# ---- design 1 ----
==> design_1/gate_families.png <==
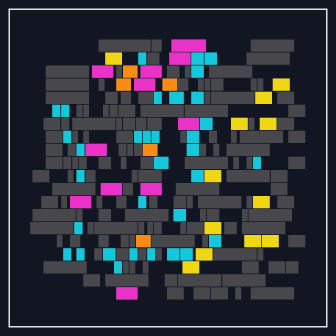

<file path="config.mk">
export PLATFORM = sky130hd
export DESIGN_NAME = alp_booth_mul_seq
export DESIGN_NICKNAME = d
export VERILOG_FILES = /design/src/rtl/alp_booth_mul_seq.sv
export SDC_FILE = /design/constraint.sdc
export NUM_CORES = 1
export LEC_CHECK = 0
export CORE_MARGIN = 4
export CORE_UTILIZATION = 50
export DETAILED_ROUTE_END_ITERATION = 8
export GPL_ROUTABILITY_DRIVEN = 0
export PLACE_DENSITY = 0.74
export SYNTH_ARGS = -nofsm -noshare
export SYNTH_HDL_FRONTEND = slang
export SYNTH_SLANG_ARGS = --single-unit
</file>
<file path="constraint.sdc">
create_clock -name clk -period 2.95 [get_ports clk]
set_clock_uncertainty 0.05 [all_clocks]
set_input_delay 0.7375 -clock clk [delete_from_list [all_inputs] [get_ports clk]]
set_output_delay 0.7375 -clock clk [all_outputs]
set_load 0.02 [all_outputs]
</file>
<file path="src/rtl/alp_booth_mul_seq.sv">
// Multi-cycle radix-2 Booth multiplier with a start/busy/done handshake.
// The accumulator is one bit wider than the operands, so the most negative value squared still fits.
module alp_booth_mul_seq #(
    parameter int W = 4
) (
    input  logic             clk,
    input  logic             rst_n,
    input  logic             start,
    input  logic             clr,
    input  logic [W-1:0]     multiplicand,
    input  logic [W-1:0]     multiplier,
    output logic             busy,
    output logic             done,
    output logic [2*W-1:0]   product,
    output logic             err
);

    localparam int CW = $clog2(W + 1);

    localparam logic [1:0] ST_IDLE  = 2'd0;
    localparam logic [1:0] ST_EVAL  = 2'd1;
    localparam logic [1:0] ST_SHIFT = 2'd2;
    localparam logic [1:0] ST_DONE  = 2'd3;

    logic [1:0]      state_r;
    logic [W:0]      a_r;
    logic [W:0]      m_r;
    logic [W-1:0]    q_r;
    logic            q_m1_r;
    logic [CW-1:0]   count_r;
    logic [2*W-1:0]  product_r;
    logic            busy_r;
    logic            done_r;
    logic            err_r;

    logic [W:0]      a_eval_s;
    logic [2*W+1:0]  chain_s;
    logic [2*W+1:0]  shifted_s;
    logic [W:0]      a_sh_s;
    logic [W-1:0]    q_sh_s;
    logic            q_m1_sh_s;
    logic [CW-1:0]   count_dec_s;

    // Booth add/subtract decision for the current bit pair.
    always_comb begin
        a_eval_s = a_r;
        case ({q_r[0], q_m1_r})
            2'b01:   a_eval_s = a_r + m_r;
            2'b10:   a_eval_s = a_r - m_r;
            default: a_eval_s = a_r;
        endcase
    end

    // Arithmetic right shift of the {A,Q,q_m1} chain and counter decrement.
    always_comb begin
        chain_s     = {a_r, q_r, q_m1_r};
        shifted_s   = {a_r[W], chain_s[2*W+1:1]};
        a_sh_s      = shifted_s[2*W+1:W+1];
        q_sh_s      = shifted_s[W:1];
        q_m1_sh_s   = shifted_s[0];
        count_dec_s = count_r - CW'(1);
    end

    // Sequencer state, datapath registers and registered handshake outputs.
    always_ff @(posedge clk or negedge rst_n) begin
        if (!rst_n) begin
            state_r   <= ST_IDLE;
            a_r       <= '0;
            m_r       <= '0;
            q_r       <= '0;
            q_m1_r    <= 1'b0;
            count_r   <= '0;
            product_r <= '0;
            busy_r    <= 1'b0;
            done_r    <= 1'b0;
            err_r     <= 1'b0;
        end else if (clr) begin
            state_r   <= ST_IDLE;
            a_r       <= '0;
            m_r       <= '0;
            q_r       <= '0;
            q_m1_r    <= 1'b0;
            count_r   <= '0;
            product_r <= '0;
            busy_r    <= 1'b0;
            done_r    <= 1'b0;
            err_r     <= 1'b0;
        end else begin
            done_r <= 1'b0;
            err_r  <= 1'b0;
            case (state_r)
                ST_IDLE: begin
                    if (start) begin
                        a_r     <= '0;
                        q_r     <= multiplier;
                        q_m1_r  <= 1'b0;
                        m_r     <= {multiplicand[W-1], multiplicand};
                        count_r <= CW'(W);
                        busy_r  <= 1'b1;
                        state_r <= ST_EVAL;
                    end else begin
                        busy_r  <= 1'b0;
                        state_r <= ST_IDLE;
                    end
                end
                ST_EVAL: begin
                    a_r     <= a_eval_s;
                    err_r   <= start;
                    state_r <= ST_SHIFT;
                end
                ST_SHIFT: begin
                    a_r     <= a_sh_s;
                    q_r     <= q_sh_s;
                    q_m1_r  <= q_m1_sh_s;
                    count_r <= count_dec_s;
                    err_r   <= start;
                    // Product is captured from the final shifted chain as DONE is entered.
                    if (count_dec_s == CW'(0)) begin
                        product_r <= {a_sh_s[W-1:0], q_sh_s};
                        busy_r    <= 1'b0;
                        done_r    <= 1'b1;
                        state_r   <= ST_DONE;
                    end else begin
                        state_r   <= ST_EVAL;
                    end
                end
                ST_DONE: begin
                    state_r <= ST_IDLE;
                end
                default: begin
                    busy_r  <= 1'b0;
                    state_r <= ST_IDLE;
                end
            endcase
        end
    end

    assign busy    = busy_r;
    assign done    = done_r;
    assign product = product_r;
    assign err     = err_r;

endmodule
</file>
# ---- design 2 ----
[src/rtl/codi_pkg.sv]
// Shared types and constants for the CODI arbiter slice.
package codi_pkg;

  localparam int DATA_W = 4;
  localparam int CODE_W = 8;

  // Output stage occupancy.
  typedef enum logic {
    EMPTY = 1'b0,
    FULL  = 1'b1
  } codi_state_t;

  // Requester index (two requesters).
  typedef logic req_idx_t;

  localparam req_idx_t REQ0 = 1'b0;
  localparam req_idx_t REQ1 = 1'b1;

  // Even parity over three bits; used for the Hamming check bits.
  function automatic logic parity3(input logic a, input logic b, input logic c);
    return a ^ b ^ c;
  endfunction

endpackage

[src/rtl/codi_rr_grant.sv]
// Two-way round-robin grant; remembers the last accepted requester.
module codi_rr_grant
  import codi_pkg::*;
(
  input  logic clk,
  input  logic rst,
  input  logic i_valid0,
  input  logic i_valid1,
  input  logic i_accept,
  output logic o_gnt,
  output logic o_any
);

  req_idx_t r_last;

  // Pick the only valid requester, or the one not served last on a tie.
  always_comb begin
    o_gnt = REQ0;
    if (i_valid0 && i_valid1) o_gnt = ~r_last;
    else if (i_valid1)        o_gnt = REQ1;
  end

  assign o_any = i_valid0 | i_valid1;

  // Last-grant moves only when a word is actually taken; reset favours req0.
  always_ff @(posedge clk or posedge rst) begin
    if (rst)           r_last <= REQ1;
    else if (i_accept) r_last <= o_gnt;
  end

endmodule

[src/rtl/module_codi.sv]
// Combinational extended Hamming (8,4) SECDED encoder.
// Bit i of the code is Hamming position i: 1,2,4 are check bits,
// 3,5,6,7 carry data bits 0..3, bit 0 is overall parity.
module module_codi
  import codi_pkg::*;
(
  input  logic [DATA_W-1:0] i_data,
  output logic [CODE_W-1:0] o_code
);

  logic w_p1, w_p2, w_p4, w_p0;

  assign w_p1 = parity3(i_data[0], i_data[1], i_data[3]);
  assign w_p2 = parity3(i_data[0], i_data[2], i_data[3]);
  assign w_p4 = parity3(i_data[1], i_data[2], i_data[3]);
  // Overall parity makes the full 8-bit word even, enabling double-error detect.
  assign w_p0 = ^{i_data, w_p1, w_p2, w_p4};

  assign o_code = {i_data[3], i_data[2], i_data[1], w_p4,
                   i_data[0], w_p2, w_p1, w_p0};

endmodule

[src/rtl/codi_arbiter.sv]
// Two requesters share one Hamming encoder feeding a one-entry output stage.
module codi_arbiter
  import codi_pkg::*;
#(
  parameter int CNT_W = 8
) (
  input  logic              clk,
  input  logic              rst,
  input  logic              req0_valid,
  input  logic [3:0]        req0_data,
  output logic              req0_ready,
  input  logic              req1_valid,
  input  logic [3:0]        req1_data,
  output logic              req1_ready,
  output logic              out_valid,
  output logic [7:0]        out_data,
  output logic              out_src,
  input  logic              out_ready,
  output logic [CNT_W-1:0]  cnt0,
  output logic [CNT_W-1:0]  cnt1
);

  codi_state_t             r_state, w_state_nxt;
  logic [CODE_W-1:0]       r_data;
  req_idx_t                r_src;
  logic [1:0][CNT_W-1:0]   r_cnt;

  logic                    w_free, w_accept, w_any;
  req_idx_t                w_gnt;
  logic [DATA_W-1:0]       w_mux_data;
  logic [CODE_W-1:0]       w_code;
  logic [1:0]              w_acc_n;

  // Stage can take a word if empty or its word leaves this cycle.
  assign w_free   = (r_state == EMPTY) || out_ready;
  assign w_accept = !rst && w_free && w_any;

  codi_rr_grant u_grant (
    .clk      (clk),
    .rst      (rst),
    .i_valid0 (req0_valid),
    .i_valid1 (req1_valid),
    .i_accept (w_accept),
    .o_gnt    (w_gnt),
    .o_any    (w_any)
  );

  assign w_acc_n[0] = w_accept && (w_gnt == REQ0);
  assign w_acc_n[1] = w_accept && (w_gnt == REQ1);

  assign req0_ready = w_acc_n[0];
  assign req1_ready = w_acc_n[1];

  assign w_mux_data = (w_gnt == REQ1) ? req1_data : req0_data;

  module_codi u_enc (
    .i_data (w_mux_data),
    .o_code (w_code)
  );

  // Stage occupancy register.
  always_ff @(posedge clk or posedge rst) begin
    if (rst) r_state <= EMPTY;
    else     r_state <= w_state_nxt;
  end

  // Fill on accept; drain only when consumed with nothing replacing it.
  always_comb begin
    w_state_nxt = r_state;
    case (r_state)
      EMPTY:   if (w_accept) w_state_nxt = FULL;
      FULL:    if (out_ready && !w_accept) w_state_nxt = EMPTY;
      default: w_state_nxt = EMPTY;
    endcase
  end

  // Payload register; holds during stall, overwritten on every accept.
  always_ff @(posedge clk or posedge rst) begin
    if (rst) begin
      r_data <= '0;
      r_src  <= REQ0;
    end else if (w_accept) begin
      r_data <= w_code;
      r_src  <= w_gnt;
    end
  end

  // Per-requester saturating accept counters.
  for (genvar n = 0; n < 2; n++) begin : g_cnt
    always_ff @(posedge clk or posedge rst) begin
      if (rst)                                r_cnt[n] <= '0;
      else if (w_acc_n[n] && (r_cnt[n] != '1)) r_cnt[n] <= r_cnt[n] + 1'b1;
    end
  end

  assign out_valid = (r_state == FULL);
  assign out_data  = r_data;
  assign out_src   = r_src;
  assign cnt0      = r_cnt[0];
  assign cnt1      = r_cnt[1];

endmodule

[config.mk]
export PLATFORM = sky130hd
export DESIGN_NAME = codi_arbiter
export DESIGN_NICKNAME = d
export VERILOG_FILES = /design/src/rtl/codi_pkg.sv /design/src/rtl/codi_rr_grant.sv /design/src/rtl/module_codi.sv /design/src/rtl/codi_arbiter.sv
export SDC_FILE = /design/constraint.sdc
export NUM_CORES = 1
export LEC_CHECK = 0
export CORE_MARGIN = 1
export CORE_UTILIZATION = 43
export CTS_CLUSTER_SIZE = 24
export DETAILED_ROUTE_END_ITERATION = 7
export PLACE_DENSITY_LB_ADDON = 0.15
export SLEW_MARGIN = 20
export SYNTH_ARGS = -nofsm -noshare
export SYNTH_HDL_FRONTEND = slang
export SYNTH_HIERARCHICAL = 1
export SYNTH_SLANG_ARGS = --single-unit
[constraint.sdc]
create_clock -name clk -period 1.9 [get_ports clk]
set_input_delay 0.19 -clock clk [delete_from_list [all_inputs] [get_ports clk]]
set_output_delay 0.19 -clock clk [all_outputs]
set_load 0.01 [all_outputs]
==> design_1/cell_classes.png <==
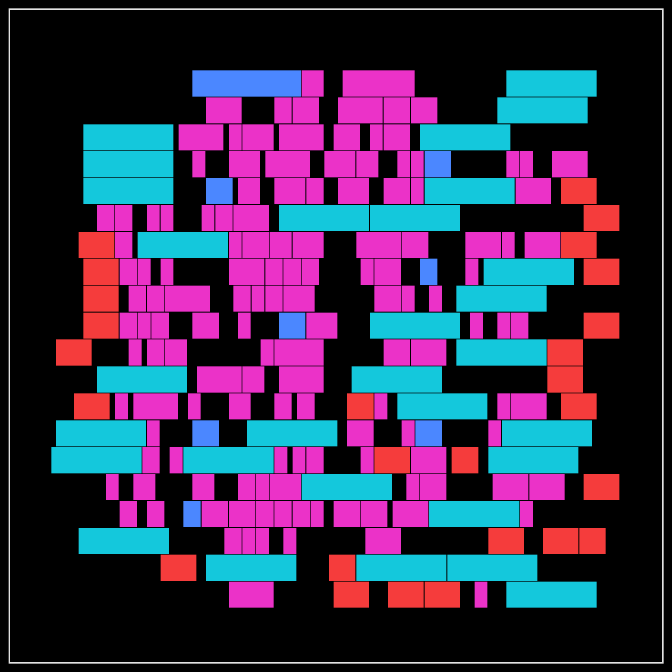
| class | colour | cells |
|---|---|---|
| clock drivers and dummy loads | blue | 8 |
| all other logic | magenta | 137 |
| other buffers and delay cells | red | 26 |
| flops | cyan | 30 |

Notes on design_1/gate_families.png above:
| family | colour | cells |
|---|---|---|
| XOR/XNOR gates | orange | 5 |
| multiplexers | yellow | 12 |
| adder and majority cells | magenta | 11 |
| inverting AOI/OAI gates | cyan | 33 |

==> results.py, design 1 <==
# Metrics from the implementation run
metrics = {
    "outcome": {
        "status": "complete, no violations",
    },
    "floorplan": {
        "pin_count": 23,
        "fp_util": 0.536,
    },
    "power": {
        "vdd_drop_max_v": 0.000263,
        "power.total_w": 0.000940,
        "powerDensity_nw_per_um2": 465,
    },
    "setup_path": {
        "cpPeakStageDelay_ns": 0.41,
        "path_cells": "inv_1, ha_1, mux2i_1, fa_1, a21o_1, a21oi_1, or3_1, and3b_1, o22a_1",
        "timing.rr.end": "a_r[4]",
        "r2r_start": "m_r[0]",
        "r2r_slack_ns": 0.57,
    },
    "synthesis": {
        "synth_area_leader_cell": "dfrtp_1",
        "synth-edff-count": 0,
        "mux_share": 0.0716,
        "yosys-top-cells-count": "30 x dfrtp_1, 23 x nor2_1, 13 x a21oi_1, 13 x nand2_1, 12 x mux2i_1",
        "postSynth.asyncResetShare": 1.00,
    },
    "sta": {
        "max-slew-margin-rel": 0.680,
    },
    "layout": {
        "clock_buffers": 5,
        "stdcell_count": 245,
        "mostFrequentLayoutCell": "dfrtp_1",
    },
    "clock_tree": {
        "cts_tree": "yes",
        "clk_latency_ns": 0.33,
    },
    "drt": {
        "wl_mm": 3.36,
        "drt-met1-wl_mm": 1.53,
        "dr_wl_met3_um": 161,
    },
    "job": {
        "warning_count": 29,
    },
    "worst_hold_path": {
        "whs_path_depth": 2,
    },
    "global_route": {
        "gr-usage-met3": 0.0510,
    },
}
design 1: where the power goes:
| part | total [W] | internal [W] | leakage, nW | switching (W) |
|---|---|---|---|---|
| logic | 0.000174 | 0.0000795 | 0.465 | 0.0000940 |
| clock network | 0.000320 | 0.000175 | 0.0450 | 0.000145 |
| registers | 0.000446 | 0.000428 | 0.409 | 0.0000179 |
| total | 0.000940 | 0.000683 | 0.919 | 0.000257 |
==> design_2/final_clocks.png <==
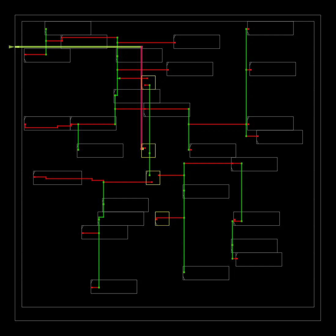
CTS Sinks: 27
P_clk: 0.000261 W
seq_cells: 27
Num CTS Buffers: 3

==> results.py, design 2 <==
# Metrics from the implementation run
metrics = {
    "setup_path": {
        "worst_setup_path_start_kind": "flop",
        "end_kind": "flop",
    },
    "outcome": {
        "violations": "negative setup slack",
        "status": "complete, but fails checks",
    },
    "drt": {
        "route.detailed.drc": 0,
        "drt-wirelength-per-cell_um": 13.5,
    },
    "floorplan": {
        "rows": 21,
        "fp_util": 0.450,
        "die_y_um": 61.1,
    },
    "layout": {
        "areaGrowthSynthToFinish_pct": 37.8,
        "clock_buffers": 3,
    },
    "global_route": {
        "gr-usage-met3": 0.0231,
    },
    "sta": {
        "setup_viol": 1,
        "worst_slack_ns": -0.00629,
        "hold_viol": 0,
    },
    "synthesis": {
        "ys_cells": 121,
    },
    "power": {
        "largestPowerGroup": "combinational cells",
    },
    "clock_tree": {
        "cts_tree": "yes",
    },
}
design 2: per-stage QoR:
step,TNS (ns),util,area (um^2),setup WS [ns],hold WS (ns)
after floorplan,-0.148,-,1520,-0.0749,0.0797
after global placement,-1.70,0.604,2010,-0.276,0.479
after detailed placement,-2.42,0.604,2010,-0.346,0.500
after CTS,-0.219,0.615,2050,-0.219,0.223
after global routing,-0.0780,0.621,2070,-0.0430,0.233
final,-0.00629,0.621,2070,-0.00629,0.236
design 2: flip-flops by register name (all words and copies together), names as in the netlist:
register	flops
cnt0	8
out_src	1
u_grant/r_last	1
out_valid	1
cnt1	8
out_data	8

==> layout pictures side by side <==
Clock network drawn from the DEF.
Bar = 20 um.
image #1
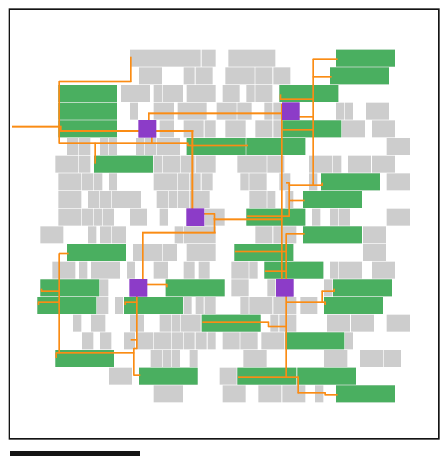
image #2
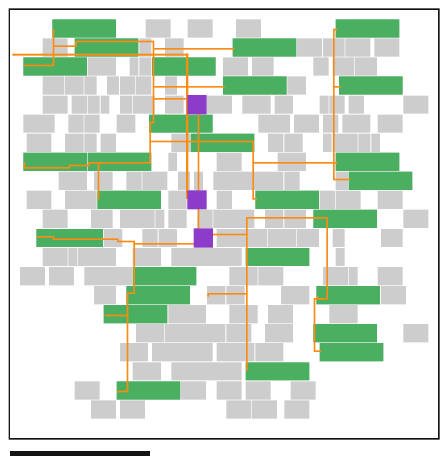
The one with the largest die is image #1.
image #1 -> design 1
image #2 -> design 2

Key to image #1:
[flip-flops] green | count: 30
[cells driving clock nets] purple | count: 5
[clock wires] orange | length: 388 um
flops lie: all over the die
routed clock nets: 6


# ---- design 3 ----
==> design_3/final_clocks.png <==
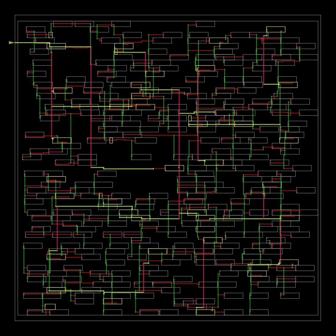

### config.mk
export PLATFORM = sky130hd
export DESIGN_NAME = sdp_ram_stream_rd
export DESIGN_NICKNAME = d
export VERILOG_FILES = /design/src/rtl/sdp_ram_stream_rd_pkg.sv /design/src/rtl/sdp_rd_fifo.sv /design/src/rtl/sdp_ram_stream_rd.sv
export SDC_FILE = /design/constraint.sdc
export NUM_CORES = 1
export LEC_CHECK = 0
export CAP_MARGIN = 40
export CORE_UTILIZATION = 60
export CTS_CLUSTER_SIZE = 10
export DETAILED_ROUTE_END_ITERATION = 10
export PLACE_DENSITY = 0.86
export SETUP_SLACK_MARGIN = 0.05
export SYNTH_ARGS = -nofsm -noshare
export SYNTH_HDL_FRONTEND = slang
export SYNTH_SLANG_ARGS = --single-unit
export TNS_END_PERCENT = 20
### constraint.sdc
create_clock -name clk -period 6.1 [get_ports clk]
set_input_delay 1.22 -clock clk [delete_from_list [all_inputs] [get_ports clk]]
set_output_delay 1.22 -clock clk [all_outputs]
set_load 0.01 [all_outputs]
### src/rtl/sdp_ram_stream_rd_pkg.sv
// Shared types and helpers for the SDP RAM streaming read sequencer.
package sdp_ram_stream_rd_pkg;

    function automatic int bw(input int n);
        return (n > 1) ? $clog2(n) : 1;
    endfunction

    typedef enum logic [1:0] {
        IDLE   = 2'd0,
        ISSUE  = 2'd1,
        DRAIN  = 2'd2,
        FINISH = 2'd3
    } rd_state_t;

    // The FIFO must absorb every read in flight plus the word currently presented.
    localparam int FIFO_SLACK = 1;

    function automatic bit fifo_depth_ok(input int fifo_depth, input int ram_lat);
        return fifo_depth >= ram_lat + FIFO_SLACK;
    endfunction

endpackage

### src/rtl/sdp_rd_fifo.sv
// Synchronous FIFO with occupancy count; no write-to-read bypass.
module sdp_rd_fifo #(
    parameter int WIDTH = 8,
    parameter int DEPTH = 4
) (
    input  logic                       clk,
    input  logic                       rst_n,
    input  logic                       wr_en,
    input  logic [WIDTH-1:0]           wr_data,
    input  logic                       rd_en,
    output logic [WIDTH-1:0]           rd_data,
    output logic [$clog2(DEPTH+1)-1:0] count,
    output logic                       empty
);
    localparam int AW = (DEPTH > 1) ? $clog2(DEPTH) : 1;
    localparam int CW = $clog2(DEPTH + 1);

    logic [WIDTH-1:0] mem_q [DEPTH];
    logic [AW-1:0]    wr_ptr_q;
    logic [AW-1:0]    rd_ptr_q;
    logic             do_wr;
    logic             do_rd;

    function automatic logic [AW-1:0] ptr_next(input logic [AW-1:0] p);
        return (p == AW'(DEPTH - 1)) ? '0 : p + AW'(1);
    endfunction

    assign empty   = (count == '0);
    assign do_rd   = rd_en && !empty;
    assign do_wr   = wr_en && ((count != CW'(DEPTH)) || do_rd);
    assign rd_data = mem_q[rd_ptr_q];

    always_ff @(posedge clk or negedge rst_n) begin
        if (!rst_n) begin
            for (int i = 0; i < DEPTH; i++) begin
                mem_q[i] <= '0;
            end
            wr_ptr_q <= '0;
            rd_ptr_q <= '0;
            count    <= '0;
        end else begin
            if (do_wr) begin
                mem_q[wr_ptr_q] <= wr_data;
                wr_ptr_q        <= ptr_next(wr_ptr_q);
            end
            if (do_rd) begin
                rd_ptr_q <= ptr_next(rd_ptr_q);
            end
            case ({do_wr, do_rd})
                2'b10:   count <= count + CW'(1);
                2'b01:   count <= count - CW'(1);
                default: count <= count;
            endcase
        end
    end

endmodule

### src/rtl/sdp_ram_stream_rd.sv
// Burst read sequencer for a simple-dual-port sync RAM, streaming words out on valid/ready.
// Optional macro SDP_RD_PERF_EN adds the perf_stall stalled-valid cycle counter.
//
// state  | meaning
// IDLE   | waiting for start
// ISSUE  | issuing reads while FIFO credit allows
// DRAIN  | all reads issued; waiting for the last word to be accepted
// FINISH | done pulse, back to IDLE
module sdp_ram_stream_rd
    import sdp_ram_stream_rd_pkg::*;
#(
    parameter int DATA_W     = 64,
    parameter int RAM_DEPTH  = 512,
    parameter int RAM_LAT    = 2,
    parameter int FIFO_DEPTH = 4
) (
    input  logic                      clk,
    input  logic                      rst_n,
    input  logic                      start,
    input  logic [bw(RAM_DEPTH)-1:0]  start_addr,
    input  logic [bw(RAM_DEPTH):0]    len,
    output logic                      busy,
    output logic                      done,
    output logic [bw(RAM_DEPTH)-1:0]  ram_addrb,
    output logic                      ram_enb,
    output logic                      ram_rstb,
    input  logic [DATA_W-1:0]         ram_doutb,
    output logic                      m_valid,
    input  logic                      m_ready,
    output logic [DATA_W-1:0]         m_data,
    output logic                      m_last
`ifdef SDP_RD_PERF_EN
    ,
    output logic [31:0]               perf_stall
`endif
);
    localparam int AW = bw(RAM_DEPTH);
    localparam int LW = AW + 1;
    localparam int CW = $clog2(FIFO_DEPTH + 1);

    generate
        if (!fifo_depth_ok(FIFO_DEPTH, RAM_LAT)) begin : g_depth_chk
            $error("sdp_ram_stream_rd: FIFO_DEPTH must be at least RAM_LAT+1");
        end
    endgenerate

    rd_state_t          state_q;
    rd_state_t          state_d;
    logic [AW-1:0]      addr_q;
    logic [LW-1:0]      rem_q;
    logic [RAM_LAT-1:0] tag_v_q;
    logic [RAM_LAT-1:0] tag_l_q;
    logic [CW-1:0]      fifo_count;
    logic               fifo_empty;
    logic [DATA_W:0]    fifo_rd_data;
    logic               accept;
    logic               issue;
    logic               push;
    logic               pop;

    // Credit: reads in flight plus words already buffered must leave room in the FIFO.
    assign accept    = (state_q == IDLE) && start;
    assign issue     = (state_q == ISSUE) &&
                       (($countones(tag_v_q) + int'(fifo_count)) < FIFO_DEPTH);
    assign push      = tag_v_q[RAM_LAT-1];
    assign m_valid   = !fifo_empty;
    assign pop       = m_valid && m_ready;
    assign {m_last, m_data} = fifo_rd_data;
    assign ram_addrb = addr_q;
    assign ram_enb   = issue || (tag_v_q != '0);
    assign ram_rstb  = 1'b0;
    assign busy      = (state_q != IDLE);
    assign done      = (state_q == FINISH);

    always_ff @(posedge clk or negedge rst_n) begin
        if (!rst_n) begin
            state_q <= IDLE;
        end else begin
            state_q <= state_d;
        end
    end

    always_comb begin
        state_d = state_q;
        unique case (state_q)
            IDLE:    if (start) state_d = (len == '0) ? FINISH : ISSUE;
            ISSUE:   if (issue && (rem_q == LW'(1))) state_d = DRAIN;
            DRAIN:   if ((tag_v_q == '0) && (fifo_count == CW'(1)) && pop && m_last)
                         state_d = FINISH;
            FINISH:  state_d = IDLE;
            default: state_d = IDLE;
        endcase
    end

    always_ff @(posedge clk or negedge rst_n) begin
        if (!rst_n) begin
            addr_q  <= '0;
            rem_q   <= '0;
            tag_v_q <= '0;
            tag_l_q <= '0;
        end else begin
            if (accept) begin
                addr_q <= start_addr;
                rem_q  <= len;
            end else if (issue) begin
                addr_q <= (addr_q == AW'(RAM_DEPTH - 1)) ? '0 : addr_q + AW'(1);
                rem_q  <= rem_q - LW'(1);
            end
            // Tags ride alongside the RAM pipeline so returning data is written on exit.
            tag_v_q[0] <= issue;
            tag_l_q[0] <= issue && (rem_q == LW'(1));
            for (int i = 1; i < RAM_LAT; i++) begin
                tag_v_q[i] <= tag_v_q[i-1];
                tag_l_q[i] <= tag_l_q[i-1];
            end
        end
    end

    sdp_rd_fifo #(
        .WIDTH (DATA_W + 1),
        .DEPTH (FIFO_DEPTH)
    ) u_fifo (
        .clk     (clk),
        .rst_n   (rst_n),
        .wr_en   (push),
        .wr_data ({tag_l_q[RAM_LAT-1], ram_doutb}),
        .rd_en   (pop),
        .rd_data (fifo_rd_data),
        .count   (fifo_count),
        .empty   (fifo_empty)
    );

`ifdef SDP_RD_PERF_EN
    always_ff @(posedge clk or negedge rst_n) begin
        if (!rst_n) begin
            perf_stall <= '0;
        end else if (accept) begin
            perf_stall <= '0;
        end else if (m_valid && !m_ready && (perf_stall != '1)) begin
            perf_stall <= perf_stall + 32'd1;
        end
    end
`endif

endmodule

# ---- design 4 ----
<file path="config.mk">
export PLATFORM = sky130hd
export DESIGN_NAME = ctrl_seq
export DESIGN_NICKNAME = d
export VERILOG_FILES = /design/src/rtl/ctrl_seq.sv
export SDC_FILE = /design/constraint.sdc
export NUM_CORES = 1
export LEC_CHECK = 0
export CAP_MARGIN = 10
export CORE_UTILIZATION = 53
export CTS_CLUSTER_DIAMETER = 120
export DETAILED_ROUTE_END_ITERATION = 7
export PLACE_DENSITY = 0.92
export SLEW_MARGIN = 20
export SYNTH_ARGS = -nofsm -noshare
export SYNTH_HDL_FRONTEND = slang
export SYNTH_SLANG_ARGS = --single-unit
</file>
<file path="constraint.sdc">
create_clock -name clk -period 7 [get_ports clk]
set_input_delay 1.05 -clock clk [delete_from_list [all_inputs] [get_ports clk]]
set_output_delay 1.05 -clock clk [all_outputs]
set_load 0.01 [all_outputs]
</file>
<file path="src/rtl/ctrl_seq.sv">
// ctrl_seq: multi-cycle instruction sequencer (fetch/decode/exec/branch/halt).
// Optional macro CTRL_SEQ_TRAP_EN adds a trap output and TRAP state for illegal encodings.
module ctrl_seq #(
    parameter int             AW       = 8,
    parameter logic [AW-1:0]  RESET_PC = '0,
    parameter logic [4:0]     FS_ADD   = 5'b00010
) (
    input  logic          clk,
    input  logic          rst_n,
    output logic          imem_req,
    output logic [AW-1:0] imem_addr,
    input  logic          imem_ack,
    input  logic [15:0]   imem_rdata,
    output logic [4:0]    fs,
    input  logic [3:0]    psw,
    output logic [2:0]    ra,
    output logic [2:0]    rb,
    output logic [2:0]    rd,
    output logic          b_sel,
    output logic [15:0]   imm,
    output logic          rf_we,
    output logic [AW-1:0] pc,
    output logic          halted
`ifdef CTRL_SEQ_TRAP_EN
    ,
    output logic          trap
`endif
);

    typedef enum logic [2:0] {
        S_FETCH,
        S_DECODE,
        S_EXEC,
        S_BRANCH,
        S_HALT
`ifdef CTRL_SEQ_TRAP_EN
        ,
        S_TRAP
`endif
    } state_t;

    state_t        state_q;
    logic [15:0]   ir_q;
    logic [3:0]    flags_q;
    logic [AW-1:0] pc_q;
    logic          imem_req_q, rf_we_q, b_sel_q, halted_q;
    logic [4:0]    fs_q;
    logic [2:0]    ra_q, rb_q, rd_q;
    logic [15:0]   imm_q;
`ifdef CTRL_SEQ_TRAP_EN
    logic          trap_q;
`endif

    logic [AW-1:0] pc_inc_d, br_pc_d, off_ext;
    logic          taken_d;

    // Branches test the flags captured by the last EXEC, never the live psw.
    always_comb begin
        pc_inc_d = pc_q + AW'(1);
        off_ext  = AW'($signed(ir_q[7:0]));
        br_pc_d  = pc_inc_d + off_ext;
        case (ir_q[13:11])
            3'b000:  taken_d = 1'b1;
            3'b001:  taken_d = flags_q[3];
            3'b010:  taken_d = ~flags_q[3];
            3'b011:  taken_d = flags_q[2];
            3'b100:  taken_d = flags_q[1];
            3'b101:  taken_d = flags_q[0];
            3'b110:  taken_d = ~flags_q[2];
            default: taken_d = 1'b0;
        endcase
    end

    // NOTE: all state and registered outputs use non-blocking assignments so every
    // register samples the pre-edge values; the async reset clears them together.
    always_ff @(posedge clk or negedge rst_n) begin
        if (!rst_n) begin
            state_q    <= S_FETCH;
            pc_q       <= RESET_PC;
            flags_q    <= '0;
            ir_q       <= '0;
            imem_req_q <= 1'b0;
            rf_we_q    <= 1'b0;
            fs_q       <= '0;
            b_sel_q    <= 1'b0;
            imm_q      <= '0;
            ra_q       <= '0;
            rb_q       <= '0;
            rd_q       <= '0;
            halted_q   <= 1'b0;
`ifdef CTRL_SEQ_TRAP_EN
            trap_q     <= 1'b0;
`endif
        end else begin
            case (state_q)
                S_FETCH: begin
                    // Ack only counts once the request is actually on the bus.
                    if (imem_req_q && imem_ack) begin
                        ir_q       <= imem_rdata;
                        imem_req_q <= 1'b0;
                        state_q    <= S_DECODE;
                    end else begin
                        imem_req_q <= 1'b1;
                    end
                end
                S_DECODE: begin
                    case (ir_q[15:14])
                        2'b00: begin
                            fs_q    <= ir_q[13:9];
                            rd_q    <= ir_q[8:6];
                            ra_q    <= ir_q[5:3];
                            rb_q    <= ir_q[2:0];
                            b_sel_q <= 1'b0;
                            imm_q   <= '0;
                            rf_we_q <= 1'b1;
                            state_q <= S_EXEC;
                        end
                        2'b01: begin
                            fs_q    <= FS_ADD;
                            rd_q    <= ir_q[13:11];
                            ra_q    <= ir_q[10:8];
                            rb_q    <= '0;
                            b_sel_q <= 1'b1;
                            imm_q   <= {{8{ir_q[7]}}, ir_q[7:0]};
                            rf_we_q <= 1'b1;
                            state_q <= S_EXEC;
                        end
                        2'b10: begin
`ifdef CTRL_SEQ_TRAP_EN
                            if (ir_q[13:11] == 3'b111) begin
                                trap_q  <= 1'b1;
                                state_q <= S_TRAP;
                            end else begin
                                state_q <= S_BRANCH;
                            end
`else
                            state_q <= S_BRANCH;
`endif
                        end
                        default: begin
                            if (ir_q[13:12] == 2'b00) begin
                                halted_q <= 1'b1;
                                state_q  <= S_HALT;
                            end else begin
`ifdef CTRL_SEQ_TRAP_EN
                                trap_q     <= 1'b1;
                                state_q    <= S_TRAP;
`else
                                pc_q       <= pc_inc_d;
                                imem_req_q <= 1'b1;
                                state_q    <= S_FETCH;
`endif
                            end
                        end
                    endcase
                end
                S_EXEC: begin
                    flags_q    <= psw;
                    pc_q       <= pc_inc_d;
                    rf_we_q    <= 1'b0;
                    fs_q       <= '0;
                    ra_q       <= '0;
                    rb_q       <= '0;
                    rd_q       <= '0;
                    b_sel_q    <= 1'b0;
                    imm_q      <= '0;
                    imem_req_q <= 1'b1;
                    state_q    <= S_FETCH;
                end
                S_BRANCH: begin
                    pc_q       <= taken_d ? br_pc_d : pc_inc_d;
                    imem_req_q <= 1'b1;
                    state_q    <= S_FETCH;
                end
                S_HALT: state_q <= S_HALT;
`ifdef CTRL_SEQ_TRAP_EN
                S_TRAP: state_q <= S_TRAP;
`endif
                default: state_q <= S_FETCH;
            endcase
        end
    end

    assign imem_req  = imem_req_q;
    assign imem_addr = pc_q;
    assign pc        = pc_q;
    assign fs        = fs_q;
    assign ra        = ra_q;
    assign rb        = rb_q;
    assign rd        = rd_q;
    assign b_sel     = b_sel_q;
    assign imm       = imm_q;
    assign rf_we     = rf_we_q;
    assign halted    = halted_q;
`ifdef CTRL_SEQ_TRAP_EN
    assign trap      = trap_q;
`endif

endmodule

</file>
==> design_4/final_clocks.png <==
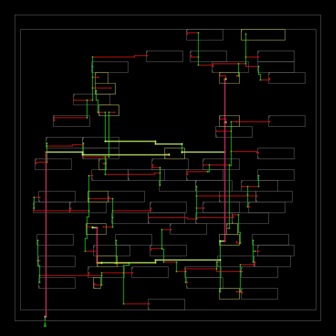
Num CTS Buffers: 9
CTS Sinks: 57
# clk buffers: 10
skew final: 0.00774 ns
clk latency late pin: 0.33 ns

==> results.py, design 4 <==
# Metrics from the implementation run
metrics = {
    "worst_hold_path": {
        "whs_path_depth": 2,
        "hp-start": "rf_we",
        "holdPathEnd": "rf_we",
        "hp-class": "flop to flop",
    },
    "synthesis": {
        "ys_sh_adder": 0.0444,
        "ys_seq_frac": 0.478,
        "ys_ff": 57,
        "compound_area_frac": 0.152,
        "yosys-stat-area_um2": 2990,
    },
    "sta": {
        "setup_viol": 0,
        "hold_viol": 0,
        "slew_violations": 0,
        "max-slew-margin-rel": 0.525,
    },
    "outcome": {
        "status": "complete, no violations",
    },
    "setup_path": {
        "reg2reg_depth": 9,
    },
    "global_route": {
        "gr-usage-met3": 0.0571,
    },
    "drt": {
        "ant_nets": 0,
        "dr_wl_met3_um": 338,
    },
    "placement": {
        "placed_cells": 385,
    },
    "clock_tree": {
        "postCtsSetupRepairBufs": 0,
    },
    "power": {
        "cellLeakagePower_nw": 1.68,
        "pg_comb_w": 0.000989,
    },
    "layout": {
        "inverters_excl_clock": 6,
    },
}
-- design 4: per-stage QoR --
step / hold slack, ns / total power, W / cell area [um^2] / setup slack [ns] / util
6_report: 0.475 / 0.00194 / 3800 / 4.13 / 0.722
5_1_grt: 0.507 / 0.00208 / 3800 / 3.94 / 0.722
4_1_cts: 0.479 / 0.00195 / 3800 / 4.13 / 0.722
3_5_place_dp: 0.463 / 0.00164 / 3610 / 4.15 / 0.685
3_3_place_gp: 0.456 / 0.00159 / 3610 / 4.23 / 0.685
2_1_floorplan: 0.473 / 0.00131 / 2990 / 4.18 / -
==> design_3/registers.png <==
Other sequential cells in the stronger grey, the rest of the logic in the fainter grey.
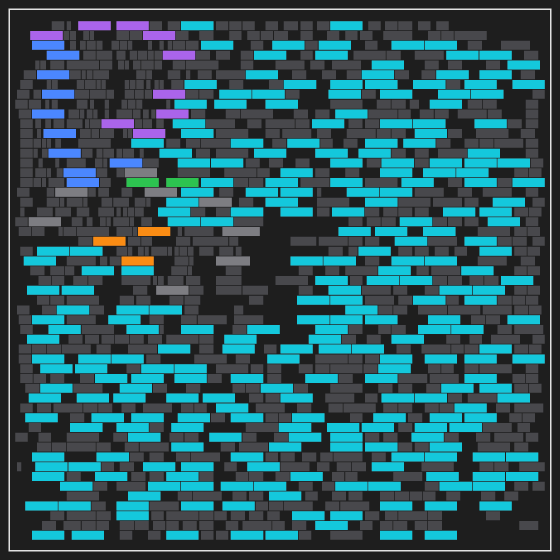
| signal | colour | placed flops |
|---|---|---|
| `u_fifo.mem_q` | cyan | 260 |
| `tag_l_q` | green | 2 |
| `u_fifo.count` | orange | 3 |
| `ram_addrb` | purple | 9 |
| `rem_q` | blue | 10 |

About design_3/final_clocks.png:
clk latency late pin: 0.49 ns
CTS Sinks: 292
seq_cells: 292
# clk buffers: 42

==> results.py, design 3 <==
# Metrics from the implementation run
metrics = {
    "setup_path": {
        "reg2reg_depth": 7,
        "cp.required_ns": 4.88,
        "crit_cells": 3,
        "crit_family": "buffers and inverters",
    },
    "synthesis": {
        "syn_area_um2": 13100,
        "yosys-stat-area_um2": 13100,
        "synth-xor-area-share": 0.00801,
    },
    "drt": {
        "avgViaCountPerCell": 5.88,
        "routed.top_layer": "met4",
        "vias": 7537,
    },
    "layout": {
        "mostFrequentLayoutCell": "dfrtp_1",
        "fill_cells": 1291,
        "fin_area_um2": 16000,
    },
    "sta": {
        "worst_slack_ns": 1.89,
    },
    "floorplan": {
        "fp.dieW_um": 150,
    },
    "clock_tree": {
        "cts_inserted_buffers": 35,
    },
    "outcome": {
        "status": "complete, no violations",
    },
    "worst_hold_path": {
        "holdPathEnd": "tag_l_q[1]",
    },
}
==> design 3: cell type report <==
type	count	area share
Sequential cell	292	0.458
Multi-Input combinational cell	484	0.343
Timing Repair Buffer	175	0.114
Clock buffer	42	0.0598
Tap cell	275	0.0215
Inverter	13	0.00306
Clock inverter	1	0.000313
==> design 3: metrics by stage <==
stage	hold slack (ns)	power [W]
floorplan	0.331	0.00566
global placement	0.335	0.00705
detailed placement	0.338	0.00724
CTS	0.348	0.00912
global route	0.362	0.00955
finish	0.349	0.00901

# ---- design 5 ----
==> design_5/gate_families.png <==
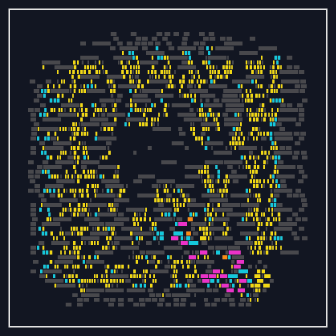

### src/rtl/fifo_push_compact.sv
// Packs sparse 4-lane input groups into a 4-slot buffer and drains it as a
// contiguous multi-push into a downstream FIFO, limited by its clear full prefix.
module fifo_push_compact #(
  parameter int unsigned W = 32,
  parameter int unsigned N = 8
) (
  input  logic           clk,
  input  logic           rst,
  input  logic [3:0]     in_vld,
  input  logic [4*W-1:0] in_data,
  output logic           in_rdy,
  output logic           push_0,
  output logic           push_1,
  output logic           push_2,
  output logic           push_3,
  output logic [W-1:0]   push_0_data,
  output logic [W-1:0]   push_1_data,
  output logic [W-1:0]   push_2_data,
  output logic [W-1:0]   push_3_data,
  input  logic [3:0]     full,
  output logic [2:0]     pend_cnt
);

  localparam int unsigned LANES = 4;
  localparam int unsigned CW    = 3;

  localparam logic [0:0] ST_EMPTY = 1'b0;
  localparam logic [0:0] ST_HOLD  = 1'b1;

  // N sizes the downstream FIFO only; reject a degenerate value at elaboration.
  if (N == 0) begin : g_n_check
    $error("fifo_push_compact: N must be nonzero");
  end

  logic [0:0]         state_q, state_d;
  logic [CW-1:0]      cnt_q, cnt_d;
  logic [W-1:0]       slot_q [LANES];
  logic [W-1:0]       slot_d [LANES];
  logic [LANES-1:0][W-1:0] in_lanes;

  logic [CW-1:0]      avail_c;
  logic [CW-1:0]      drain_c;
  logic               accept_c;
  logic [CW-1:0]      pos;
  logic [CW-1:0]      src;

  assign in_lanes = in_data;

  // Length of the clear run of full starting at slot 0.
  always_comb begin
    casez (full)
      4'b???1: avail_c = 3'd0;
      4'b??10: avail_c = 3'd1;
      4'b?100: avail_c = 3'd2;
      4'b1000: avail_c = 3'd3;
      default: avail_c = 3'd4;
    endcase
  end

  assign drain_c  = (cnt_q < avail_c) ? cnt_q : avail_c;
  assign in_rdy   = !rst && (drain_c == cnt_q);
  assign accept_c = in_rdy && (in_vld != 4'b0000);

  assign push_0 = !rst && (drain_c > 3'd0);
  assign push_1 = !rst && (drain_c > 3'd1);
  assign push_2 = !rst && (drain_c > 3'd2);
  assign push_3 = !rst && (drain_c > 3'd3);

  assign push_0_data = slot_q[0];
  assign push_1_data = slot_q[1];
  assign push_2_data = slot_q[2];
  assign push_3_data = slot_q[3];
  assign pend_cnt    = cnt_q;

  // Next state: refill on accept, empty on idle ready, else shift down by drain.
  always_comb begin
    state_d = state_q;
    cnt_d   = cnt_q;
    pos     = '0;
    src     = '0;
    for (int j = 0; j < int'(LANES); j++) begin
      slot_d[j] = slot_q[j];
    end

    if (accept_c) begin
      for (int i = 0; i < int'(LANES); i++) begin
        if (in_vld[2'(i)]) begin
          slot_d[pos[1:0]] = in_lanes[2'(i)];
          pos = pos + 3'd1;
        end
      end
      cnt_d = pos;
    end else if (in_rdy) begin
      cnt_d = '0;
    end else begin
      for (int j = 0; j < int'(LANES); j++) begin
        src = 3'(j) + drain_c;
        if (!src[2]) begin
          slot_d[j] = slot_q[src[1:0]];
        end
      end
      cnt_d = cnt_q - drain_c;
    end

    case (state_q)
      ST_EMPTY: if (accept_c) state_d = ST_HOLD;
      ST_HOLD:  if ((drain_c == cnt_q) && !accept_c) state_d = ST_EMPTY;
      default:  state_d = ST_EMPTY;
    endcase
  end

  always_ff @(posedge clk) begin
    if (rst) begin
      state_q <= ST_EMPTY;
      cnt_q   <= '0;
    end else begin
      state_q <= state_d;
      cnt_q   <= cnt_d;
    end
  end

  // Slot payload is never reset; only cnt_q marks which slots are meaningful.
  always_ff @(posedge clk) begin
    for (int j = 0; j < int'(LANES); j++) begin
      slot_q[j] <= slot_d[j];
    end
  end

endmodule

### config.mk
export PLATFORM = sky130hd
export DESIGN_NAME = fifo_push_compact
export DESIGN_NICKNAME = d
export VERILOG_FILES = /design/src/rtl/fifo_push_compact.sv
export SDC_FILE = /design/constraint.sdc
export NUM_CORES = 1
export LEC_CHECK = 0
export ABC_AREA = 1
export CAP_MARGIN = 25
export CORE_MARGIN = 10
export CORE_UTILIZATION = 37
export DETAILED_ROUTE_END_ITERATION = 10
export GPL_TIMING_DRIVEN = 1
export SLEW_MARGIN = 40
export SYNTH_ARGS = -nofsm -noshare
export SYNTH_HDL_FRONTEND = slang
export SYNTH_SLANG_ARGS = --single-unit
export TNS_END_PERCENT = 50
### constraint.sdc
create_clock -name clk -period 8 [get_ports clk]
set_input_delay 2 -clock clk [delete_from_list [all_inputs] [get_ports clk]]
set_output_delay 2 -clock clk [all_outputs]
set_load 0.02 [all_outputs]
# ---- design 6 ----
**src/rtl/dplca_txop_monitor.sv**
```systemverilog
// DPLCA TXOP monitor: follows the PLCA cycle from beacons and carrier activity,
// numbers each transmit opportunity and reports its ID and claim status on a one-cycle end pulse.
module dplca_txop_monitor #(
  parameter int unsigned TO_TIMER = 32
) (
  input  logic       clk,
  input  logic       reset,
  input  logic       plca_en,
  input  logic       beacon_det,
  input  logic       crs,
  input  logic [7:0] node_count,
  output logic       dplca_txop_end,
  output logic [7:0] dplca_txop_id,
  output logic [1:0] dplca_txop_claim,
  output logic [2:0] txop_monitor_state
);

  typedef enum logic [2:0] {
    DISABLED    = 3'b000,
    WAIT_BEACON = 3'b001,
    TO_WAIT     = 3'b010,
    ACTIVE      = 3'b011,
    TXOP_END    = 3'b100
  } state_e;

  localparam logic [15:0] TO_LAST = 16'(TO_TIMER - 1);

  state_e      state_q, state_d;
  logic [7:0]  curId_q, curId_d;
  logic [15:0] toCnt_q, toCnt_d;
  logic        pendClaim_q, pendClaim_d;
  logic        txopEnd_q, txopEnd_d;
  logic [7:0]  txopId_q, txopId_d;
  logic [1:0]  txopClaim_q, txopClaim_d;

  logic [7:0]  effLast;
  logic        lastTxop;

  // A node_count of zero still means one TXOP; ">=" also stops cur_id from wrapping
  // if node_count shrinks in the middle of a cycle.
  assign effLast  = (node_count == 8'd0) ? 8'd0 : node_count - 8'd1;
  assign lastTxop = (curId_q >= effLast);

  always_ff @(posedge clk) begin
    if (reset) begin
      state_q     <= DISABLED;
      curId_q     <= 8'd0;
      toCnt_q     <= 16'd0;
      pendClaim_q <= 1'b0;
      txopEnd_q   <= 1'b0;
      txopId_q    <= 8'd0;
      txopClaim_q <= 2'b00;
    end else begin
      state_q     <= state_d;
      curId_q     <= curId_d;
      toCnt_q     <= toCnt_d;
      pendClaim_q <= pendClaim_d;
      txopEnd_q   <= txopEnd_d;
      txopId_q    <= txopId_d;
      txopClaim_q <= txopClaim_d;
    end
  end

  // A beacon restarts the cycle from any active state and beats carrier and timeout.
  always_comb begin
    state_d = state_q;
    if (!plca_en) begin
      state_d = DISABLED;
    end else begin
      case (state_q)
        DISABLED:    state_d = WAIT_BEACON;
        WAIT_BEACON: if (beacon_det) state_d = TO_WAIT;
        TO_WAIT: begin
          if (beacon_det)              state_d = TO_WAIT;
          else if (crs)                state_d = ACTIVE;
          else if (toCnt_q == TO_LAST) state_d = TXOP_END;
        end
        ACTIVE: begin
          if (beacon_det) state_d = TO_WAIT;
          else if (!crs)  state_d = TXOP_END;
        end
        TXOP_END: begin
          if (beacon_det)    state_d = TO_WAIT;
          else if (lastTxop) state_d = WAIT_BEACON;
          else               state_d = TO_WAIT;
        end
        default: state_d = DISABLED;
      endcase
    end
  end

  always_comb begin
    curId_d     = curId_q;
    toCnt_d     = toCnt_q;
    pendClaim_d = pendClaim_q;
    txopEnd_d   = 1'b0;
    txopId_d    = txopId_q;
    txopClaim_d = txopClaim_q;

    if (state_d == DISABLED) begin
      curId_d     = 8'd0;
      toCnt_d     = 16'd0;
      pendClaim_d = 1'b0;
      txopId_d    = 8'd0;
      txopClaim_d = 2'b00;
    end else begin
      case (state_q)
        WAIT_BEACON: begin
          if (beacon_det) begin
            curId_d = 8'd0;
            toCnt_d = 16'd0;
          end
        end
        TO_WAIT: begin
          if (beacon_det) begin
            curId_d = 8'd0;
            toCnt_d = 16'd0;
          end else begin
            toCnt_d = toCnt_q + 16'd1;
            if (crs)                     pendClaim_d = 1'b1;
            else if (toCnt_q == TO_LAST) pendClaim_d = 1'b0;
          end
        end
        ACTIVE: begin
          if (beacon_det) begin
            curId_d = 8'd0;
            toCnt_d = 16'd0;
          end
        end
        TXOP_END: begin
          if (beacon_det) begin
            curId_d = 8'd0;
            toCnt_d = 16'd0;
          end else if (!lastTxop) begin
            curId_d = curId_q + 8'd1;
            toCnt_d = 16'd0;
          end
        end
        default: ;
      endcase

      // Report values are captured on entry so they line up with the TXOP_END cycle.
      if (state_d == TXOP_END) begin
        txopEnd_d   = 1'b1;
        txopId_d    = curId_q;
        txopClaim_d = {1'b0, pendClaim_d};
      end
    end
  end

  assign dplca_txop_end     = txopEnd_q;
  assign dplca_txop_id      = txopId_q;
  assign dplca_txop_claim   = txopClaim_q;
  assign txop_monitor_state = state_q;

endmodule

```
**config.mk**
```make
export PLATFORM = sky130hd
export DESIGN_NAME = dplca_txop_monitor
export DESIGN_NICKNAME = d
export VERILOG_FILES = /design/src/rtl/dplca_txop_monitor.sv
export SDC_FILE = /design/constraint.sdc
export NUM_CORES = 1
export LEC_CHECK = 0
export ABC_AREA = 1
export CORE_UTILIZATION = 57
export DETAILED_ROUTE_END_ITERATION = 10
export PLACE_DENSITY = 0.8
export SLEW_MARGIN = 20
export SYNTH_ARGS = -nofsm -noshare
export SYNTH_HDL_FRONTEND = slang
export SYNTH_SLANG_ARGS = --single-unit
```
**constraint.sdc**
```tcl
create_clock -name clk -period 3 [get_ports clk]
set_input_delay 0.3 -clock clk [delete_from_list [all_inputs] [get_ports clk]]
set_output_delay 0.3 -clock clk [all_outputs]
set_load 0.05 [all_outputs]
```
# ---- design 7 ----
<file path="src/rtl/lc3_pipe_ctrl.sv">
// rtl/lc3_pipe_ctrl.sv - LC3 pipeline stage enables, data-memory FSM and branch bubble control
// Optional PERF_CNT_EN adds the stall_cycles counter output.
module lc3_pipe_ctrl #(
    parameter logic [1:0] MEM_IDLE = 2'd3,
    parameter logic [1:0] MEM_RD   = 2'd0,
    parameter logic [1:0] MEM_IND  = 2'd1,
    parameter logic [1:0] MEM_WR   = 2'd2
) (
    input  logic        clk,
    input  logic        rst,
    input  logic [15:0] ir,
    input  logic [15:0] ir_exec,
    input  logic [2:0]  psr,
    input  logic        complete_data,
    output logic        enable_updatepc,
    output logic        enable_fetch,
    output logic        enable_decode,
    output logic        enable_execute,
    output logic        enable_writeback,
    output logic        br_taken,
    output logic [1:0]  mem_state
`ifdef PERF_CNT_EN
    ,
    output logic [15:0] stall_cycles
`endif
);

    localparam logic [3:0] OP_BR  = 4'b0000;
    localparam logic [3:0] OP_JMP = 4'b1100;
    localparam logic [3:0] OP_LD  = 4'b0010;
    localparam logic [3:0] OP_LDR = 4'b0110;
    localparam logic [3:0] OP_LDI = 4'b1010;
    localparam logic [3:0] OP_ST  = 4'b0011;
    localparam logic [3:0] OP_STR = 4'b0111;
    localparam logic [3:0] OP_STI = 4'b1011;

    logic [1:0] mem_next;
    logic [1:0] br_cnt;
    logic [1:0] br_next;
    logic       dec_valid;
    logic       exec_valid;

    logic [3:0] op_dec;
    logic [3:0] op_exec;
    logic       exec_is_load;
    logic       exec_is_ind;
    logic       exec_is_store;
    logic       exec_is_mem;
    logic       exec_is_jmp;
    logic       dec_is_br;
    logic       mem_trig;
    logic       br_trig;
    logic       unused_bits;

    assign op_dec  = ir[15:12];
    assign op_exec = ir_exec[15:12];

    assign exec_is_load  = (op_exec == OP_LD)  || (op_exec == OP_LDR);
    assign exec_is_ind   = (op_exec == OP_LDI) || (op_exec == OP_STI);
    assign exec_is_store = (op_exec == OP_ST)  || (op_exec == OP_STR);
    assign exec_is_mem   = exec_is_load || exec_is_ind || exec_is_store;
    assign exec_is_jmp   = (op_exec == OP_JMP);
    assign dec_is_br     = (op_dec == OP_BR) || (op_dec == OP_JMP);

    // A memory op waiting in execute wins over a branch waiting in decode.
    assign mem_trig = (mem_state == MEM_IDLE) && exec_valid && exec_is_mem;
    assign br_trig  = (mem_state == MEM_IDLE) && (br_cnt == 2'd0) && dec_valid
                      && dec_is_br && !mem_trig;

    assign unused_bits = ^{ir[11:0], ir_exec[8:0]};

    always_ff @(posedge clk) begin
        if (!rst) begin
            mem_state  <= MEM_IDLE;
            br_cnt     <= 2'd0;
            dec_valid  <= 1'b0;
            exec_valid <= 1'b0;
        end else begin
            mem_state  <= mem_next;
            br_cnt     <= br_next;
            dec_valid  <= enable_decode;
            exec_valid <= enable_execute;
        end
    end

    always_comb begin
        mem_next = mem_state;
        br_next  = br_cnt;
        case (mem_state)
            MEM_IDLE: begin
                if (mem_trig) begin
                    if (exec_is_load) begin
                        mem_next = MEM_RD;
                    end else if (exec_is_ind) begin
                        mem_next = MEM_IND;
                    end else begin
                        mem_next = MEM_WR;
                    end
                end else begin
                    case (br_cnt)
                        2'd2:    br_next = 2'd1;
                        2'd1:    br_next = 2'd0;
                        2'd0:    br_next = br_trig ? 2'd2 : 2'd0;
                        default: br_next = 2'd0;
                    endcase
                end
            end
            MEM_RD: begin
                if (complete_data) begin
                    mem_next = MEM_IDLE;
                end
            end
            MEM_IND: begin
                if (complete_data) begin
                    mem_next = (op_exec == OP_LDI) ? MEM_RD : MEM_WR;
                end
            end
            MEM_WR: begin
                if (complete_data) begin
                    mem_next = MEM_IDLE;
                end
            end
            default: mem_next = MEM_IDLE;
        endcase
    end

    always_comb begin
        enable_updatepc  = 1'b0;
        enable_fetch     = 1'b0;
        enable_decode    = 1'b0;
        enable_execute   = 1'b0;
        enable_writeback = 1'b0;
        br_taken         = 1'b0;
        if (rst) begin
            if (mem_state != MEM_IDLE) begin
                // Only a completed data read retires a register write.
                enable_writeback = (mem_state == MEM_RD) && complete_data;
            end else if (mem_trig) begin
                enable_writeback = 1'b0;
            end else if (br_cnt == 2'd2) begin
                enable_writeback = exec_valid;
            end else if (br_cnt == 2'd1) begin
                enable_updatepc  = 1'b1;
                enable_fetch     = 1'b1;
                enable_writeback = exec_valid;
                br_taken         = exec_is_jmp || (|(ir_exec[11:9] & psr));
            end else if (br_trig) begin
                enable_execute   = 1'b1;
                enable_writeback = exec_valid;
            end else begin
                enable_updatepc  = 1'b1;
                enable_fetch     = 1'b1;
                enable_decode    = 1'b1;
                enable_execute   = 1'b1;
                enable_writeback = exec_valid;
            end
        end
    end

`ifdef PERF_CNT_EN
    always_ff @(posedge clk) begin
        if (!rst) begin
            stall_cycles <= 16'h0000;
        end else if (!enable_fetch && (stall_cycles != 16'hFFFF)) begin
            stall_cycles <= stall_cycles + 16'h0001;
        end
    end
`endif

endmodule
</file>
<file path="config.mk">
export PLATFORM = sky130hd
export DESIGN_NAME = lc3_pipe_ctrl
export DESIGN_NICKNAME = d
export VERILOG_FILES = /design/src/rtl/lc3_pipe_ctrl.sv
export SDC_FILE = /design/constraint.sdc
export NUM_CORES = 1
export LEC_CHECK = 0
export ABC_AREA = 1
export CORE_MARGIN = 2
export CORE_UTILIZATION = 31
export CTS_CLUSTER_SIZE = 40
export DETAILED_ROUTE_END_ITERATION = 8
export PLACE_DENSITY = 0.86
export SETUP_SLACK_MARGIN = 0.2
export SYNTH_ARGS = -nofsm -noshare
export SYNTH_HDL_FRONTEND = slang
export SYNTH_SLANG_ARGS = --single-unit
</file>
<file path="constraint.sdc">
create_clock -name clk -period 3.2 [get_ports clk]
set_input_delay 0.96 -clock clk [delete_from_list [all_inputs] [get_ports clk]]
set_output_delay 0.96 -clock clk [all_outputs]
set_load 0.02 [all_outputs]
</file>
# ---- design 8 ----
===== src/rtl/fir_pkg.sv =====
// -----------------------------------------------------------------------------
// fir_pkg
// Shared definitions for the FIR output stages.
//   - FIR_IN_WIDTH_DEF / FIR_OUT_WIDTH_DEF : default sample widths
//   - clog2(n)                             : ceiling log2 (clog2(1) == 0)
//   - sat_max(w) / sat_min(w)              : two's-complement limits of a
//                                            w-bit signed value
// -----------------------------------------------------------------------------
package fir_pkg;

  localparam int FIR_IN_WIDTH_DEF  = 16;
  localparam int FIR_OUT_WIDTH_DEF = 8;

  function automatic int clog2(input int n);
    int r;
    int v;
    r = 0;
    v = 1;
    while (v < n) begin
      v = v << 1;
      r = r + 1;
    end
    return r;
  endfunction

  function automatic longint sat_max(input int w);
    return (longint'(1) <<< (w - 1)) - longint'(1);
  endfunction

  function automatic longint sat_min(input int w);
    return -(longint'(1) <<< (w - 1));
  endfunction

endpackage


===== src/rtl/fir_round_sat.sv =====
// -----------------------------------------------------------------------------
// fir_round_sat
// Combinational scaler: arithmetic right shift by SHIFT with round-half-up
// (toward +inf), then saturation to a signed OUT_WIDTH result.
//
// Parameters:
//   AW        width of the signed input sum (must carry one guard bit so the
//             rounding bias cannot overflow)
//   SHIFT     right-shift amount, 0..AW-2
//   OUT_WIDTH signed result width
// Ports:
//   sum_i  in   AW         signed sum to scale
//   res_o  out  OUT_WIDTH  rounded, saturated result
//   sat_o  out  1          result was clamped to min or max
// -----------------------------------------------------------------------------
module fir_round_sat
  import fir_pkg::*;
#(
  parameter int AW        = 19,
  parameter int SHIFT     = 2,
  parameter int OUT_WIDTH = 8
) (
  input  logic signed [AW-1:0]        sum_i,
  output logic signed [OUT_WIDTH-1:0] res_o,
  output logic                        sat_o
);

  // Compare in a width that holds both the scaled sum and the output limits.
  localparam int WW = ((AW > OUT_WIDTH) ? AW : OUT_WIDTH) + 1;
  localparam logic signed [WW-1:0] MAX_V = WW'(sat_max(OUT_WIDTH));
  localparam logic signed [WW-1:0] MIN_V = WW'(sat_min(OUT_WIDTH));

  logic signed [AW-1:0] scaled;
  logic signed [WW-1:0] scaled_ext;

  generate
    if (SHIFT > 0) begin : g_round
      // Adding half an LSB before the floor-shift rounds ties toward +inf.
      localparam logic [AW-1:0] HALF = AW'(64'd1 << (SHIFT - 1));
      logic signed [AW-1:0] biased;
      assign biased = sum_i + $signed(HALF);
      assign scaled = biased >>> SHIFT;
    end else begin : g_pass
      assign scaled = sum_i;
    end
  endgenerate

  assign scaled_ext = {{(WW - AW){scaled[AW-1]}}, scaled};

  always_comb begin
    res_o = scaled_ext[OUT_WIDTH-1:0];
    sat_o = 1'b0;
    if (scaled_ext > MAX_V) begin
      res_o = MAX_V[OUT_WIDTH-1:0];
      sat_o = 1'b1;
    end else if (scaled_ext < MIN_V) begin
      res_o = MIN_V[OUT_WIDTH-1:0];
      sat_o = 1'b1;
    end
  end

endmodule


===== src/rtl/fir_out_decimator.sv =====
// -----------------------------------------------------------------------------
// fir_out_decimator
// Integrate-and-dump decimator for the full-precision FIR output. Every DECIM
// accepted samples are summed, scaled (>>> SHIFT, round half up), saturated to
// OUT_WIDTH and pushed into a 2-entry valid/ready output buffer.
//
// Ports:
//   clk        in   1          rising-edge clock
//   rst_n      in   1          asynchronous active-low reset
//   in_valid   in   1          input sample present
//   in_data    in   IN_WIDTH   signed input sample
//   in_ready   out  1          sample accepted this cycle (registered state only)
//   out_valid  out  1          output buffer non-empty
//   out_data   out  OUT_WIDTH  signed decimated sample at buffer head
//   out_ready  in   1          downstream accepts out_data
//   sat_seen   out  1          sticky: some output saturated since reset
// -----------------------------------------------------------------------------
module fir_out_decimator
  import fir_pkg::*;
#(
  parameter int IN_WIDTH  = FIR_IN_WIDTH_DEF,
  parameter int OUT_WIDTH = FIR_OUT_WIDTH_DEF,
  parameter int DECIM     = 4,
  parameter int SHIFT     = 2
) (
  input  logic                        clk,
  input  logic                        rst_n,
  input  logic                        in_valid,
  input  logic signed [IN_WIDTH-1:0]  in_data,
  output logic                        in_ready,
  output logic                        out_valid,
  output logic signed [OUT_WIDTH-1:0] out_data,
  input  logic                        out_ready,
  output logic                        sat_seen
);

  localparam int ACC_GROWTH = clog2(DECIM);
  // One extra guard bit keeps the rounding bias from overflowing the sum.
  localparam int AW  = IN_WIDTH + ACC_GROWTH + 1;
  localparam int PHW = (ACC_GROWTH > 0) ? ACC_GROWTH : 1;
  localparam logic [PHW-1:0] PH_LAST = PHW'(DECIM - 1);

  // Registered state
  logic [PHW-1:0]              ph_q,     ph_d;
  logic signed [AW-1:0]        acc_q,    acc_d;
  logic signed [OUT_WIDTH-1:0] buf0_q,   buf0_d;
  logic signed [OUT_WIDTH-1:0] buf1_q,   buf1_d;
  logic                        wr_ptr_q, wr_ptr_d;
  logic                        rd_ptr_q, rd_ptr_d;
  logic [1:0]                  count_q,  count_d;
  logic                        sat_q,    sat_d;

  // Handshake / datapath intermediates
  logic                        ph_last;
  logic                        in_fire;
  logic                        push;
  logic                        pop;
  logic signed [AW-1:0]        in_ext;
  logic signed [AW-1:0]        acc_base;
  logic signed [AW-1:0]        sum;
  logic signed [OUT_WIDTH-1:0] rs_data;
  logic                        rs_sat;

  // ---- Handshake: depends only on registered state ----
  // in_ready drops only when the next sample would complete a group and the
  // buffer has no room; partial-group samples are always accepted.
  assign ph_last   = (ph_q == PH_LAST);
  assign in_ready  = !(ph_last && (count_q == 2'd2));
  assign out_valid = (count_q != 2'd0);
  assign in_fire   = in_valid && in_ready;
  assign push      = in_fire && ph_last;
  assign pop       = out_valid && out_ready;

  // ---- Accumulate: ph==0 starts a fresh group, so the old acc is ignored ----
  assign in_ext   = {{(AW - IN_WIDTH){in_data[IN_WIDTH-1]}}, in_data};
  assign acc_base = (ph_q == '0) ? '0 : acc_q;
  assign sum      = acc_base + in_ext;

  // ---- Scale and saturate the completed group sum ----
  fir_round_sat #(
    .AW        (AW),
    .SHIFT     (SHIFT),
    .OUT_WIDTH (OUT_WIDTH)
  ) u_round_sat (
    .sum_i (sum),
    .res_o (rs_data),
    .sat_o (rs_sat)
  );

  // ---- Next-state logic ----
  always_comb begin
    ph_d     = ph_q;
    acc_d    = acc_q;
    buf0_d   = buf0_q;
    buf1_d   = buf1_q;
    wr_ptr_d = wr_ptr_q;
    rd_ptr_d = rd_ptr_q;
    count_d  = count_q;
    sat_d    = sat_q;

    if (in_fire) begin
      if (ph_last) begin
        // The completing sample goes straight to the buffer; acc is left
        // alone because the next group reloads it at ph==0.
        ph_d = '0;
      end else begin
        ph_d  = ph_q + PHW'(1);
        acc_d = sum;
      end
    end

    if (push) begin
      if (wr_ptr_q) begin
        buf1_d = rs_data;
      end else begin
        buf0_d = rs_data;
      end
      wr_ptr_d = ~wr_ptr_q;
      sat_d    = sat_q | rs_sat;
    end

    if (pop) begin
      rd_ptr_d = ~rd_ptr_q;
    end

    // Simultaneous push and pop leaves the occupancy unchanged.
    case ({push, pop})
      2'b10:   count_d = count_q + 2'd1;
      2'b01:   count_d = count_q - 2'd1;
      default: count_d = count_q;
    endcase
  end

  // ---- State registers ----
  always_ff @(posedge clk or negedge rst_n) begin
    if (!rst_n) begin
      ph_q     <= '0;
      acc_q    <= '0;
      buf0_q   <= '0;
      buf1_q   <= '0;
      wr_ptr_q <= 1'b0;
      rd_ptr_q <= 1'b0;
      count_q  <= 2'd0;
      sat_q    <= 1'b0;
    end else begin
      ph_q     <= ph_d;
      acc_q    <= acc_d;
      buf0_q   <= buf0_d;
      buf1_q   <= buf1_d;
      wr_ptr_q <= wr_ptr_d;
      rd_ptr_q <= rd_ptr_d;
      count_q  <= count_d;
      sat_q    <= sat_d;
    end
  end

  // ---- Outputs ----
  assign out_data = rd_ptr_q ? buf1_q : buf0_q;
  assign sat_seen = sat_q;

endmodule


===== config.mk =====
export PLATFORM = sky130hd
export DESIGN_NAME = fir_out_decimator
export DESIGN_NICKNAME = d
export VERILOG_FILES = /design/src/rtl/fir_pkg.sv /design/src/rtl/fir_round_sat.sv /design/src/rtl/fir_out_decimator.sv
export SDC_FILE = /design/constraint.sdc
export NUM_CORES = 1
export LEC_CHECK = 0
export ABC_AREA = 0
export CAP_MARGIN = 5
export CORE_AREA = 2 2 95 97
export DETAILED_ROUTE_END_ITERATION = 7
export DIE_AREA = 0 0 97 99
export PLACE_DENSITY_LB_ADDON = 0.2
export SLEW_MARGIN = 20
export SYNTH_ARGS = -nofsm -noshare
export SYNTH_HDL_FRONTEND = slang
export SYNTH_SLANG_ARGS = --single-unit
export TNS_END_PERCENT = 30

===== constraint.sdc =====
create_clock -name clk -period 9 [get_ports clk]
set_input_delay 1.8 -clock clk [delete_from_list [all_inputs] [get_ports clk]]
set_output_delay 1.8 -clock clk [all_outputs]
set_load 0.02 [all_outputs]


## Gallery

Where the registers sit.
Plate I
Other sequential cells in the stronger grey, the rest of the logic in the fainter grey.
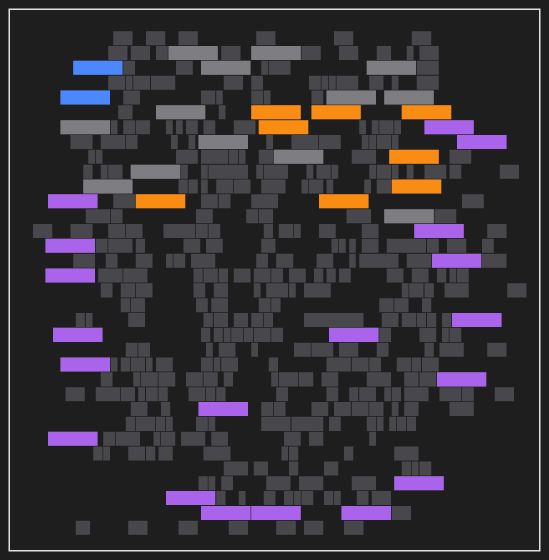
Plate II
Other sequential cells in the stronger grey, the rest of the logic in the fainter grey.
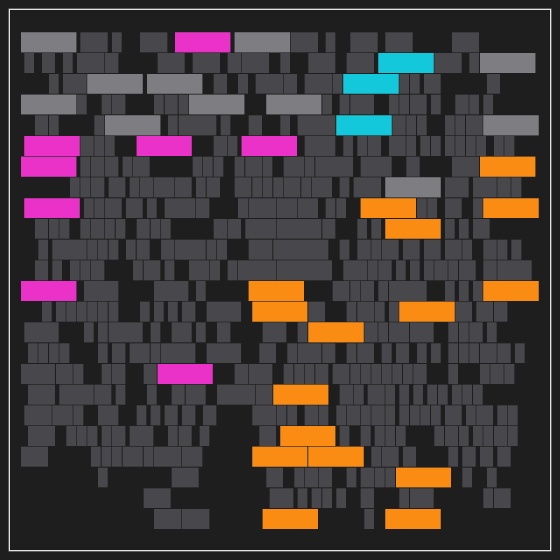
Plate III
Other cells in grey.
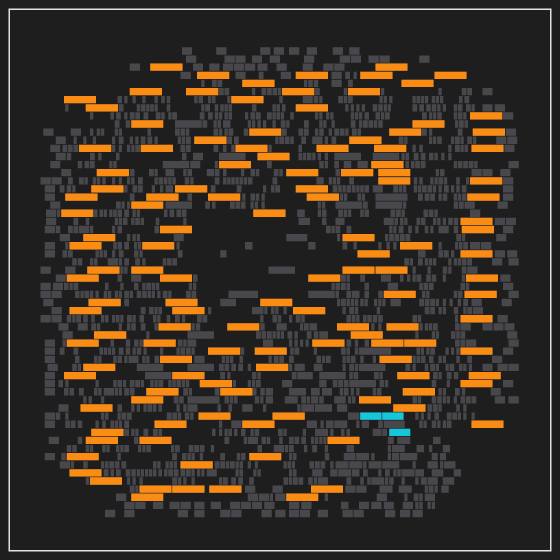
- Plate II = design 6
- Plate I = design 8
- Plate III = design 5
Of these, most sequential cells: Plate III
Of these, most cells: Plate III

Key to Plate I:
| signal | colour | placed flops |
|---|---|---|
| `count_q` | blue | 2 |
| `acc_q` | purple | 19 |
| `buf1_q` | orange | 8 |

==> design_5/clock_map.png <==
Bar = 50 um.
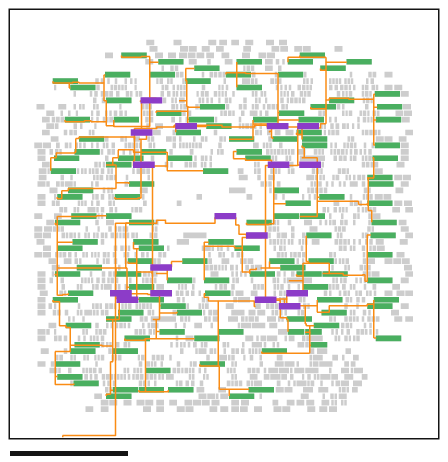
[cells driving clock nets] purple | count: 17
[clock wires] orange | length: 2,110 um
[flip-flops] green | count: 131
flops lie: all over the die
routed clock nets: 18

## Picture notes: design_5/gate_families.png
| family | colour | cells |
|---|---|---|
| adder and majority cells | magenta | 17 |
| inverting AOI/OAI gates | cyan | 146 |
| XOR/XNOR gates | orange | 3 |
| NAND gates | yellow | 787 |

==> results.py, design 5 <==
# Metrics from the implementation run
metrics = {
    "outcome": {
        "status": "complete, no violations",
    },
    "drt": {
        "route.detailed.drc": 0,
        "dr_wl_met3_mm": 2.94,
    },
    "floorplan": {
        "die_y_um": 181,
        "tap_cells": 330,
        "core_area_um2": 25300,
    },
    "layout": {
        "areaGrowthSynthToFinish_pct": 30.4,
        "largest_cell_class": "logic gates",
    },
    "sta": {
        "finalSetupTns_ns": 0,
        "fmaxAchievable_mhz": 132,
    },
    "global_route": {
        "met1_usage": 0.262,
        "track_usage": 0.207,
        "grt_max_degree": 80,
    },
    "placement": {
        "placed_cells": 1865,
        "postPlaceCellArea_um2": 11900,
        "place_hpwl_mm": 22.1,
    },
    "clock_tree": {
        "postCtsSetupRepairBufs": 0,
    },
    "setup_path": {
        "cpPeakStageDelay_ns": 0.63,
        "cp.arrival_ns": 5.58,
    },
}
design 5: path summary, 6_finish.rpt:
check	slack (ns)	depth (start not counted)	endpoint	startpoint
worst min register to register	0.70	2	slot_q[3][28]	slot_q[2][28]
worst min-delay path	0.70	2	slot_q[3][28]	slot_q[2][28]
worst max register to register	3.89	9	slot_q[3][14]	pend_cnt[2]
worst max-delay path	0.42	14	push_1	full[2]
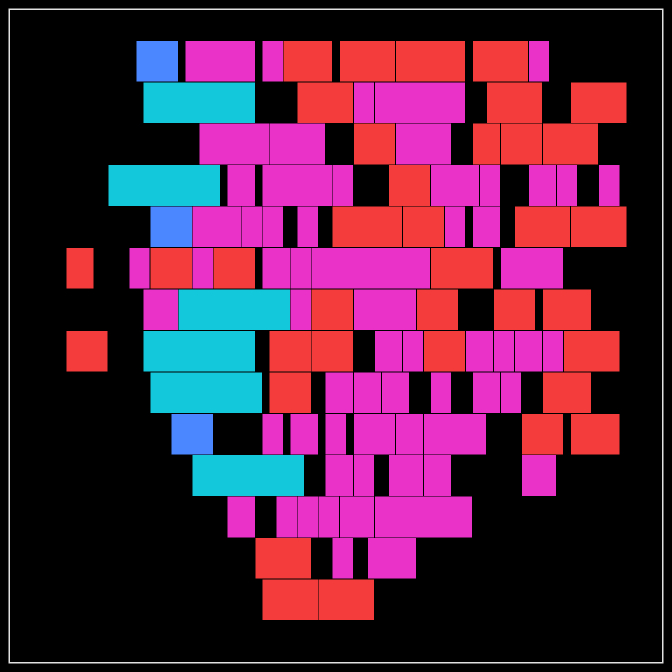
(design_7/cell_classes.png)
| class | colour | cells |
|---|---|---|
| other buffers and delay cells | red | 36 |
| all other logic | magenta | 62 |
| flops | cyan | 6 |
| cells driving clock nets | blue | 3 |

==> results.py, design 7 <==
# Metrics from the implementation run
metrics = {
    "global_route": {
        "grt_pass1_vias": 496,
        "grt.met2_usage": 0.239,
        "met1_usage": 0.144,
    },
    "sta": {
        "post-route-period-util": 0.918,
        "rsz0062_at_grt": "false",
        "max-slew-margin-rel": 0.849,
    },
    "synthesis": {
        "ys_types": 22,
        "top_logic_kind": "simple AND/OR/NAND/NOR gates",
        "avgSynthCellArea_um2": 6.76,
        "synth_nets": 110,
        "postSynth.asyncResetShare": 0,
    },
    "clock_tree": {
        "clockBufferDepth": 2,
        "cts_root_buf": "clkbuf_4",
    },
    "outcome": {
        "status": "complete, no violations",
    },
    "layout": {
        "insertedDiodeCount": 0,
    },
    "setup_path": {
        "cp.required_ns": 2.24,
    },
    "placement": {
        "postPlaceCellArea_um2": 802,
        "placed_cells": 119,
    },
    "job": {
        "warning_count": 49,
    },
    "worst_hold_path": {
        "hp-start": "br_cnt[0]",
    },
}
design 7: synthesized netlist by cell type, types with 2 or more instances:
master	n
o21ai_0	3
nor2_1	8
a21oi_1	3
nand2_1	11
nor3_1	3
nand3_1	9
nand2_2	2
dfxtp_1	6
ha_1	3
inv_1	9
design 7: final cells by class:
class                           count  area [um^2]  area share
Tap cell                           16         20.0      0.0232
Inverter                           11         46.3      0.0536
Clock buffer                        3         22.5      0.0261
Sequential cell                     6          120       0.139
Multi-Input combinational cell     51          340       0.394
Timing Repair Buffer               36          314       0.364
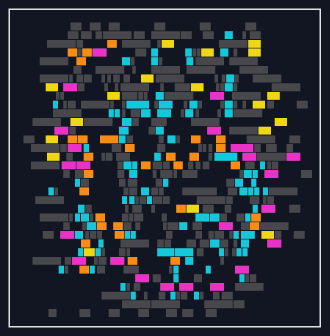
(design_8/gate_families.png)
| family | colour | cells |
|---|---|---|
| XOR/XNOR gates | orange | 30 |
| multiplexers | yellow | 18 |
| inverting AOI/OAI gates | cyan | 83 |
| adder and majority cells | magenta | 23 |

==> results.py, design 8 <==
# Metrics from the implementation run
metrics = {
    "outcome": {
        "status": "complete, no violations",
    },
    "synthesis": {
        "ys_types": 60,
        "ys_seq_frac": 0.315,
        "yosys-top-cells-area": "dfrtp_1 31%, ha_1 8.2%, mux2_2 5.7%, xnor2_1 4.7%, nor2_1 3.9%",
        "yosys-stat-area_um2": 3340,
        "top_logic_kind": "AND-OR/OR-AND gates",
    },
    "layout": {
        "mi_logic_area_um2": 2210,
        "insertedDiodeCount": 0,
        "comb_share": 0.574,
        "mostFrequentLayoutCell": "dfrtp_1",
        "stdcell_count": 505,
        "areaGrowthSynthToFinish_pct": 15.2,
    },
    "global_route": {
        "grt_max_degree": 43,
        "antenna_found_initial": 0,
    },
    "sta": {
        "post-route-period-util": 0.646,
        "timing.hold.ws_ns": 0.476,
    },
    "setup_path": {
        "worstSetupPathType": "input pin to flop",
        "startpoint": "in_data[0]",
    },
    "clock_tree": {
        "cts_sinks": 42,
    },
    "drt": {
        "wl_mm": 7.47,
    },
    "placement": {
        "port_buffers": 30,
    },
}
[design 8: worst max-delay path, cell delays in order]
cell and delay, ns:
clkdlybuf4s50_1 0.42, ha_1 0.27, fa_1 0.44, a21o_1 0.23, a211o_2 0.36, xor2_1 0.31
nand4_1 0.24, or4_4 0.58, or3_1 0.32, o21ai_0 0.14, o211ai_1 0.16, o21ai_2 0.54
a31oi_1 0.16
[design 8: per-layer routing]
layer / GRT usage / share of wire
met4: 0.0563 / 0.016
met2: 0.286 / 0.48
met3: 0.0270 / 0.029
met1: 0.208 / 0.47
met5: 0 / 0
==> design_6/clock_map.png <==
Bar = 20 um.
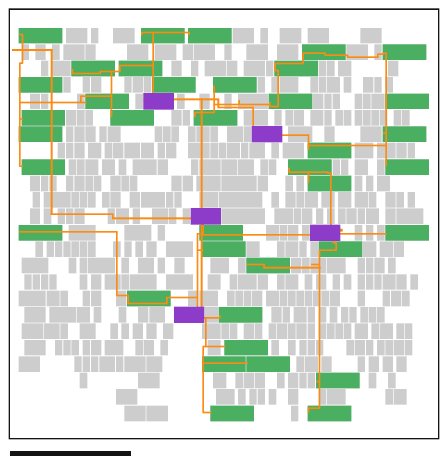
[cells driving clock nets] purple | count: 5
[flip-flops] green | count: 38
[clock wires] orange | length: 499 um
flops lie: all over the die

==> results.py, design 6 <==
# Metrics from the implementation run
metrics = {
    "outcome": {
        "status": "complete, no violations",
    },
    "synthesis": {
        "ys_sh_adder": 0.0509,
        "yosys-stat-area_um2": 2710,
        "synth_nets": 451,
    },
    "setup_path": {
        "crit_fanout": 14,
        "worstSetupEndpoint": "toCnt_q[10]",
    },
    "layout": {
        "insertedDiodeCount": 0,
        "layout_top_cells": "126 x nand2_1, 52 x nor2_1, 47 x inv_1, 38 x dfxtp_1, 35 x nand3_1",
        "fin_area_um2": 3120,
        "layout.nets": 481,
    },
    "job": {
        "cap_violations": 0,
    },
    "placement": {
        "placed_cells": 502,
    },
    "clock_tree": {
        "cts_sinks": 38,
    },
    "drt": {
        "ant_nets": 0,
    },
    "sta": {
        "timing.hold.ws_ns": 0.464,
    },
    "global_route": {
        "grt_pass1_vias": 2504,
    },
}
[design 6: cell type report]
cell class	count	area (um^2)
multi-input combinational	326	1650
fill	396	1320
sequential	38	761
timing repair buffer	36	358
inverter	50	198
clock buffer	6	82.6
tap	52	65.1
clock inverter	2	12.5
[design 6: metal layers]
metal | track usage | wire length [um]
met1 | 0.334 | 2670
met2 | 0.449 | 2960
met3 | 0.0456 | 358
met4 | 0.0800 | 84
met5 | 0 | 0
[design 6: what timing repair did]
| item | CTS | global route |
|---|---|---|
| resized | 0 | 1 |
| endpoints found under the setup margin | 0 | 24 |
| hold buffers | 0 | 0 |

# ---- design 9 ----
==> design_9/clock_map.png <==
Bar = 20 um.
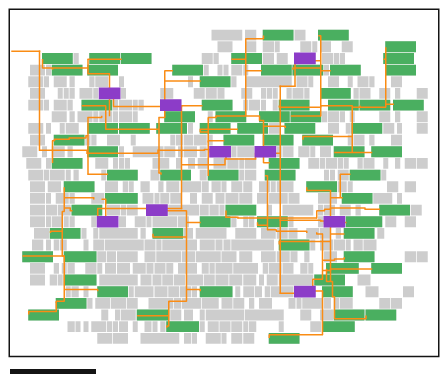

[src/rtl/approx_div_seq_pkg.sv]
`default_nettype none
// ============================================================================
// approx_pkg : shared widths, FSM encoding and divide-by-zero code for
//              the approximate divider family.
// Rev 1.0
// ============================================================================
package approx_pkg;
    localparam int DIV_DW = 16;
    localparam int DIV_SW = 8;

    localparam logic [1:0] IDLE = 2'd0;
    localparam logic [1:0] CALC = 2'd1;
    localparam logic [1:0] DONE = 2'd2;

    localparam logic [DIV_DW-1:0] DIV0_QUOT = 16'hFFFF;
endpackage
`default_nettype wire

[src/rtl/approx_div_seq_if.sv]
`default_nettype none
// ============================================================================
// approx_div_seq_if : operand and result valid/ready channels of the divider.
// Rev 1.0
// ============================================================================
interface approx_div_seq_if;
    import approx_pkg::*;

    logic              in_valid;
    logic              in_ready;
    logic [DIV_DW-1:0] dividend;
    logic [DIV_SW-1:0] divisor;
    logic              out_valid;
    logic              out_ready;
    logic [DIV_DW-1:0] quot;
    logic [DIV_SW-1:0] rem;
    logic              div_by_zero;

    modport master (
        output in_valid, dividend, divisor, out_ready,
        input  in_ready, out_valid, quot, rem, div_by_zero
    );

    modport slave (
        input  in_valid, dividend, divisor, out_ready,
        output in_ready, out_valid, quot, rem, div_by_zero
    );
endinterface
`default_nettype wire

[src/rtl/approx_div_seq_div_step.sv]
`default_nettype none
// ============================================================================
// div_step : one combinational restoring-division step.
// Rev 1.0
// ============================================================================
module div_step
    import approx_pkg::*;
(
    input  wire logic [DIV_SW:0]   rem_in,
    input  wire logic              bit_in,
    input  wire logic [DIV_SW-1:0] divisor,
    output logic      [DIV_SW:0]   rem_out,
    output logic                   q_bit
);
    logic [DIV_SW+1:0] w_shift;
    logic [DIV_SW+1:0] w_diff;

    // rem_in is always below divisor, so the MSB of the difference is a true borrow
    assign w_shift = {rem_in, bit_in};
    assign w_diff  = w_shift - {2'b00, divisor};
    assign q_bit   = ~w_diff[DIV_SW+1];
    assign rem_out = q_bit ? w_diff[DIV_SW:0] : w_shift[DIV_SW:0];
endmodule
`default_nettype wire

[src/rtl/approx_div_seq.sv]
`default_nettype none
// ============================================================================
// approx_div_seq : sequential restoring divider, 16-bit / 8-bit, with the
//                  low SKIP_LSB quotient bits forced to zero.
// Rev 1.0
// ============================================================================
module approx_div_seq
    import approx_pkg::*;
#(
    parameter int SKIP_LSB = 0
) (
    input  wire logic         clk,
    input  wire logic         rst,
    approx_div_seq_if.slave   bus
);
    localparam int N_ITER = DIV_DW - SKIP_LSB;
    localparam int CNT_W  = $clog2(DIV_DW + 1);
    localparam logic [CNT_W-1:0] LAST_CNT = CNT_W'(N_ITER - 1);

    logic [1:0]        r_state;
    logic [CNT_W-1:0]  r_cnt;
    logic [DIV_DW-1:0] r_dvd;
    logic [DIV_DW-2:0] r_q;
    logic [DIV_SW:0]   r_prem;
    logic [DIV_SW-1:0] r_dsr;
    logic [DIV_DW-1:0] r_quot;
    logic [DIV_SW-1:0] r_rem;
    logic              r_dbz;

    logic [DIV_SW:0]   w_rem_next;
    logic              w_q_bit;
    logic [DIV_DW-1:0] w_q_next;

    div_step u_step (
        .rem_in  (r_prem),
        .bit_in  (r_dvd[DIV_DW-1]),
        .divisor (r_dsr),
        .rem_out (w_rem_next),
        .q_bit   (w_q_bit)
    );

    assign w_q_next = {r_q, w_q_bit};

    always_ff @(posedge clk) begin
        if (rst) begin
            r_state <= IDLE;
            r_cnt   <= '0;
            r_dvd   <= '0;
            r_q     <= '0;
            r_prem  <= '0;
            r_dsr   <= '0;
            r_quot  <= '0;
            r_rem   <= '0;
            r_dbz   <= 1'b0;
        end else begin
            case (r_state)
                IDLE: begin
                    if (bus.in_valid) begin
                        r_dvd  <= bus.dividend;
                        r_dsr  <= bus.divisor;
                        r_q    <= '0;
                        r_prem <= '0;
                        r_cnt  <= '0;
                        if (bus.divisor == '0) begin
                            r_state <= DONE;
                            r_quot  <= DIV0_QUOT;
                            r_rem   <= '0;
                            r_dbz   <= 1'b1;
                        end else begin
                            r_state <= CALC;
                            r_dbz   <= 1'b0;
                        end
                    end
                end
                CALC: begin
                    // Only the top N_ITER dividend bits ever reach the step,
                    // which is exactly dividend >> SKIP_LSB.
                    r_dvd  <= {r_dvd[DIV_DW-2:0], 1'b0};
                    r_q    <= w_q_next[DIV_DW-2:0];
                    r_prem <= w_rem_next;
                    if (r_cnt == LAST_CNT) begin
                        r_state <= DONE;
                        r_cnt   <= '0;
                        r_quot  <= w_q_next << SKIP_LSB;
                        r_rem   <= w_rem_next[DIV_SW-1:0];
                    end else begin
                        r_cnt <= r_cnt + 1'b1;
                    end
                end
                DONE: begin
                    if (bus.out_ready) begin
                        r_state <= IDLE;
                    end
                end
                default: r_state <= IDLE;
            endcase
        end
    end

    assign bus.in_ready    = (r_state == IDLE);
    assign bus.out_valid   = (r_state == DONE);
    assign bus.quot        = r_quot;
    assign bus.rem         = r_rem;
    assign bus.div_by_zero = r_dbz;
endmodule
`default_nettype wire

[src/flat_wrapper.sv]
// flat-port wrapper written by rule: the top's interface ports become plain ports
module approx_div_seq_flat import approx_pkg::*;
#(
    parameter int SKIP_LSB = 0
)
  (clk, rst, bus_in_valid, bus_dividend, bus_divisor, bus_out_ready, bus_in_ready, bus_out_valid, bus_quot, bus_rem, bus_div_by_zero);
  approx_div_seq_if bus_i ();
  input  wire logic clk;
  input  wire logic rst;
  input wire logic [$bits(bus_i.in_valid)-1:0] bus_in_valid;
  input wire logic [$bits(bus_i.dividend)-1:0] bus_dividend;
  input wire logic [$bits(bus_i.divisor)-1:0] bus_divisor;
  input wire logic [$bits(bus_i.out_ready)-1:0] bus_out_ready;
  output wire logic [$bits(bus_i.in_ready)-1:0] bus_in_ready;
  output wire logic [$bits(bus_i.out_valid)-1:0] bus_out_valid;
  output wire logic [$bits(bus_i.quot)-1:0] bus_quot;
  output wire logic [$bits(bus_i.rem)-1:0] bus_rem;
  output wire logic [$bits(bus_i.div_by_zero)-1:0] bus_div_by_zero;
  assign bus_i.in_valid = bus_in_valid;
  assign bus_i.dividend = bus_dividend;
  assign bus_i.divisor = bus_divisor;
  assign bus_i.out_ready = bus_out_ready;
  assign bus_in_ready = bus_i.in_ready;
  assign bus_out_valid = bus_i.out_valid;
  assign bus_quot = bus_i.quot;
  assign bus_rem = bus_i.rem;
  assign bus_div_by_zero = bus_i.div_by_zero;
  approx_div_seq #(.SKIP_LSB(SKIP_LSB)) u_core (.clk(clk), .rst(rst), .bus(bus_i));
endmodule
[config.mk]
export PLATFORM = sky130hd
export DESIGN_NAME = approx_div_seq_flat
export DESIGN_NICKNAME = d
export VERILOG_FILES = /design/src/rtl/approx_div_seq_pkg.sv /design/src/rtl/approx_div_seq_if.sv /design/src/rtl/approx_div_seq_div_step.sv /design/src/rtl/approx_div_seq.sv /design/src/flat_wrapper.sv
export SDC_FILE = /design/constraint.sdc
export NUM_CORES = 1
export LEC_CHECK = 0
export CORE_ASPECT_RATIO = 0.8
export CORE_MARGIN = 2
export CORE_UTILIZATION = 48
export CTS_CLUSTER_SIZE = 20
export DETAILED_ROUTE_END_ITERATION = 16
export PLACE_DENSITY_LB_ADDON = 0.3
export SYNTH_ARGS = -nofsm -noshare
export SYNTH_HDL_FRONTEND = slang
export SYNTH_SLANG_ARGS = --single-unit
[constraint.sdc]
create_clock -name clk -period 2.2 [get_ports clk]
set_input_delay 0.44 -clock clk [delete_from_list [all_inputs] [get_ports clk]]
set_output_delay 0.44 -clock clk [all_outputs]
set_load 0.1 [all_outputs]
# ---- design 10 ----
`config.mk`:
```
export PLATFORM = sky130hd
export DESIGN_NAME = layer1_pool
export DESIGN_NICKNAME = d
export VERILOG_FILES = /design/src/rtl/layer1_pool.sv
export SDC_FILE = /design/constraint.sdc
export NUM_CORES = 1
export LEC_CHECK = 0
export ABC_CLOCK_PERIOD_IN_PS = 3530
export CAP_MARGIN = 30
export CORE_ASPECT_RATIO = 1.75
export CORE_MARGIN = 3
export CORE_UTILIZATION = 50
export CTS_CLUSTER_DIAMETER = 120
export CTS_CLUSTER_SIZE = 30
export DETAILED_ROUTE_END_ITERATION = 10
export GPL_ROUTABILITY_DRIVEN = 0
export PLACE_DENSITY_LB_ADDON = 0.25
export SETUP_SLACK_MARGIN = 0.3
export SLEW_MARGIN = 0
export SYNTH_ARGS = -nofsm -noshare
export SYNTH_HDL_FRONTEND = slang
export SYNTH_SLANG_ARGS = --single-unit
```
`constraint.sdc`:
```
create_clock -name clk -period 3.53 [get_ports clk]
set_input_delay 0.8825 -clock clk [delete_from_list [all_inputs] [get_ports clk]]
set_output_delay 0.8825 -clock clk [all_outputs]
set_load 0.01 [all_outputs]
```
`src/rtl/layer1_pool.sv`:
```
// 2x2 max-pool stage behind layer0. Each conv sample is written straight to L0 memory.
// Each 2x2 block maximum is queued in a one-entry slot and written to L1 memory when the write port is free.
module layer1_pool #(
    parameter int DW = 19
) (
    input  logic          clk,
    input  logic          reset,
    input  logic          i_start,
    input  logic          i_valid,
    input  logic [DW-1:0] i_data,
    output logic          o_busy,
    output logic          o_we,
    output logic          o_csel,
    output logic [11:0]   o_addr,
    output logic [DW-1:0] o_data,
    output logic          o_done,
    output logic          o_err,
    output logic [1:0]    o_dbg_state
);

    typedef enum logic [1:0] {
        IDLE = 2'd0,
        RUN  = 2'd1,
        DONE = 2'd2
    } state_t;

    state_t        state_q, state_d;
    logic [1:0]    g_q, g_d;
    logic [4:0]    c_q, c_d;
    logic [4:0]    rp_q, rp_d;
    logic          pend_q, pend_d;
    logic [9:0]    pend_addr_q, pend_addr_d;
    logic [DW-1:0] pend_max_q, pend_max_d;
    logic [DW-1:0] max_q, max_d;
    logic [DW-1:0] cand;
    logic          busy_q, busy_d;
    logic          we_q, we_d;
    logic          csel_q, csel_d;
    logic [11:0]   addr_q, addr_d;
    logic [DW-1:0] data_q, data_d;
    logic          done_q, done_d;
    logic          err_q, err_d;

    always_comb begin
        // g0 restarts the running max; on ties the held value wins
        cand        = (g_q != 2'd0 && max_q >= i_data) ? max_q : i_data;
        state_d     = state_q;
        g_d         = g_q;
        c_d         = c_q;
        rp_d        = rp_q;
        pend_d      = pend_q;
        pend_addr_d = pend_addr_q;
        pend_max_d  = pend_max_q;
        max_d       = max_q;
        busy_d      = busy_q;
        we_d        = 1'b0;
        csel_d      = csel_q;
        addr_d      = addr_q;
        data_d      = data_q;
        done_d      = 1'b0;
        err_d       = err_q;
        case (state_q)
            IDLE: begin
                if (i_start) begin
                    state_d = RUN;
                    busy_d  = 1'b1;
                    g_d     = 2'd0;
                    c_d     = 5'd0;
                    rp_d    = 5'd0;
                    pend_d  = 1'b0;
                    err_d   = 1'b0;
                    max_d   = '0;
                end
            end
            RUN: begin
                if (i_valid) begin
                    we_d   = 1'b1;
                    csel_d = 1'b0;
                    addr_d = {rp_q, g_q[0], c_q, g_q[1]};
                    data_d = i_data;
                    max_d  = cand;
                    g_d    = g_q + 2'd1;
                    if (g_q == 2'd3) begin
                        // An unissued older max is lost here; the stream never stalls
                        if (pend_q) err_d = 1'b1;
                        pend_d      = 1'b1;
                        pend_max_d  = cand;
                        pend_addr_d = {rp_q, c_q};
                        c_d         = c_q + 5'd1;
                        if (c_q == 5'd31) rp_d = rp_q + 5'd1;
                    end
                end else if (pend_q) begin
                    we_d   = 1'b1;
                    csel_d = 1'b1;
                    addr_d = {2'b00, pend_addr_q};
                    data_d = pend_max_q;
                    pend_d = 1'b0;
                    if (pend_addr_q == 10'd1023) state_d = DONE;
                end
            end
            DONE: begin
                state_d = IDLE;
                busy_d  = 1'b0;
                done_d  = 1'b1;
                g_d     = 2'd0;
                c_d     = 5'd0;
                rp_d    = 5'd0;
            end
            default: state_d = IDLE;
        endcase
    end

    always_ff @(posedge clk or posedge reset) begin
        if (reset) begin
            state_q     <= IDLE;
            g_q         <= 2'd0;
            c_q         <= 5'd0;
            rp_q        <= 5'd0;
            pend_q      <= 1'b0;
            pend_addr_q <= 10'd0;
            pend_max_q  <= '0;
            max_q       <= '0;
            busy_q      <= 1'b0;
            we_q        <= 1'b0;
            csel_q      <= 1'b0;
            addr_q      <= 12'd0;
            data_q      <= '0;
            done_q      <= 1'b0;
            err_q       <= 1'b0;
        end else begin
            state_q     <= state_d;
            g_q         <= g_d;
            c_q         <= c_d;
            rp_q        <= rp_d;
            pend_q      <= pend_d;
            pend_addr_q <= pend_addr_d;
            pend_max_q  <= pend_max_d;
            max_q       <= max_d;
            busy_q      <= busy_d;
            we_q        <= we_d;
            csel_q      <= csel_d;
            addr_q      <= addr_d;
            data_q      <= data_d;
            done_q      <= done_d;
            err_q       <= err_d;
        end
    end

    assign o_busy      = busy_q;
    assign o_we        = we_q;
    assign o_csel      = csel_q;
    assign o_addr      = addr_q;
    assign o_data      = data_q;
    assign o_done      = done_q;
    assign o_err       = err_q;
    assign o_dbg_state = state_q;

endmodule

```
# ---- design 11 ----
$ cat src/rtl/pipe_hazard_ctrl.sv
// -----------------------------------------------------------------------------
// pipe_hazard_ctrl
// Hazard controller for a classic 5-stage RV32 integer pipeline.
// It decodes the instruction held in IF/ID and keeps a shadow copy of the
// destination information for the instructions in EX and MEM. From these it:
//   - detects load-use hazards and stalls PC / IF-ID for one cycle,
//   - computes registered operand-forwarding selects for the instruction
//     that is about to enter EX,
//   - flushes the front end for BR_PENALTY cycles after a taken branch,
//   - counts lost cycles (stalls plus bubbles) in a saturating counter.
//
// Parameters
//   BR_PENALTY       bubble cycles per taken branch, including the resolve
//                    cycle (1..7)
// Ports
//   clk              clock, all state changes on the rising edge
//   reset            synchronous, active-high reset
//   id_instr[31:0]   instruction currently held in IF/ID
//   id_valid         IF/ID holds a real instruction (0 = treat as NOP)
//   ex_branch_taken  branch in EX resolved taken this cycle
//   pc_write         PC update enable
//   ifid_write       IF/ID load enable
//   ifid_flush       clear IF/ID to a NOP at the next edge
//   idex_bubble      load a NOP into ID/EX at the next edge
//   fwd_a[1:0]       rs1 select for the EX instruction: 00 regfile,
//                    10 EX/MEM, 01 MEM/WB
//   fwd_b[1:0]       rs2 select, same encoding
//   stall_count[15:0] saturating count of lost cycles
// -----------------------------------------------------------------------------
module pipe_hazard_ctrl #(
   parameter int unsigned BR_PENALTY = 2
) (
   input  logic        clk,
   input  logic        reset,
   input  logic [31:0] id_instr,
   input  logic        id_valid,
   input  logic        ex_branch_taken,
   output logic        pc_write,
   output logic        ifid_write,
   output logic        ifid_flush,
   output logic        idex_bubble,
   output logic [1:0]  fwd_a,
   output logic [1:0]  fwd_b,
   output logic [15:0] stall_count
);

   typedef enum logic {RUN, FLUSH} state_t;

   localparam logic [6:0] OP_R_TYPE = 7'b0110011;
   localparam logic [6:0] OP_STORE  = 7'b0100011;
   localparam logic [6:0] OP_BRANCH = 7'b1100011;
   localparam logic [6:0] OP_LOAD   = 7'b0000011;
   localparam logic [6:0] OP_I_ALU  = 7'b0010011;

   localparam logic [2:0] FLUSH_RELOAD = 3'(BR_PENALTY - 1);

   // ---------------------------------------------------------------- decode
   logic [6:0] opcode;
   logic [4:0] id_rd, id_rs1, id_rs2;
   logic       use_rs1, use_rs2, id_wr, id_ld;

   assign opcode = id_instr[6:0];
   assign id_rd  = id_instr[11:7];
   assign id_rs1 = id_instr[19:15];
   assign id_rs2 = id_instr[24:20];

   // funct3 / funct7 / immediate bits do not affect hazard decisions.
   logic unused_instr_bits;
   assign unused_instr_bits = ^{id_instr[31:25], id_instr[14:12]};

   // NOTE: every variable assigned in a combinational block gets a default
   // first, so no path can leave it unassigned and infer a latch.
   always_comb begin
      use_rs1 = 1'b0;
      use_rs2 = 1'b0;
      id_wr   = 1'b0;
      id_ld   = 1'b0;
      if (id_valid) begin
         unique case (opcode)
            OP_R_TYPE: begin use_rs1 = 1'b1; use_rs2 = 1'b1; id_wr = 1'b1; end
            OP_STORE,
            OP_BRANCH: begin use_rs1 = 1'b1; use_rs2 = 1'b1; end
            OP_LOAD:   begin use_rs1 = 1'b1; id_wr = 1'b1; id_ld = 1'b1; end
            OP_I_ALU:  begin use_rs1 = 1'b1; id_wr = 1'b1; end
            default:   ;
         endcase
      end
      // x0 is hard-wired to zero, so writing it produces nothing to forward.
      id_wr = id_wr && (id_rd != 5'd0);
   end

   // ------------------------------------------------------ shadow pipeline
   logic [4:0] ex_rd, mem_rd;
   logic       ex_wr, ex_ld, mem_wr;

   logic load_use;
   assign load_use = ex_ld && ex_wr &&
                     ((use_rs1 && (id_rs1 == ex_rd)) ||
                      (use_rs2 && (id_rs2 == ex_rd)));

   // Forward selects for the ID instruction, evaluated against the
   // instructions that will sit in MEM and WB once it reaches EX.
   logic [1:0] fwd_a_next, fwd_b_next;

   always_comb begin
      fwd_a_next = 2'b00;
      fwd_b_next = 2'b00;
      if (use_rs1) begin
         if (ex_wr && (ex_rd == id_rs1))        fwd_a_next = 2'b10;
         else if (mem_wr && (mem_rd == id_rs1)) fwd_a_next = 2'b01;
      end
      if (use_rs2) begin
         if (ex_wr && (ex_rd == id_rs2))        fwd_b_next = 2'b10;
         else if (mem_wr && (mem_rd == id_rs2)) fwd_b_next = 2'b01;
      end
   end

   // ------------------------------------------------------------------ FSM
   state_t     state, state_next;
   logic [2:0] flush_cnt, flush_cnt_next;

   // NOTE: sequential state uses non-blocking assignments so every register
   // samples the pre-edge value of the others, independent of block order.
   always_ff @(posedge clk) begin
      if (reset) begin
         state     <= RUN;
         flush_cnt <= 3'd0;
      end else begin
         state     <= state_next;
         flush_cnt <= flush_cnt_next;
      end
   end

   always_comb begin
      state_next     = state;
      flush_cnt_next = flush_cnt;
      if (ex_branch_taken) begin
         // A single-cycle penalty is fully covered by the resolve cycle.
         if (BR_PENALTY > 1) begin
            state_next     = FLUSH;
            flush_cnt_next = FLUSH_RELOAD;
         end else begin
            state_next     = RUN;
            flush_cnt_next = 3'd0;
         end
      end else if (state == FLUSH) begin
         if (flush_cnt <= 3'd1) begin
            state_next     = RUN;
            flush_cnt_next = 3'd0;
         end else begin
            flush_cnt_next = flush_cnt - 3'd1;
         end
      end
   end

   // Branch redirect wins over a load-use stall: the stalled instruction is
   // on the wrong path and is being discarded anyway.
   always_comb begin
      pc_write    = 1'b1;
      ifid_write  = 1'b1;
      ifid_flush  = 1'b0;
      idex_bubble = 1'b0;
      if (!reset) begin
         if (ex_branch_taken || (state == FLUSH)) begin
            ifid_flush  = 1'b1;
            idex_bubble = 1'b1;
         end else if (load_use) begin
            pc_write    = 1'b0;
            ifid_write  = 1'b0;
            idex_bubble = 1'b1;
         end
      end
   end

   // ------------------------------------------- shadow regs, fwd, counters
   always_ff @(posedge clk) begin
      if (reset) begin
         ex_rd  <= 5'd0;
         ex_wr  <= 1'b0;
         ex_ld  <= 1'b0;
         mem_rd <= 5'd0;
         mem_wr <= 1'b0;
         fwd_a  <= 2'b00;
         fwd_b  <= 2'b00;
      end else begin
         mem_rd <= ex_rd;
         mem_wr <= ex_wr;
         if (idex_bubble) begin
            ex_rd <= 5'd0;
            ex_wr <= 1'b0;
            ex_ld <= 1'b0;
            fwd_a <= 2'b00;
            fwd_b <= 2'b00;
         end else begin
            ex_rd <= id_rd;
            ex_wr <= id_wr;
            ex_ld <= id_ld;
            fwd_a <= fwd_a_next;
            fwd_b <= fwd_b_next;
         end
      end
   end

   always_ff @(posedge clk) begin
      if (reset) begin
         stall_count <= 16'd0;
      end else if ((!pc_write || idex_bubble) && (stall_count != 16'hFFFF)) begin
         stall_count <= stall_count + 16'd1;
      end
   end

endmodule
$ cat config.mk
export PLATFORM = sky130hd
export DESIGN_NAME = pipe_hazard_ctrl
export DESIGN_NICKNAME = d
export VERILOG_FILES = /design/src/rtl/pipe_hazard_ctrl.sv
export SDC_FILE = /design/constraint.sdc
export NUM_CORES = 1
export LEC_CHECK = 0
export CAP_MARGIN = 20
export CELL_PAD_IN_SITES_DETAIL_PLACEMENT = 1
export CELL_PAD_IN_SITES_GLOBAL_PLACEMENT = 1
export CORE_ASPECT_RATIO = 1.25
export CORE_MARGIN = 3
export CORE_UTILIZATION = 25
export DETAILED_ROUTE_END_ITERATION = 16
export PLACE_DENSITY = 0.62
export SYNTH_ARGS = -nofsm -noshare
export SYNTH_HDL_FRONTEND = slang
export SYNTH_SLANG_ARGS = --single-unit
$ cat constraint.sdc
create_clock -name clk -period 3.37 [get_ports clk]
set_clock_uncertainty 0.05 [all_clocks]
set_input_delay 0.674 -clock clk [delete_from_list [all_inputs] [get_ports clk]]
set_output_delay 0.674 -clock clk [all_outputs]
set_load 0.02 [all_outputs]
# ---- design 12 ----
### src/rtl/sdf_stage_ctrl.sv
// Sequencer for one radix-2 SDF (DIF) FFT stage: delay-lane enable, butterfly select, twiddle addressing, framing.
// Optional SDF_SYNC_CHECK_EN: mid-frame in_sop resynchronises and framing violations pulse sync_err.
module sdf_stage_ctrl #(
    parameter int FFT_LEN = 1024,
    parameter int STAGE   = 0
) (
    input  logic                              clk,
    input  logic                              rst_n,
    input  logic                              in_valid,
    input  logic                              in_sop,
    input  logic                              flush,
    output logic                              dl_enable,
    output logic                              bf_sel,
    output logic                              pad_zero,
    output logic [$clog2(FFT_LEN / 2) - 1:0]  tw_addr,
    output logic                              tw_en,
    output logic                              out_valid,
    output logic                              out_sop,
    output logic                              sync_err,
    output logic                              busy
);
    localparam int DELAY = FFT_LEN >> (STAGE + 1);
    localparam int CW    = (DELAY > 1) ? $clog2(2 * DELAY) : 1;
    localparam int AW    = $clog2(FFT_LEN / 2);

    localparam logic [CW-1:0] CNT_FILL_LAST = CW'(DELAY - 1);
    localparam logic [CW-1:0] CNT_HALF      = CW'(DELAY);
    localparam logic [CW-1:0] CNT_MAX       = CW'(2 * DELAY - 1);
    localparam logic [CW-1:0] CNT_MASK      = CW'(DELAY - 1);

`ifdef SDF_SYNC_CHECK_EN
    localparam bit SYNC_CHECK = 1'b1;
`else
    localparam bit SYNC_CHECK = 1'b0;
`endif

    typedef enum logic [1:0] {IDLE, FILL, RUN, FLUSH} state_t;

    state_t          state, state_nx;
    logic [CW-1:0]   cnt, cnt_nx;
    logic            flush_pend, flush_pend_nx;
    logic            frame_sop, frame_sop_nx;

    logic            dl_nx, bf_nx, pad_nx, tw_en_nx, ov_nx, osop_nx, serr_nx;
    logic [AW-1:0]   tw_addr_nx;
    logic            phase, resync, flush_go;

    function automatic logic [AW-1:0] tw_index(input logic [CW-1:0] c);
        logic [CW-1:0] m;
        m = c & CNT_MASK;
        return AW'(m) << STAGE;
    endfunction

    assign phase    = (cnt >= CNT_HALF);
    assign resync   = SYNC_CHECK && in_sop && (cnt != '0);
    assign flush_go = flush_pend && (cnt == '0);

    always_ff @(posedge clk or negedge rst_n) begin
        if (!rst_n) begin
            state      <= IDLE;
            cnt        <= '0;
            flush_pend <= 1'b0;
            frame_sop  <= 1'b0;
            dl_enable  <= 1'b0;
            bf_sel     <= 1'b0;
            pad_zero   <= 1'b0;
            tw_addr    <= '0;
            tw_en      <= 1'b0;
            out_valid  <= 1'b0;
            out_sop    <= 1'b0;
            sync_err   <= 1'b0;
            busy       <= 1'b0;
        end else begin
            state      <= state_nx;
            cnt        <= cnt_nx;
            flush_pend <= flush_pend_nx;
            frame_sop  <= frame_sop_nx;
            dl_enable  <= dl_nx;
            bf_sel     <= bf_nx;
            pad_zero   <= pad_nx;
            tw_addr    <= tw_addr_nx;
            tw_en      <= tw_en_nx;
            out_valid  <= ov_nx;
            out_sop    <= osop_nx;
            sync_err   <= serr_nx;
            busy       <= (state_nx != IDLE);
        end
    end

    // An accepted in_sop is sample 0 of its frame, so the counter resumes at 1.
    always_comb begin
        state_nx      = state;
        cnt_nx        = cnt;
        flush_pend_nx = flush_pend;
        frame_sop_nx  = frame_sop;
        case (state)
            IDLE: begin
                flush_pend_nx = 1'b0;
                if (in_valid && in_sop) begin
                    state_nx     = (DELAY == 1) ? RUN : FILL;
                    cnt_nx       = CW'(1);
                    frame_sop_nx = 1'b1;
                end
            end
            FILL: begin
                if (flush) begin
                    state_nx      = IDLE;
                    cnt_nx        = '0;
                    flush_pend_nx = 1'b0;
                end else if (in_valid) begin
                    if (SYNC_CHECK && in_sop) begin
                        cnt_nx       = CW'(1);
                        frame_sop_nx = 1'b1;
                        state_nx     = (DELAY == 1) ? RUN : FILL;
                    end else begin
                        cnt_nx = cnt + CW'(1);
                        if (cnt == CNT_FILL_LAST) state_nx = RUN;
                    end
                end
            end
            RUN: begin
                if (flush) flush_pend_nx = 1'b1;
                if (in_valid) begin
                    if (resync) begin
                        cnt_nx       = CW'(1);
                        frame_sop_nx = 1'b1;
                        state_nx     = (DELAY == 1) ? RUN : FILL;
                    end else begin
                        cnt_nx = (cnt == CNT_MAX) ? '0 : cnt + CW'(1);
                        if (cnt == '0) frame_sop_nx = in_sop;
                    end
                end else if (flush_go) begin
                    state_nx      = FLUSH;
                    cnt_nx        = CW'(1);
                    flush_pend_nx = 1'b0;
                end
            end
            FLUSH: begin
                // cnt runs 1..DELAY here; the entry edge already issued flush cycle 0.
                if (cnt == CNT_HALF) begin
                    state_nx = IDLE;
                    cnt_nx   = '0;
                end else begin
                    cnt_nx = cnt + CW'(1);
                end
            end
            default: begin
                state_nx = IDLE;
                cnt_nx   = '0;
            end
        endcase
    end

    always_comb begin
        dl_nx      = 1'b0;
        bf_nx      = 1'b0;
        pad_nx     = 1'b0;
        tw_en_nx   = 1'b0;
        tw_addr_nx = '0;
        ov_nx      = 1'b0;
        osop_nx    = 1'b0;
        serr_nx    = 1'b0;
        case (state)
            IDLE: dl_nx = in_valid && in_sop;
            FILL: dl_nx = in_valid && !flush;
            RUN: begin
                if (in_valid) begin
                    dl_nx = 1'b1;
                    if (resync) begin
                        serr_nx = 1'b1;
                    end else begin
                        ov_nx      = 1'b1;
                        bf_nx      = phase;
                        tw_en_nx   = !phase;
                        tw_addr_nx = phase ? '0 : tw_index(cnt);
                        osop_nx    = (cnt == CNT_HALF) && frame_sop;
                    end
                end else if (flush_go) begin
                    dl_nx    = 1'b1;
                    ov_nx    = 1'b1;
                    pad_nx   = 1'b1;
                    tw_en_nx = 1'b1;
                end
            end
            FLUSH: begin
                serr_nx = SYNC_CHECK && in_valid;
                if (cnt != CNT_HALF) begin
                    dl_nx      = 1'b1;
                    ov_nx      = 1'b1;
                    pad_nx     = 1'b1;
                    tw_en_nx   = 1'b1;
                    tw_addr_nx = tw_index(cnt);
                end
            end
            default: dl_nx = 1'b0;
        endcase
    end
endmodule

### config.mk
export PLATFORM = sky130hd
export DESIGN_NAME = sdf_stage_ctrl
export DESIGN_NICKNAME = d
export VERILOG_FILES = /design/src/rtl/sdf_stage_ctrl.sv
export SDC_FILE = /design/constraint.sdc
export NUM_CORES = 1
export LEC_CHECK = 0
export CAP_MARGIN = 5
export CORE_MARGIN = 1.5
export CORE_UTILIZATION = 35
export CTS_CLUSTER_SIZE = 28
export DETAILED_ROUTE_END_ITERATION = 12
export GPL_TIMING_DRIVEN = 0
export PLACE_DENSITY = 0.66
export SYNTH_ARGS = -nofsm -noshare
export SYNTH_HDL_FRONTEND = slang
export SYNTH_SLANG_ARGS = --single-unit
### constraint.sdc
create_clock -name clk -period 3.98 [get_ports clk]
set_input_delay 0.398 -clock clk [delete_from_list [all_inputs] [get_ports clk]]
set_output_delay 0.398 -clock clk [all_outputs]
set_load 0.02 [all_outputs]
==> design_12/registers.png <==
Other sequential cells in the stronger grey, the rest of the logic in the fainter grey.
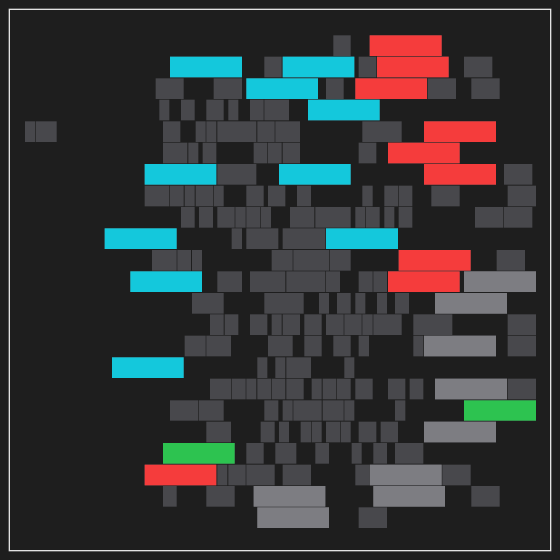
| signal | colour | placed flops |
|---|---|---|
| `state` | green | 2 |
| `tw_addr` | red | 9 |
| `cnt` | cyan | 10 |
not coloured: 9

==> results.py, design 12 <==
# Metrics from the implementation run
metrics = {
    "sta": {
        "hold_viol": 0,
        "max-slew-margin-rel": 0.496,
        "timing.hold.ws_ns": 0.146,
    },
    "synthesis": {
        "synth_area_leader_cell": "dfrtp_1",
        "ys_sh_adder": 0.0167,
        "ys_cells": 155,
        "avgSynthCellArea_um2": 9.67,
    },
    "clock_tree": {
        "clockBufferDepth": 2,
    },
    "layout": {
        "comb_share": 0.370,
        "largest_cell_class": "sequential cells",
        "final-clk-cell-share": 0.0494,
        "inverters_excl_clock": 8,
    },
    "setup_path": {
        "worstSetupPathType": "flop to flop",
        "crit_family": "AND-OR/OR-AND gates",
        "crit_fanout": 8,
        "worstSetupEndpoint": "cnt[6]",
        "end_kind": "flop",
    },
    "global_route": {
        "met1_usage": 0.218,
        "antenna_found_initial": 0,
        "track_usage": 0.166,
    },
    "power": {
        "pg_comb_w": 0.000244,
        "p_seq_w": 0.000346,
    },
    "floorplan": {
        "core_area_um2": 4060,
    },
    "outcome": {
        "status": "complete, no violations",
    },
}
## design 12: cell usage in the layout (no fill, tap or decap), drive strengths merged, types with 4 or more instances in the layout
master	instances
dfrtp	30
clkdlybuf4s50	19
nor2	16
clkbuf	11
a21oi	10
o21ai	9
nor3	8
and2	8
nand2	7
inv	7
nand3	6
and3	6
a31oi	4
a22o	4
## design 12: per-layer routing
metal / up-vias / part of all wire
met2: 37 / 0.48
met4: 0 / 0.0084
li1: 617 / -
met1: 590 / 0.46
met3: 2 / 0.045
met5: - / 0
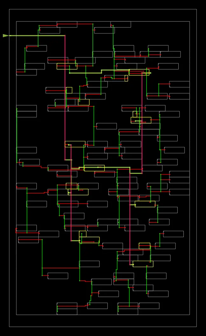
(design_10/final_clocks.png)
Num CTS Buffers: 9
CTS Sinks: 99
# clk buffers: 13
P_clk: 0.000975 W
clk latency late pin: 0.35 ns

==> results.py, design 10 <==
# Metrics from the implementation run
metrics = {
    "outcome": {
        "status": "complete, no violations",
    },
    "floorplan": {
        "core_area_um2": 10500,
        "pin_count": 61,
    },
    "setup_path": {
        "worstSetupEndpoint": "pend_max_q[18]",
        "end_kind": "flop",
        "timing.rr.end": "pend_max_q[18]",
    },
    "layout": {
        "insertedDiodeCount": 0,
        "final_core_util": 0.657,
        "seq_cells": 99,
        "layout_top_cells": "99 x dfrtp_1, 72 x nand2_1, 62 x nor3_1, 57 x clkdlybuf4s50_1, 43 x o21ai_0",
    },
    "drt": {
        "drt-met1-wl_mm": 5.33,
        "drt_iter0_markers": 213,
    },
    "synthesis": {
        "ys_warn_count": 0,
        "yosys-stat-area_um2": 5460,
        "mux_share": 0.101,
        "top_logic_kind": "AND-OR/OR-AND gates",
        "syn_inst": 534,
        "ys_sh_adder": 0.0550,
    },
    "placement": {
        "dpl_worst_slack_ns": -0.208,
    },
    "power": {
        "p_int_w": 0.00333,
    },
    "worst_hold_path": {
        "hp-class": "flop to flop",
    },
    "clock_tree": {
        "clockBufferDepth": 2,
        "cts_tree": "yes",
        "postCtsSetupRepairBufs": 0,
    },
    "global_route": {
        "grt_overflow": 0,
    },
}
-- design 10: Yosys cell counts, types with 5 or more instances --
library cell,number,area [um^2]
a2111oi_1,6,60.1
mux2i_1,30,300
inv_1,27,101
buf_2,5,25.0
a2111oi_4,10,275
nand2_1,72,270
a22o_1,21,184
dfrtp_1,99,2480
nand4_1,7,43.8
nor3_1,62,310
nor2_1,32,120
mux2_4,10,150
mux2_2,9,101
clkbuf_1,24,90.1
o21ai_0,43,215
a21oi_1,8,40.0
ha_1,24,300
==> design_9/final_clocks.png <==
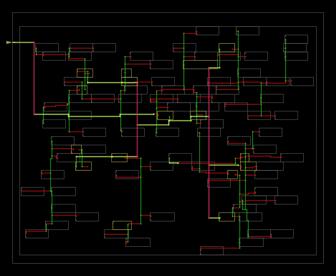
P_clk: 0.00114 W
CTS Sinks: 80
# clk buffers: 9
Num CTS Buffers: 9

## Picture notes: design_9/clock_map.png
[clock wires] orange | length: 929 um
[flip-flops] green | count: 80
[cells driving clock nets] purple | count: 9
flops lie: all over the die
routed clock nets: 10

==> results.py, design 9 <==
# Metrics from the implementation run
metrics = {
    "drt": {
        "ant_nets": 0,
        "wl_met2_mm": 3.79,
        "drt-met1-wl_mm": 4.31,
        "first_pass_iters": 5,
        "route.detailed.drc": 0,
        "vias": 3255,
        "drt-wirelength-per-cell_um": 14.9,
    },
    "sta": {
        "worst_slack_ns": -0.0360,
        "setup_viol": 3,
        "max-slew-margin-rel": 0.636,
    },
    "placement": {
        "place_hpwl_mm": 6.01,
        "gp_congestion": 0.863,
    },
    "outcome": {
        "violations": "negative setup slack",
        "status": "complete, but fails checks",
    },
    "setup_path": {
        "end_kind": "flop",
        "cp.arrival_ns": 2.46,
    },
    "floorplan": {
        "dieArea_um2": 8050,
        "core_area_um2": 6990,
    },
    "layout": {
        "comb_cells": 297,
        "sh_seq_area": 0.338,
        "inverters_excl_clock": 16,
    },
    "clock_tree": {
        "ctsHoldBuffers": 0,
        "cts.clk_slew.worst_paths_ns": 0.10,
    },
    "job": {
        "cap_violations": 0,
    },
    "synthesis": {
        "syn_inst": 418,
        "simple_gate_area_frac": 0.204,
    },
}
## design 9: worst max-delay path, stage by stage, from the launching register on
cell and delay (ns):
dfxtp_4 0.38, ha_4 0.23, nor2b_4 0.12, o31a_1 0.30
a211oi_4 0.23, buf_6 0.16, xnor2_4 0.18, mux2i_1 0.36
o32ai_1 0.15
## design 9: final timing paths
kind,from,to,cells past startpoint
min reg2reg,u_core.r_dsr[2],u_core.r_dsr[2],2
max,u_core.r_prem[0],u_core.bus.rem[3],8
min,u_core.r_dsr[2],u_core.r_dsr[2],2
max reg2reg,u_core.r_prem[0],u_core.bus.rem[3],8
==> design_11/clock_map.png <==
Bar = 20 um.
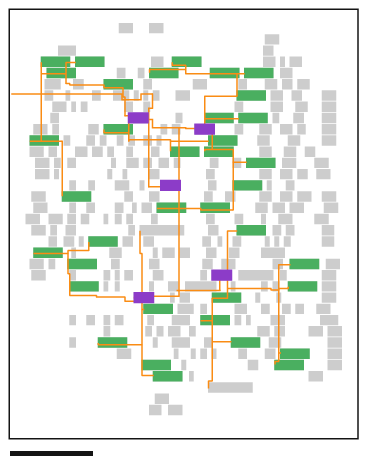
[clock wires] orange | length: 569 um
[cells driving clock nets] purple | count: 5
[flip-flops] green | count: 37
routed clock nets: 6

==> results.py, design 11 <==
# Metrics from the implementation run
metrics = {
    "outcome": {
        "status": "complete, no violations",
    },
    "layout": {
        "largest-register": "stall_count",
        "layout.nets": 326,
        "final_core_util": 0.371,
        "reg.largest.list": "stall_count x16, ex_rd x5, mem_rd x5",
    },
    "synthesis": {
        "ys_ff": 37,
        "ys_sh_adder": 0.0197,
        "simple_gate_area_frac": 0.321,
        "synth-edff-count": 0,
        "ys_seq_frac": 0.388,
        "synth_nets": 260,
        "syn_area_um2": 1910,
    },
    "floorplan": {
        "core_area_um2": 7400,
        "fp_util": 0.258,
    },
    "setup_path": {
        "startpoint": "id_instr[16]",
        "crit_fanout": 2,
        "worstSetupPathType": "input pin to output pin",
    },
    "drt": {
        "routed.top_layer": "met4",
        "vias": 1876,
        "drt-wirelength-per-cell_um": 15.0,
    },
    "placement": {
        "port_buffers": 49,
        "postPlaceCellArea_um2": 2610,
    },
    "sta": {
        "post-route-period-util": 0.952,
    },
    "worst_hold_path": {
        "hp-class": "flop to flop",
    },
    "power": {
        "cellLeakagePower_nw": 0.975,
        "p_int_w": 0.000812,
        "power_frac_seq": 0.431,
    },
    "global_route": {
        "track_usage": 0.138,
    },
    "clock_tree": {
        "cts.clk_slew.worst_paths_ns": 0.08,
    },
}
## design 11: critical path, delay by kind of cell
family                    cells  cell delay (ns)
AOI/OAI and AO/OA             1             0.13
buffers and inverters         2             0.84
xor gates and xnor gates      1             0.13
and+or+nand+nor               3             0.70
## design 11: cell type report
class | instances | area (um^2)
fill | 876 | 4650
sequential | 37 | 741
inverter | 6 | 22.5
tap | 92 | 115
multi-input combinational | 171 | 1120
timing repair buffer | 66 | 614
clock inverter | 3 | 65.1
clock buffer | 5 | 68.8

# ---- design 13 ----
<file path="config.mk">
export PLATFORM = sky130hd
export DESIGN_NAME = fetch_queue
export DESIGN_NICKNAME = d
export VERILOG_FILES = /design/src/rtl/fetch_queue.sv
export SDC_FILE = /design/constraint.sdc
export NUM_CORES = 1
export LEC_CHECK = 0
export CAP_MARGIN = 20
export CORE_MARGIN = 2
export CORE_UTILIZATION = 59
export CTS_CLUSTER_DIAMETER = 40
export DETAILED_ROUTE_END_ITERATION = 10
export PLACE_DENSITY = 0.84
export SYNTH_ARGS = -nofsm -noshare
export SYNTH_HDL_FRONTEND = slang
export SYNTH_SLANG_ARGS = --single-unit
</file>
<file path="constraint.sdc">
create_clock -name Clock -period 7.16 [get_ports Clock]
set_input_delay 2.148 -clock Clock [delete_from_list [all_inputs] [get_ports Clock]]
set_output_delay 2.148 -clock Clock [all_outputs]
set_load 0.01 [all_outputs]
</file>
<file path="src/rtl/fetch_queue.sv">
// fetch_queue: credit-limited instruction fetch FIFO between program memory and decode.
// Optional same-cycle bypass when empty is enabled by defining FETCHQ_BYPASS_EN.
module fetch_queue #(
    parameter int XLEN  = 32,
    parameter int ILEN  = 32,
    parameter int DEPTH = 4,
    localparam int CW   = $clog2(DEPTH + 1)
) (
    input  logic            Clock,
    input  logic            nReset,
    input  logic            flush,
    output logic            req_valid,
    input  logic            req_ready,
    input  logic            rsp_valid,
    input  logic [XLEN-1:0] rsp_PC,
    input  logic [ILEN-1:0] rsp_inst,
    output logic            out_valid,
    input  logic            out_ready,
    output logic [XLEN-1:0] out_PC,
    output logic [ILEN-1:0] out_inst,
    output logic [CW-1:0]   count,
    output logic            empty,
    output logic            full
);

    localparam int PW = $clog2(DEPTH);
    localparam int SW = CW + 2;

    logic [XLEN-1:0] pc_q   [DEPTH];
    logic [ILEN-1:0] inst_q [DEPTH];

    logic [PW-1:0] wptr_q, wptr_d;
    logic [PW-1:0] rptr_q, rptr_d;
    logic [CW-1:0] count_q, count_d;
    logic [CW-1:0] outst_q, outst_d;
    logic [CW-1:0] drop_q, drop_d;

    logic [SW-1:0] credit_sum;
    logic [SW-1:0] flush_sum;
    logic          issue;
    logic          rsp_live;
    logic          byp;
    logic          wr_en;
    logic          rd_en;

    assign empty = (count_q == '0);
    assign full  = (count_q == CW'(DEPTH));
    assign count = count_q;

    // Every issued request already owns a slot, so a response never finds the FIFO full.
    assign credit_sum = SW'(count_q) + SW'(outst_q) + SW'(drop_q);
    assign req_valid  = nReset && !flush && (credit_sum < SW'(DEPTH));
    assign issue      = req_valid && req_ready;

    assign rsp_live = rsp_valid && !flush
                   && (drop_q == '0) && (outst_q != '0);

`ifdef FETCHQ_BYPASS_EN
    assign byp = empty && rsp_live;
`else
    assign byp = 1'b0;
`endif

    assign out_valid = !empty || byp;
    assign wr_en     = rsp_live && !(byp && out_ready);
    assign rd_en     = !empty && out_ready && !flush;

    always_comb begin
        if (byp) begin
            out_PC   = rsp_PC;
            out_inst = rsp_inst;
        end else if (empty) begin
            out_PC   = '0;
            out_inst = '0;
        end else begin
            out_PC   = pc_q[rptr_q];
            out_inst = inst_q[rptr_q];
        end
    end

    always_comb begin
        wptr_d    = wptr_q;
        rptr_d    = rptr_q;
        count_d   = count_q;
        outst_d   = outst_q;
        drop_d    = drop_q;
        flush_sum = SW'(drop_q) + SW'(outst_q);
        if (flush) begin
            // Everything still in flight belongs to the abandoned path.
            if (rsp_valid && (flush_sum != '0)) begin
                flush_sum = flush_sum - SW'(1);
            end
            wptr_d  = '0;
            rptr_d  = '0;
            count_d = '0;
            outst_d = '0;
            drop_d  = CW'(flush_sum);
        end else begin
            if (wr_en) begin
                wptr_d = wptr_q + PW'(1);
            end
            if (rd_en) begin
                rptr_d = rptr_q + PW'(1);
            end
            unique case (1'b1)
                wr_en && !rd_en: count_d = count_q + CW'(1);
                !wr_en && rd_en: count_d = count_q - CW'(1);
                default:         count_d = count_q;
            endcase
            unique case (1'b1)
                issue && !rsp_live: outst_d = outst_q + CW'(1);
                !issue && rsp_live: outst_d = outst_q - CW'(1);
                default:            outst_d = outst_q;
            endcase
            if (rsp_valid && (drop_q != '0)) begin
                drop_d = drop_q - CW'(1);
            end
        end
    end

    always_ff @(posedge Clock or negedge nReset) begin
        if (!nReset) begin
            wptr_q  <= '0;
            rptr_q  <= '0;
            count_q <= '0;
            outst_q <= '0;
            drop_q  <= '0;
        end else begin
            wptr_q  <= wptr_d;
            rptr_q  <= rptr_d;
            count_q <= count_d;
            outst_q <= outst_d;
            drop_q  <= drop_d;
        end
    end

    always_ff @(posedge Clock) begin
        if (wr_en) begin
            pc_q[wptr_q]   <= rsp_PC;
            inst_q[wptr_q] <= rsp_inst;
        end
    end

`ifndef SYNTHESIS
    a_no_push_full: assert property (
        @(posedge Clock) disable iff (!nReset)
        !(wr_en && full)
    ) else $error("fetch_queue: push while full");

    a_rsp_protocol: assert property (
        @(posedge Clock) disable iff (!nReset)
        !(rsp_valid && (outst_q == '0) && (drop_q == '0))
    ) else $error("fetch_queue: response without outstanding request");
`endif

endmodule

</file>
==> design_13/final_clocks.png <==
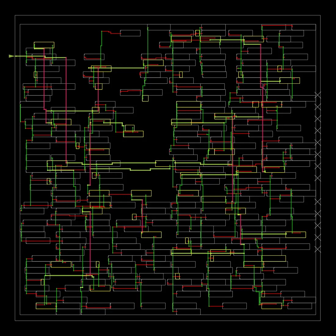
skew final: 0.0166 ns
clk latency late pin: 0.50 ns
Num CTS Buffers: 34
CTS Sinks: 269
P_clk: 0.00162 W

==> design_13/gate_families.png <==
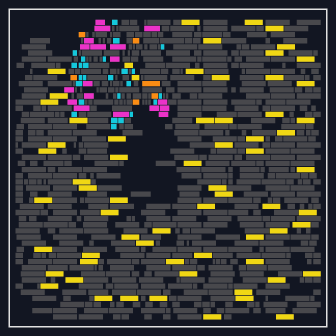
| family | colour | cells |
|---|---|---|
| multiplexers | yellow | 66 |
| inverting AOI/OAI gates | cyan | 25 |
| XOR/XNOR gates | orange | 6 |
| adder and majority cells | magenta | 18 |

==> design_13/registers.png <==
Other sequential cells in the stronger grey, the rest of the logic in the fainter grey.
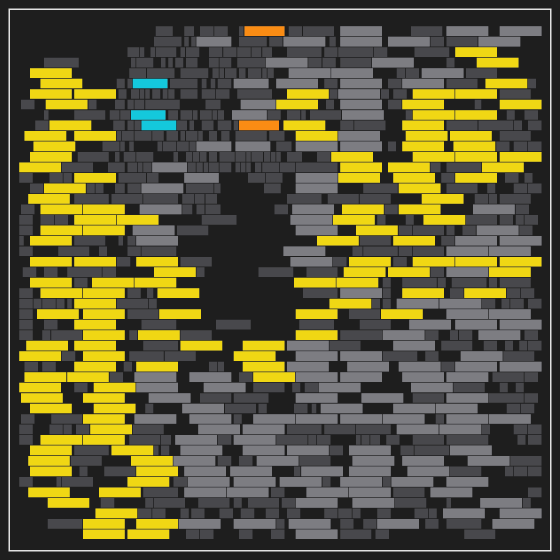
| signal | colour | placed flops |
|---|---|---|
| `rptr_q` | orange | 2 |
| `drop_q` | cyan | 3 |
| `inst_q` | yellow | 128 |
not coloured: 136

==> results.py <==
# Metrics from the implementation run
metrics = {
    "clock_tree": {
        "cts.repair.resized": 0,
        "cts.clk_slew.worst_paths_ns": 0.05,
        "h-tree-depth": 2,
    },
    "outcome": {
        "status": "complete, but fails checks",
        "violations": "design-rule violations",
    },
    "drt": {
        "route.detailed.drc": 13,
    },
    "layout": {
        "layout.nets": 792,
        "sh_seq_area": 0.587,
        "drive_above_1_share": 0.182,
    },
    "setup_path": {
        "reg2reg_depth": 11,
        "cpPeakStageDelay_ns": 0.57,
        "crit_family": "buffers and inverters",
        "path_cells": "clkdlybuf4s50_1, buf_4, nor2_1, o211ai_1, nor2_1, clkdlybuf4s50_1",
    },
    "sta": {
        "max-slew-margin-rel": 0.325,
    },
    "worst_hold_path": {
        "holdPathEnd": "wptr_q[0]",
    },
    "placement": {
        "gp_congestion": 0.745,
        "postPlaceCellArea_um2": 12600,
    },
    "synthesis": {
        "ys_seq_frac": 0.733,
    },
}
## sequential cells by signal (all words and copies together) (netlist names)
name and cells:
inst_q 128, pc_q 128, count 3, drop_q 3, outst_q 3, rptr_q 2
wptr_q 2
## per-layer routing
metal | wire length [um] | up-vias | track usage | share of wire
met5 | 0 | - | 0 | 0
met4 | 452 | 0 | 0.0675 | 0.021
met3 | 1430 | 46 | 0.0489 | 0.067
met2 | 11100 | 224 | 0.395 | 0.52
met1 | 8300 | 2918 | 0.281 | 0.39
li1 | - | 2510 | - | -


==> gallery <==
Clock network drawn from the DEF.
panel A
Bar = 50 um.
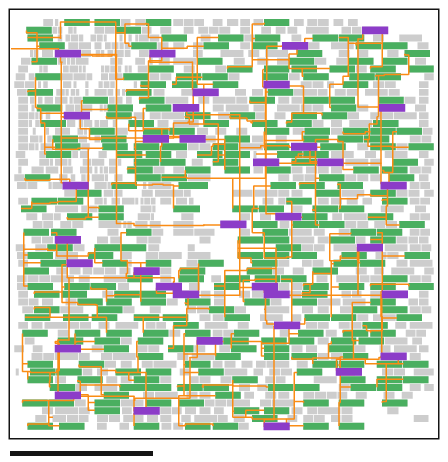
panel B
Bar = 20 um.
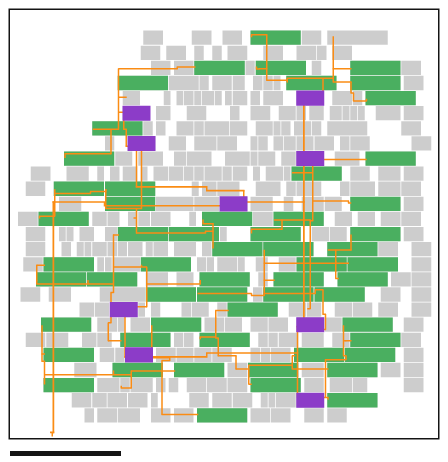
panel C
Bar = 50 um.
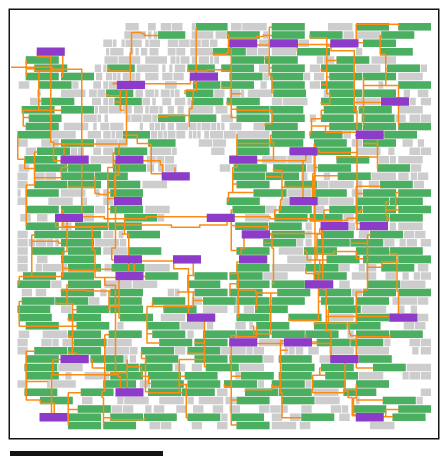
panel D
Bar = 20 um.
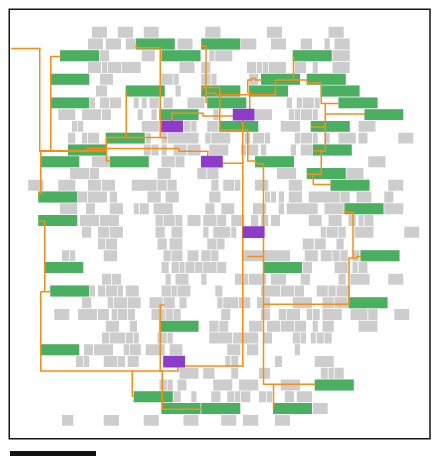
panel E
Bar = 20 um.
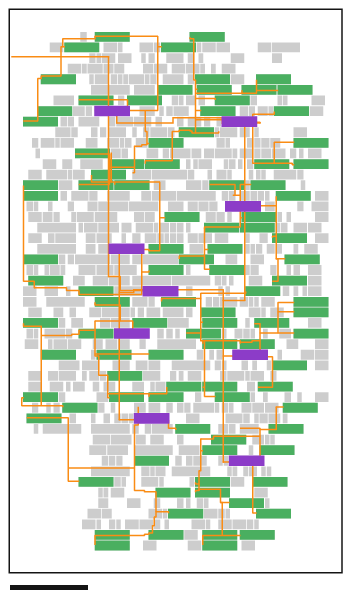
panel F
Bar = 20 um.
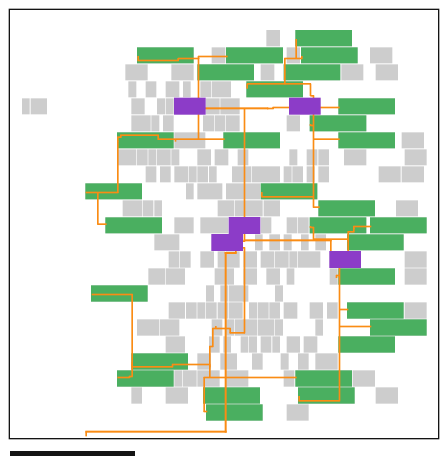
The one with the smallest die is panel F.
The one with the fewest sequential cells is panel F.
- design 12 = panel F
- design 3 = panel A
- design 8 = panel D
- design 13 = panel C
- design 10 = panel E
- design 4 = panel B


==> notes/layouts.md <==
Pictures saved along the way, in no particular order.

Clock nets.
shot_01.png
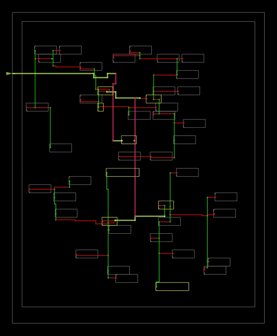
shot_02.png
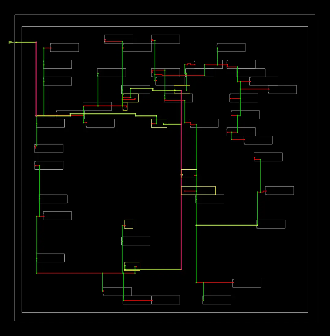
shot_03.png
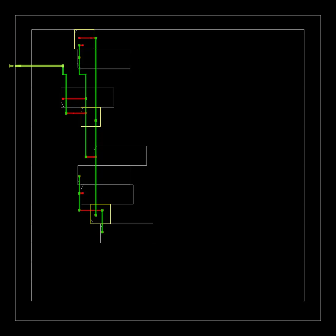
shot_04.png
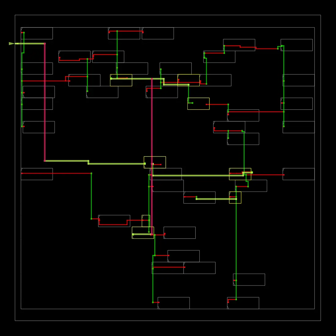
shot_05.png
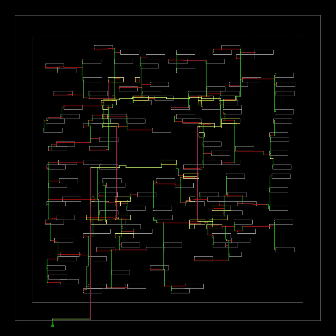
shot_06.png
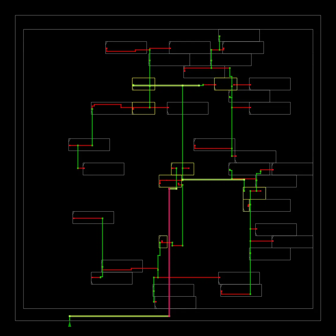
shot_05.png is design 5.
shot_02.png is design 8.
shot_06.png is design 12.
shot_04.png is design 6.
shot_03.png is design 7.
shot_01.png is design 11.
Of these, most clock buffers: shot_05.png
Of these, fewest sequential cells: shot_03.png

Power is estimated from default activity; no workload was simulated.
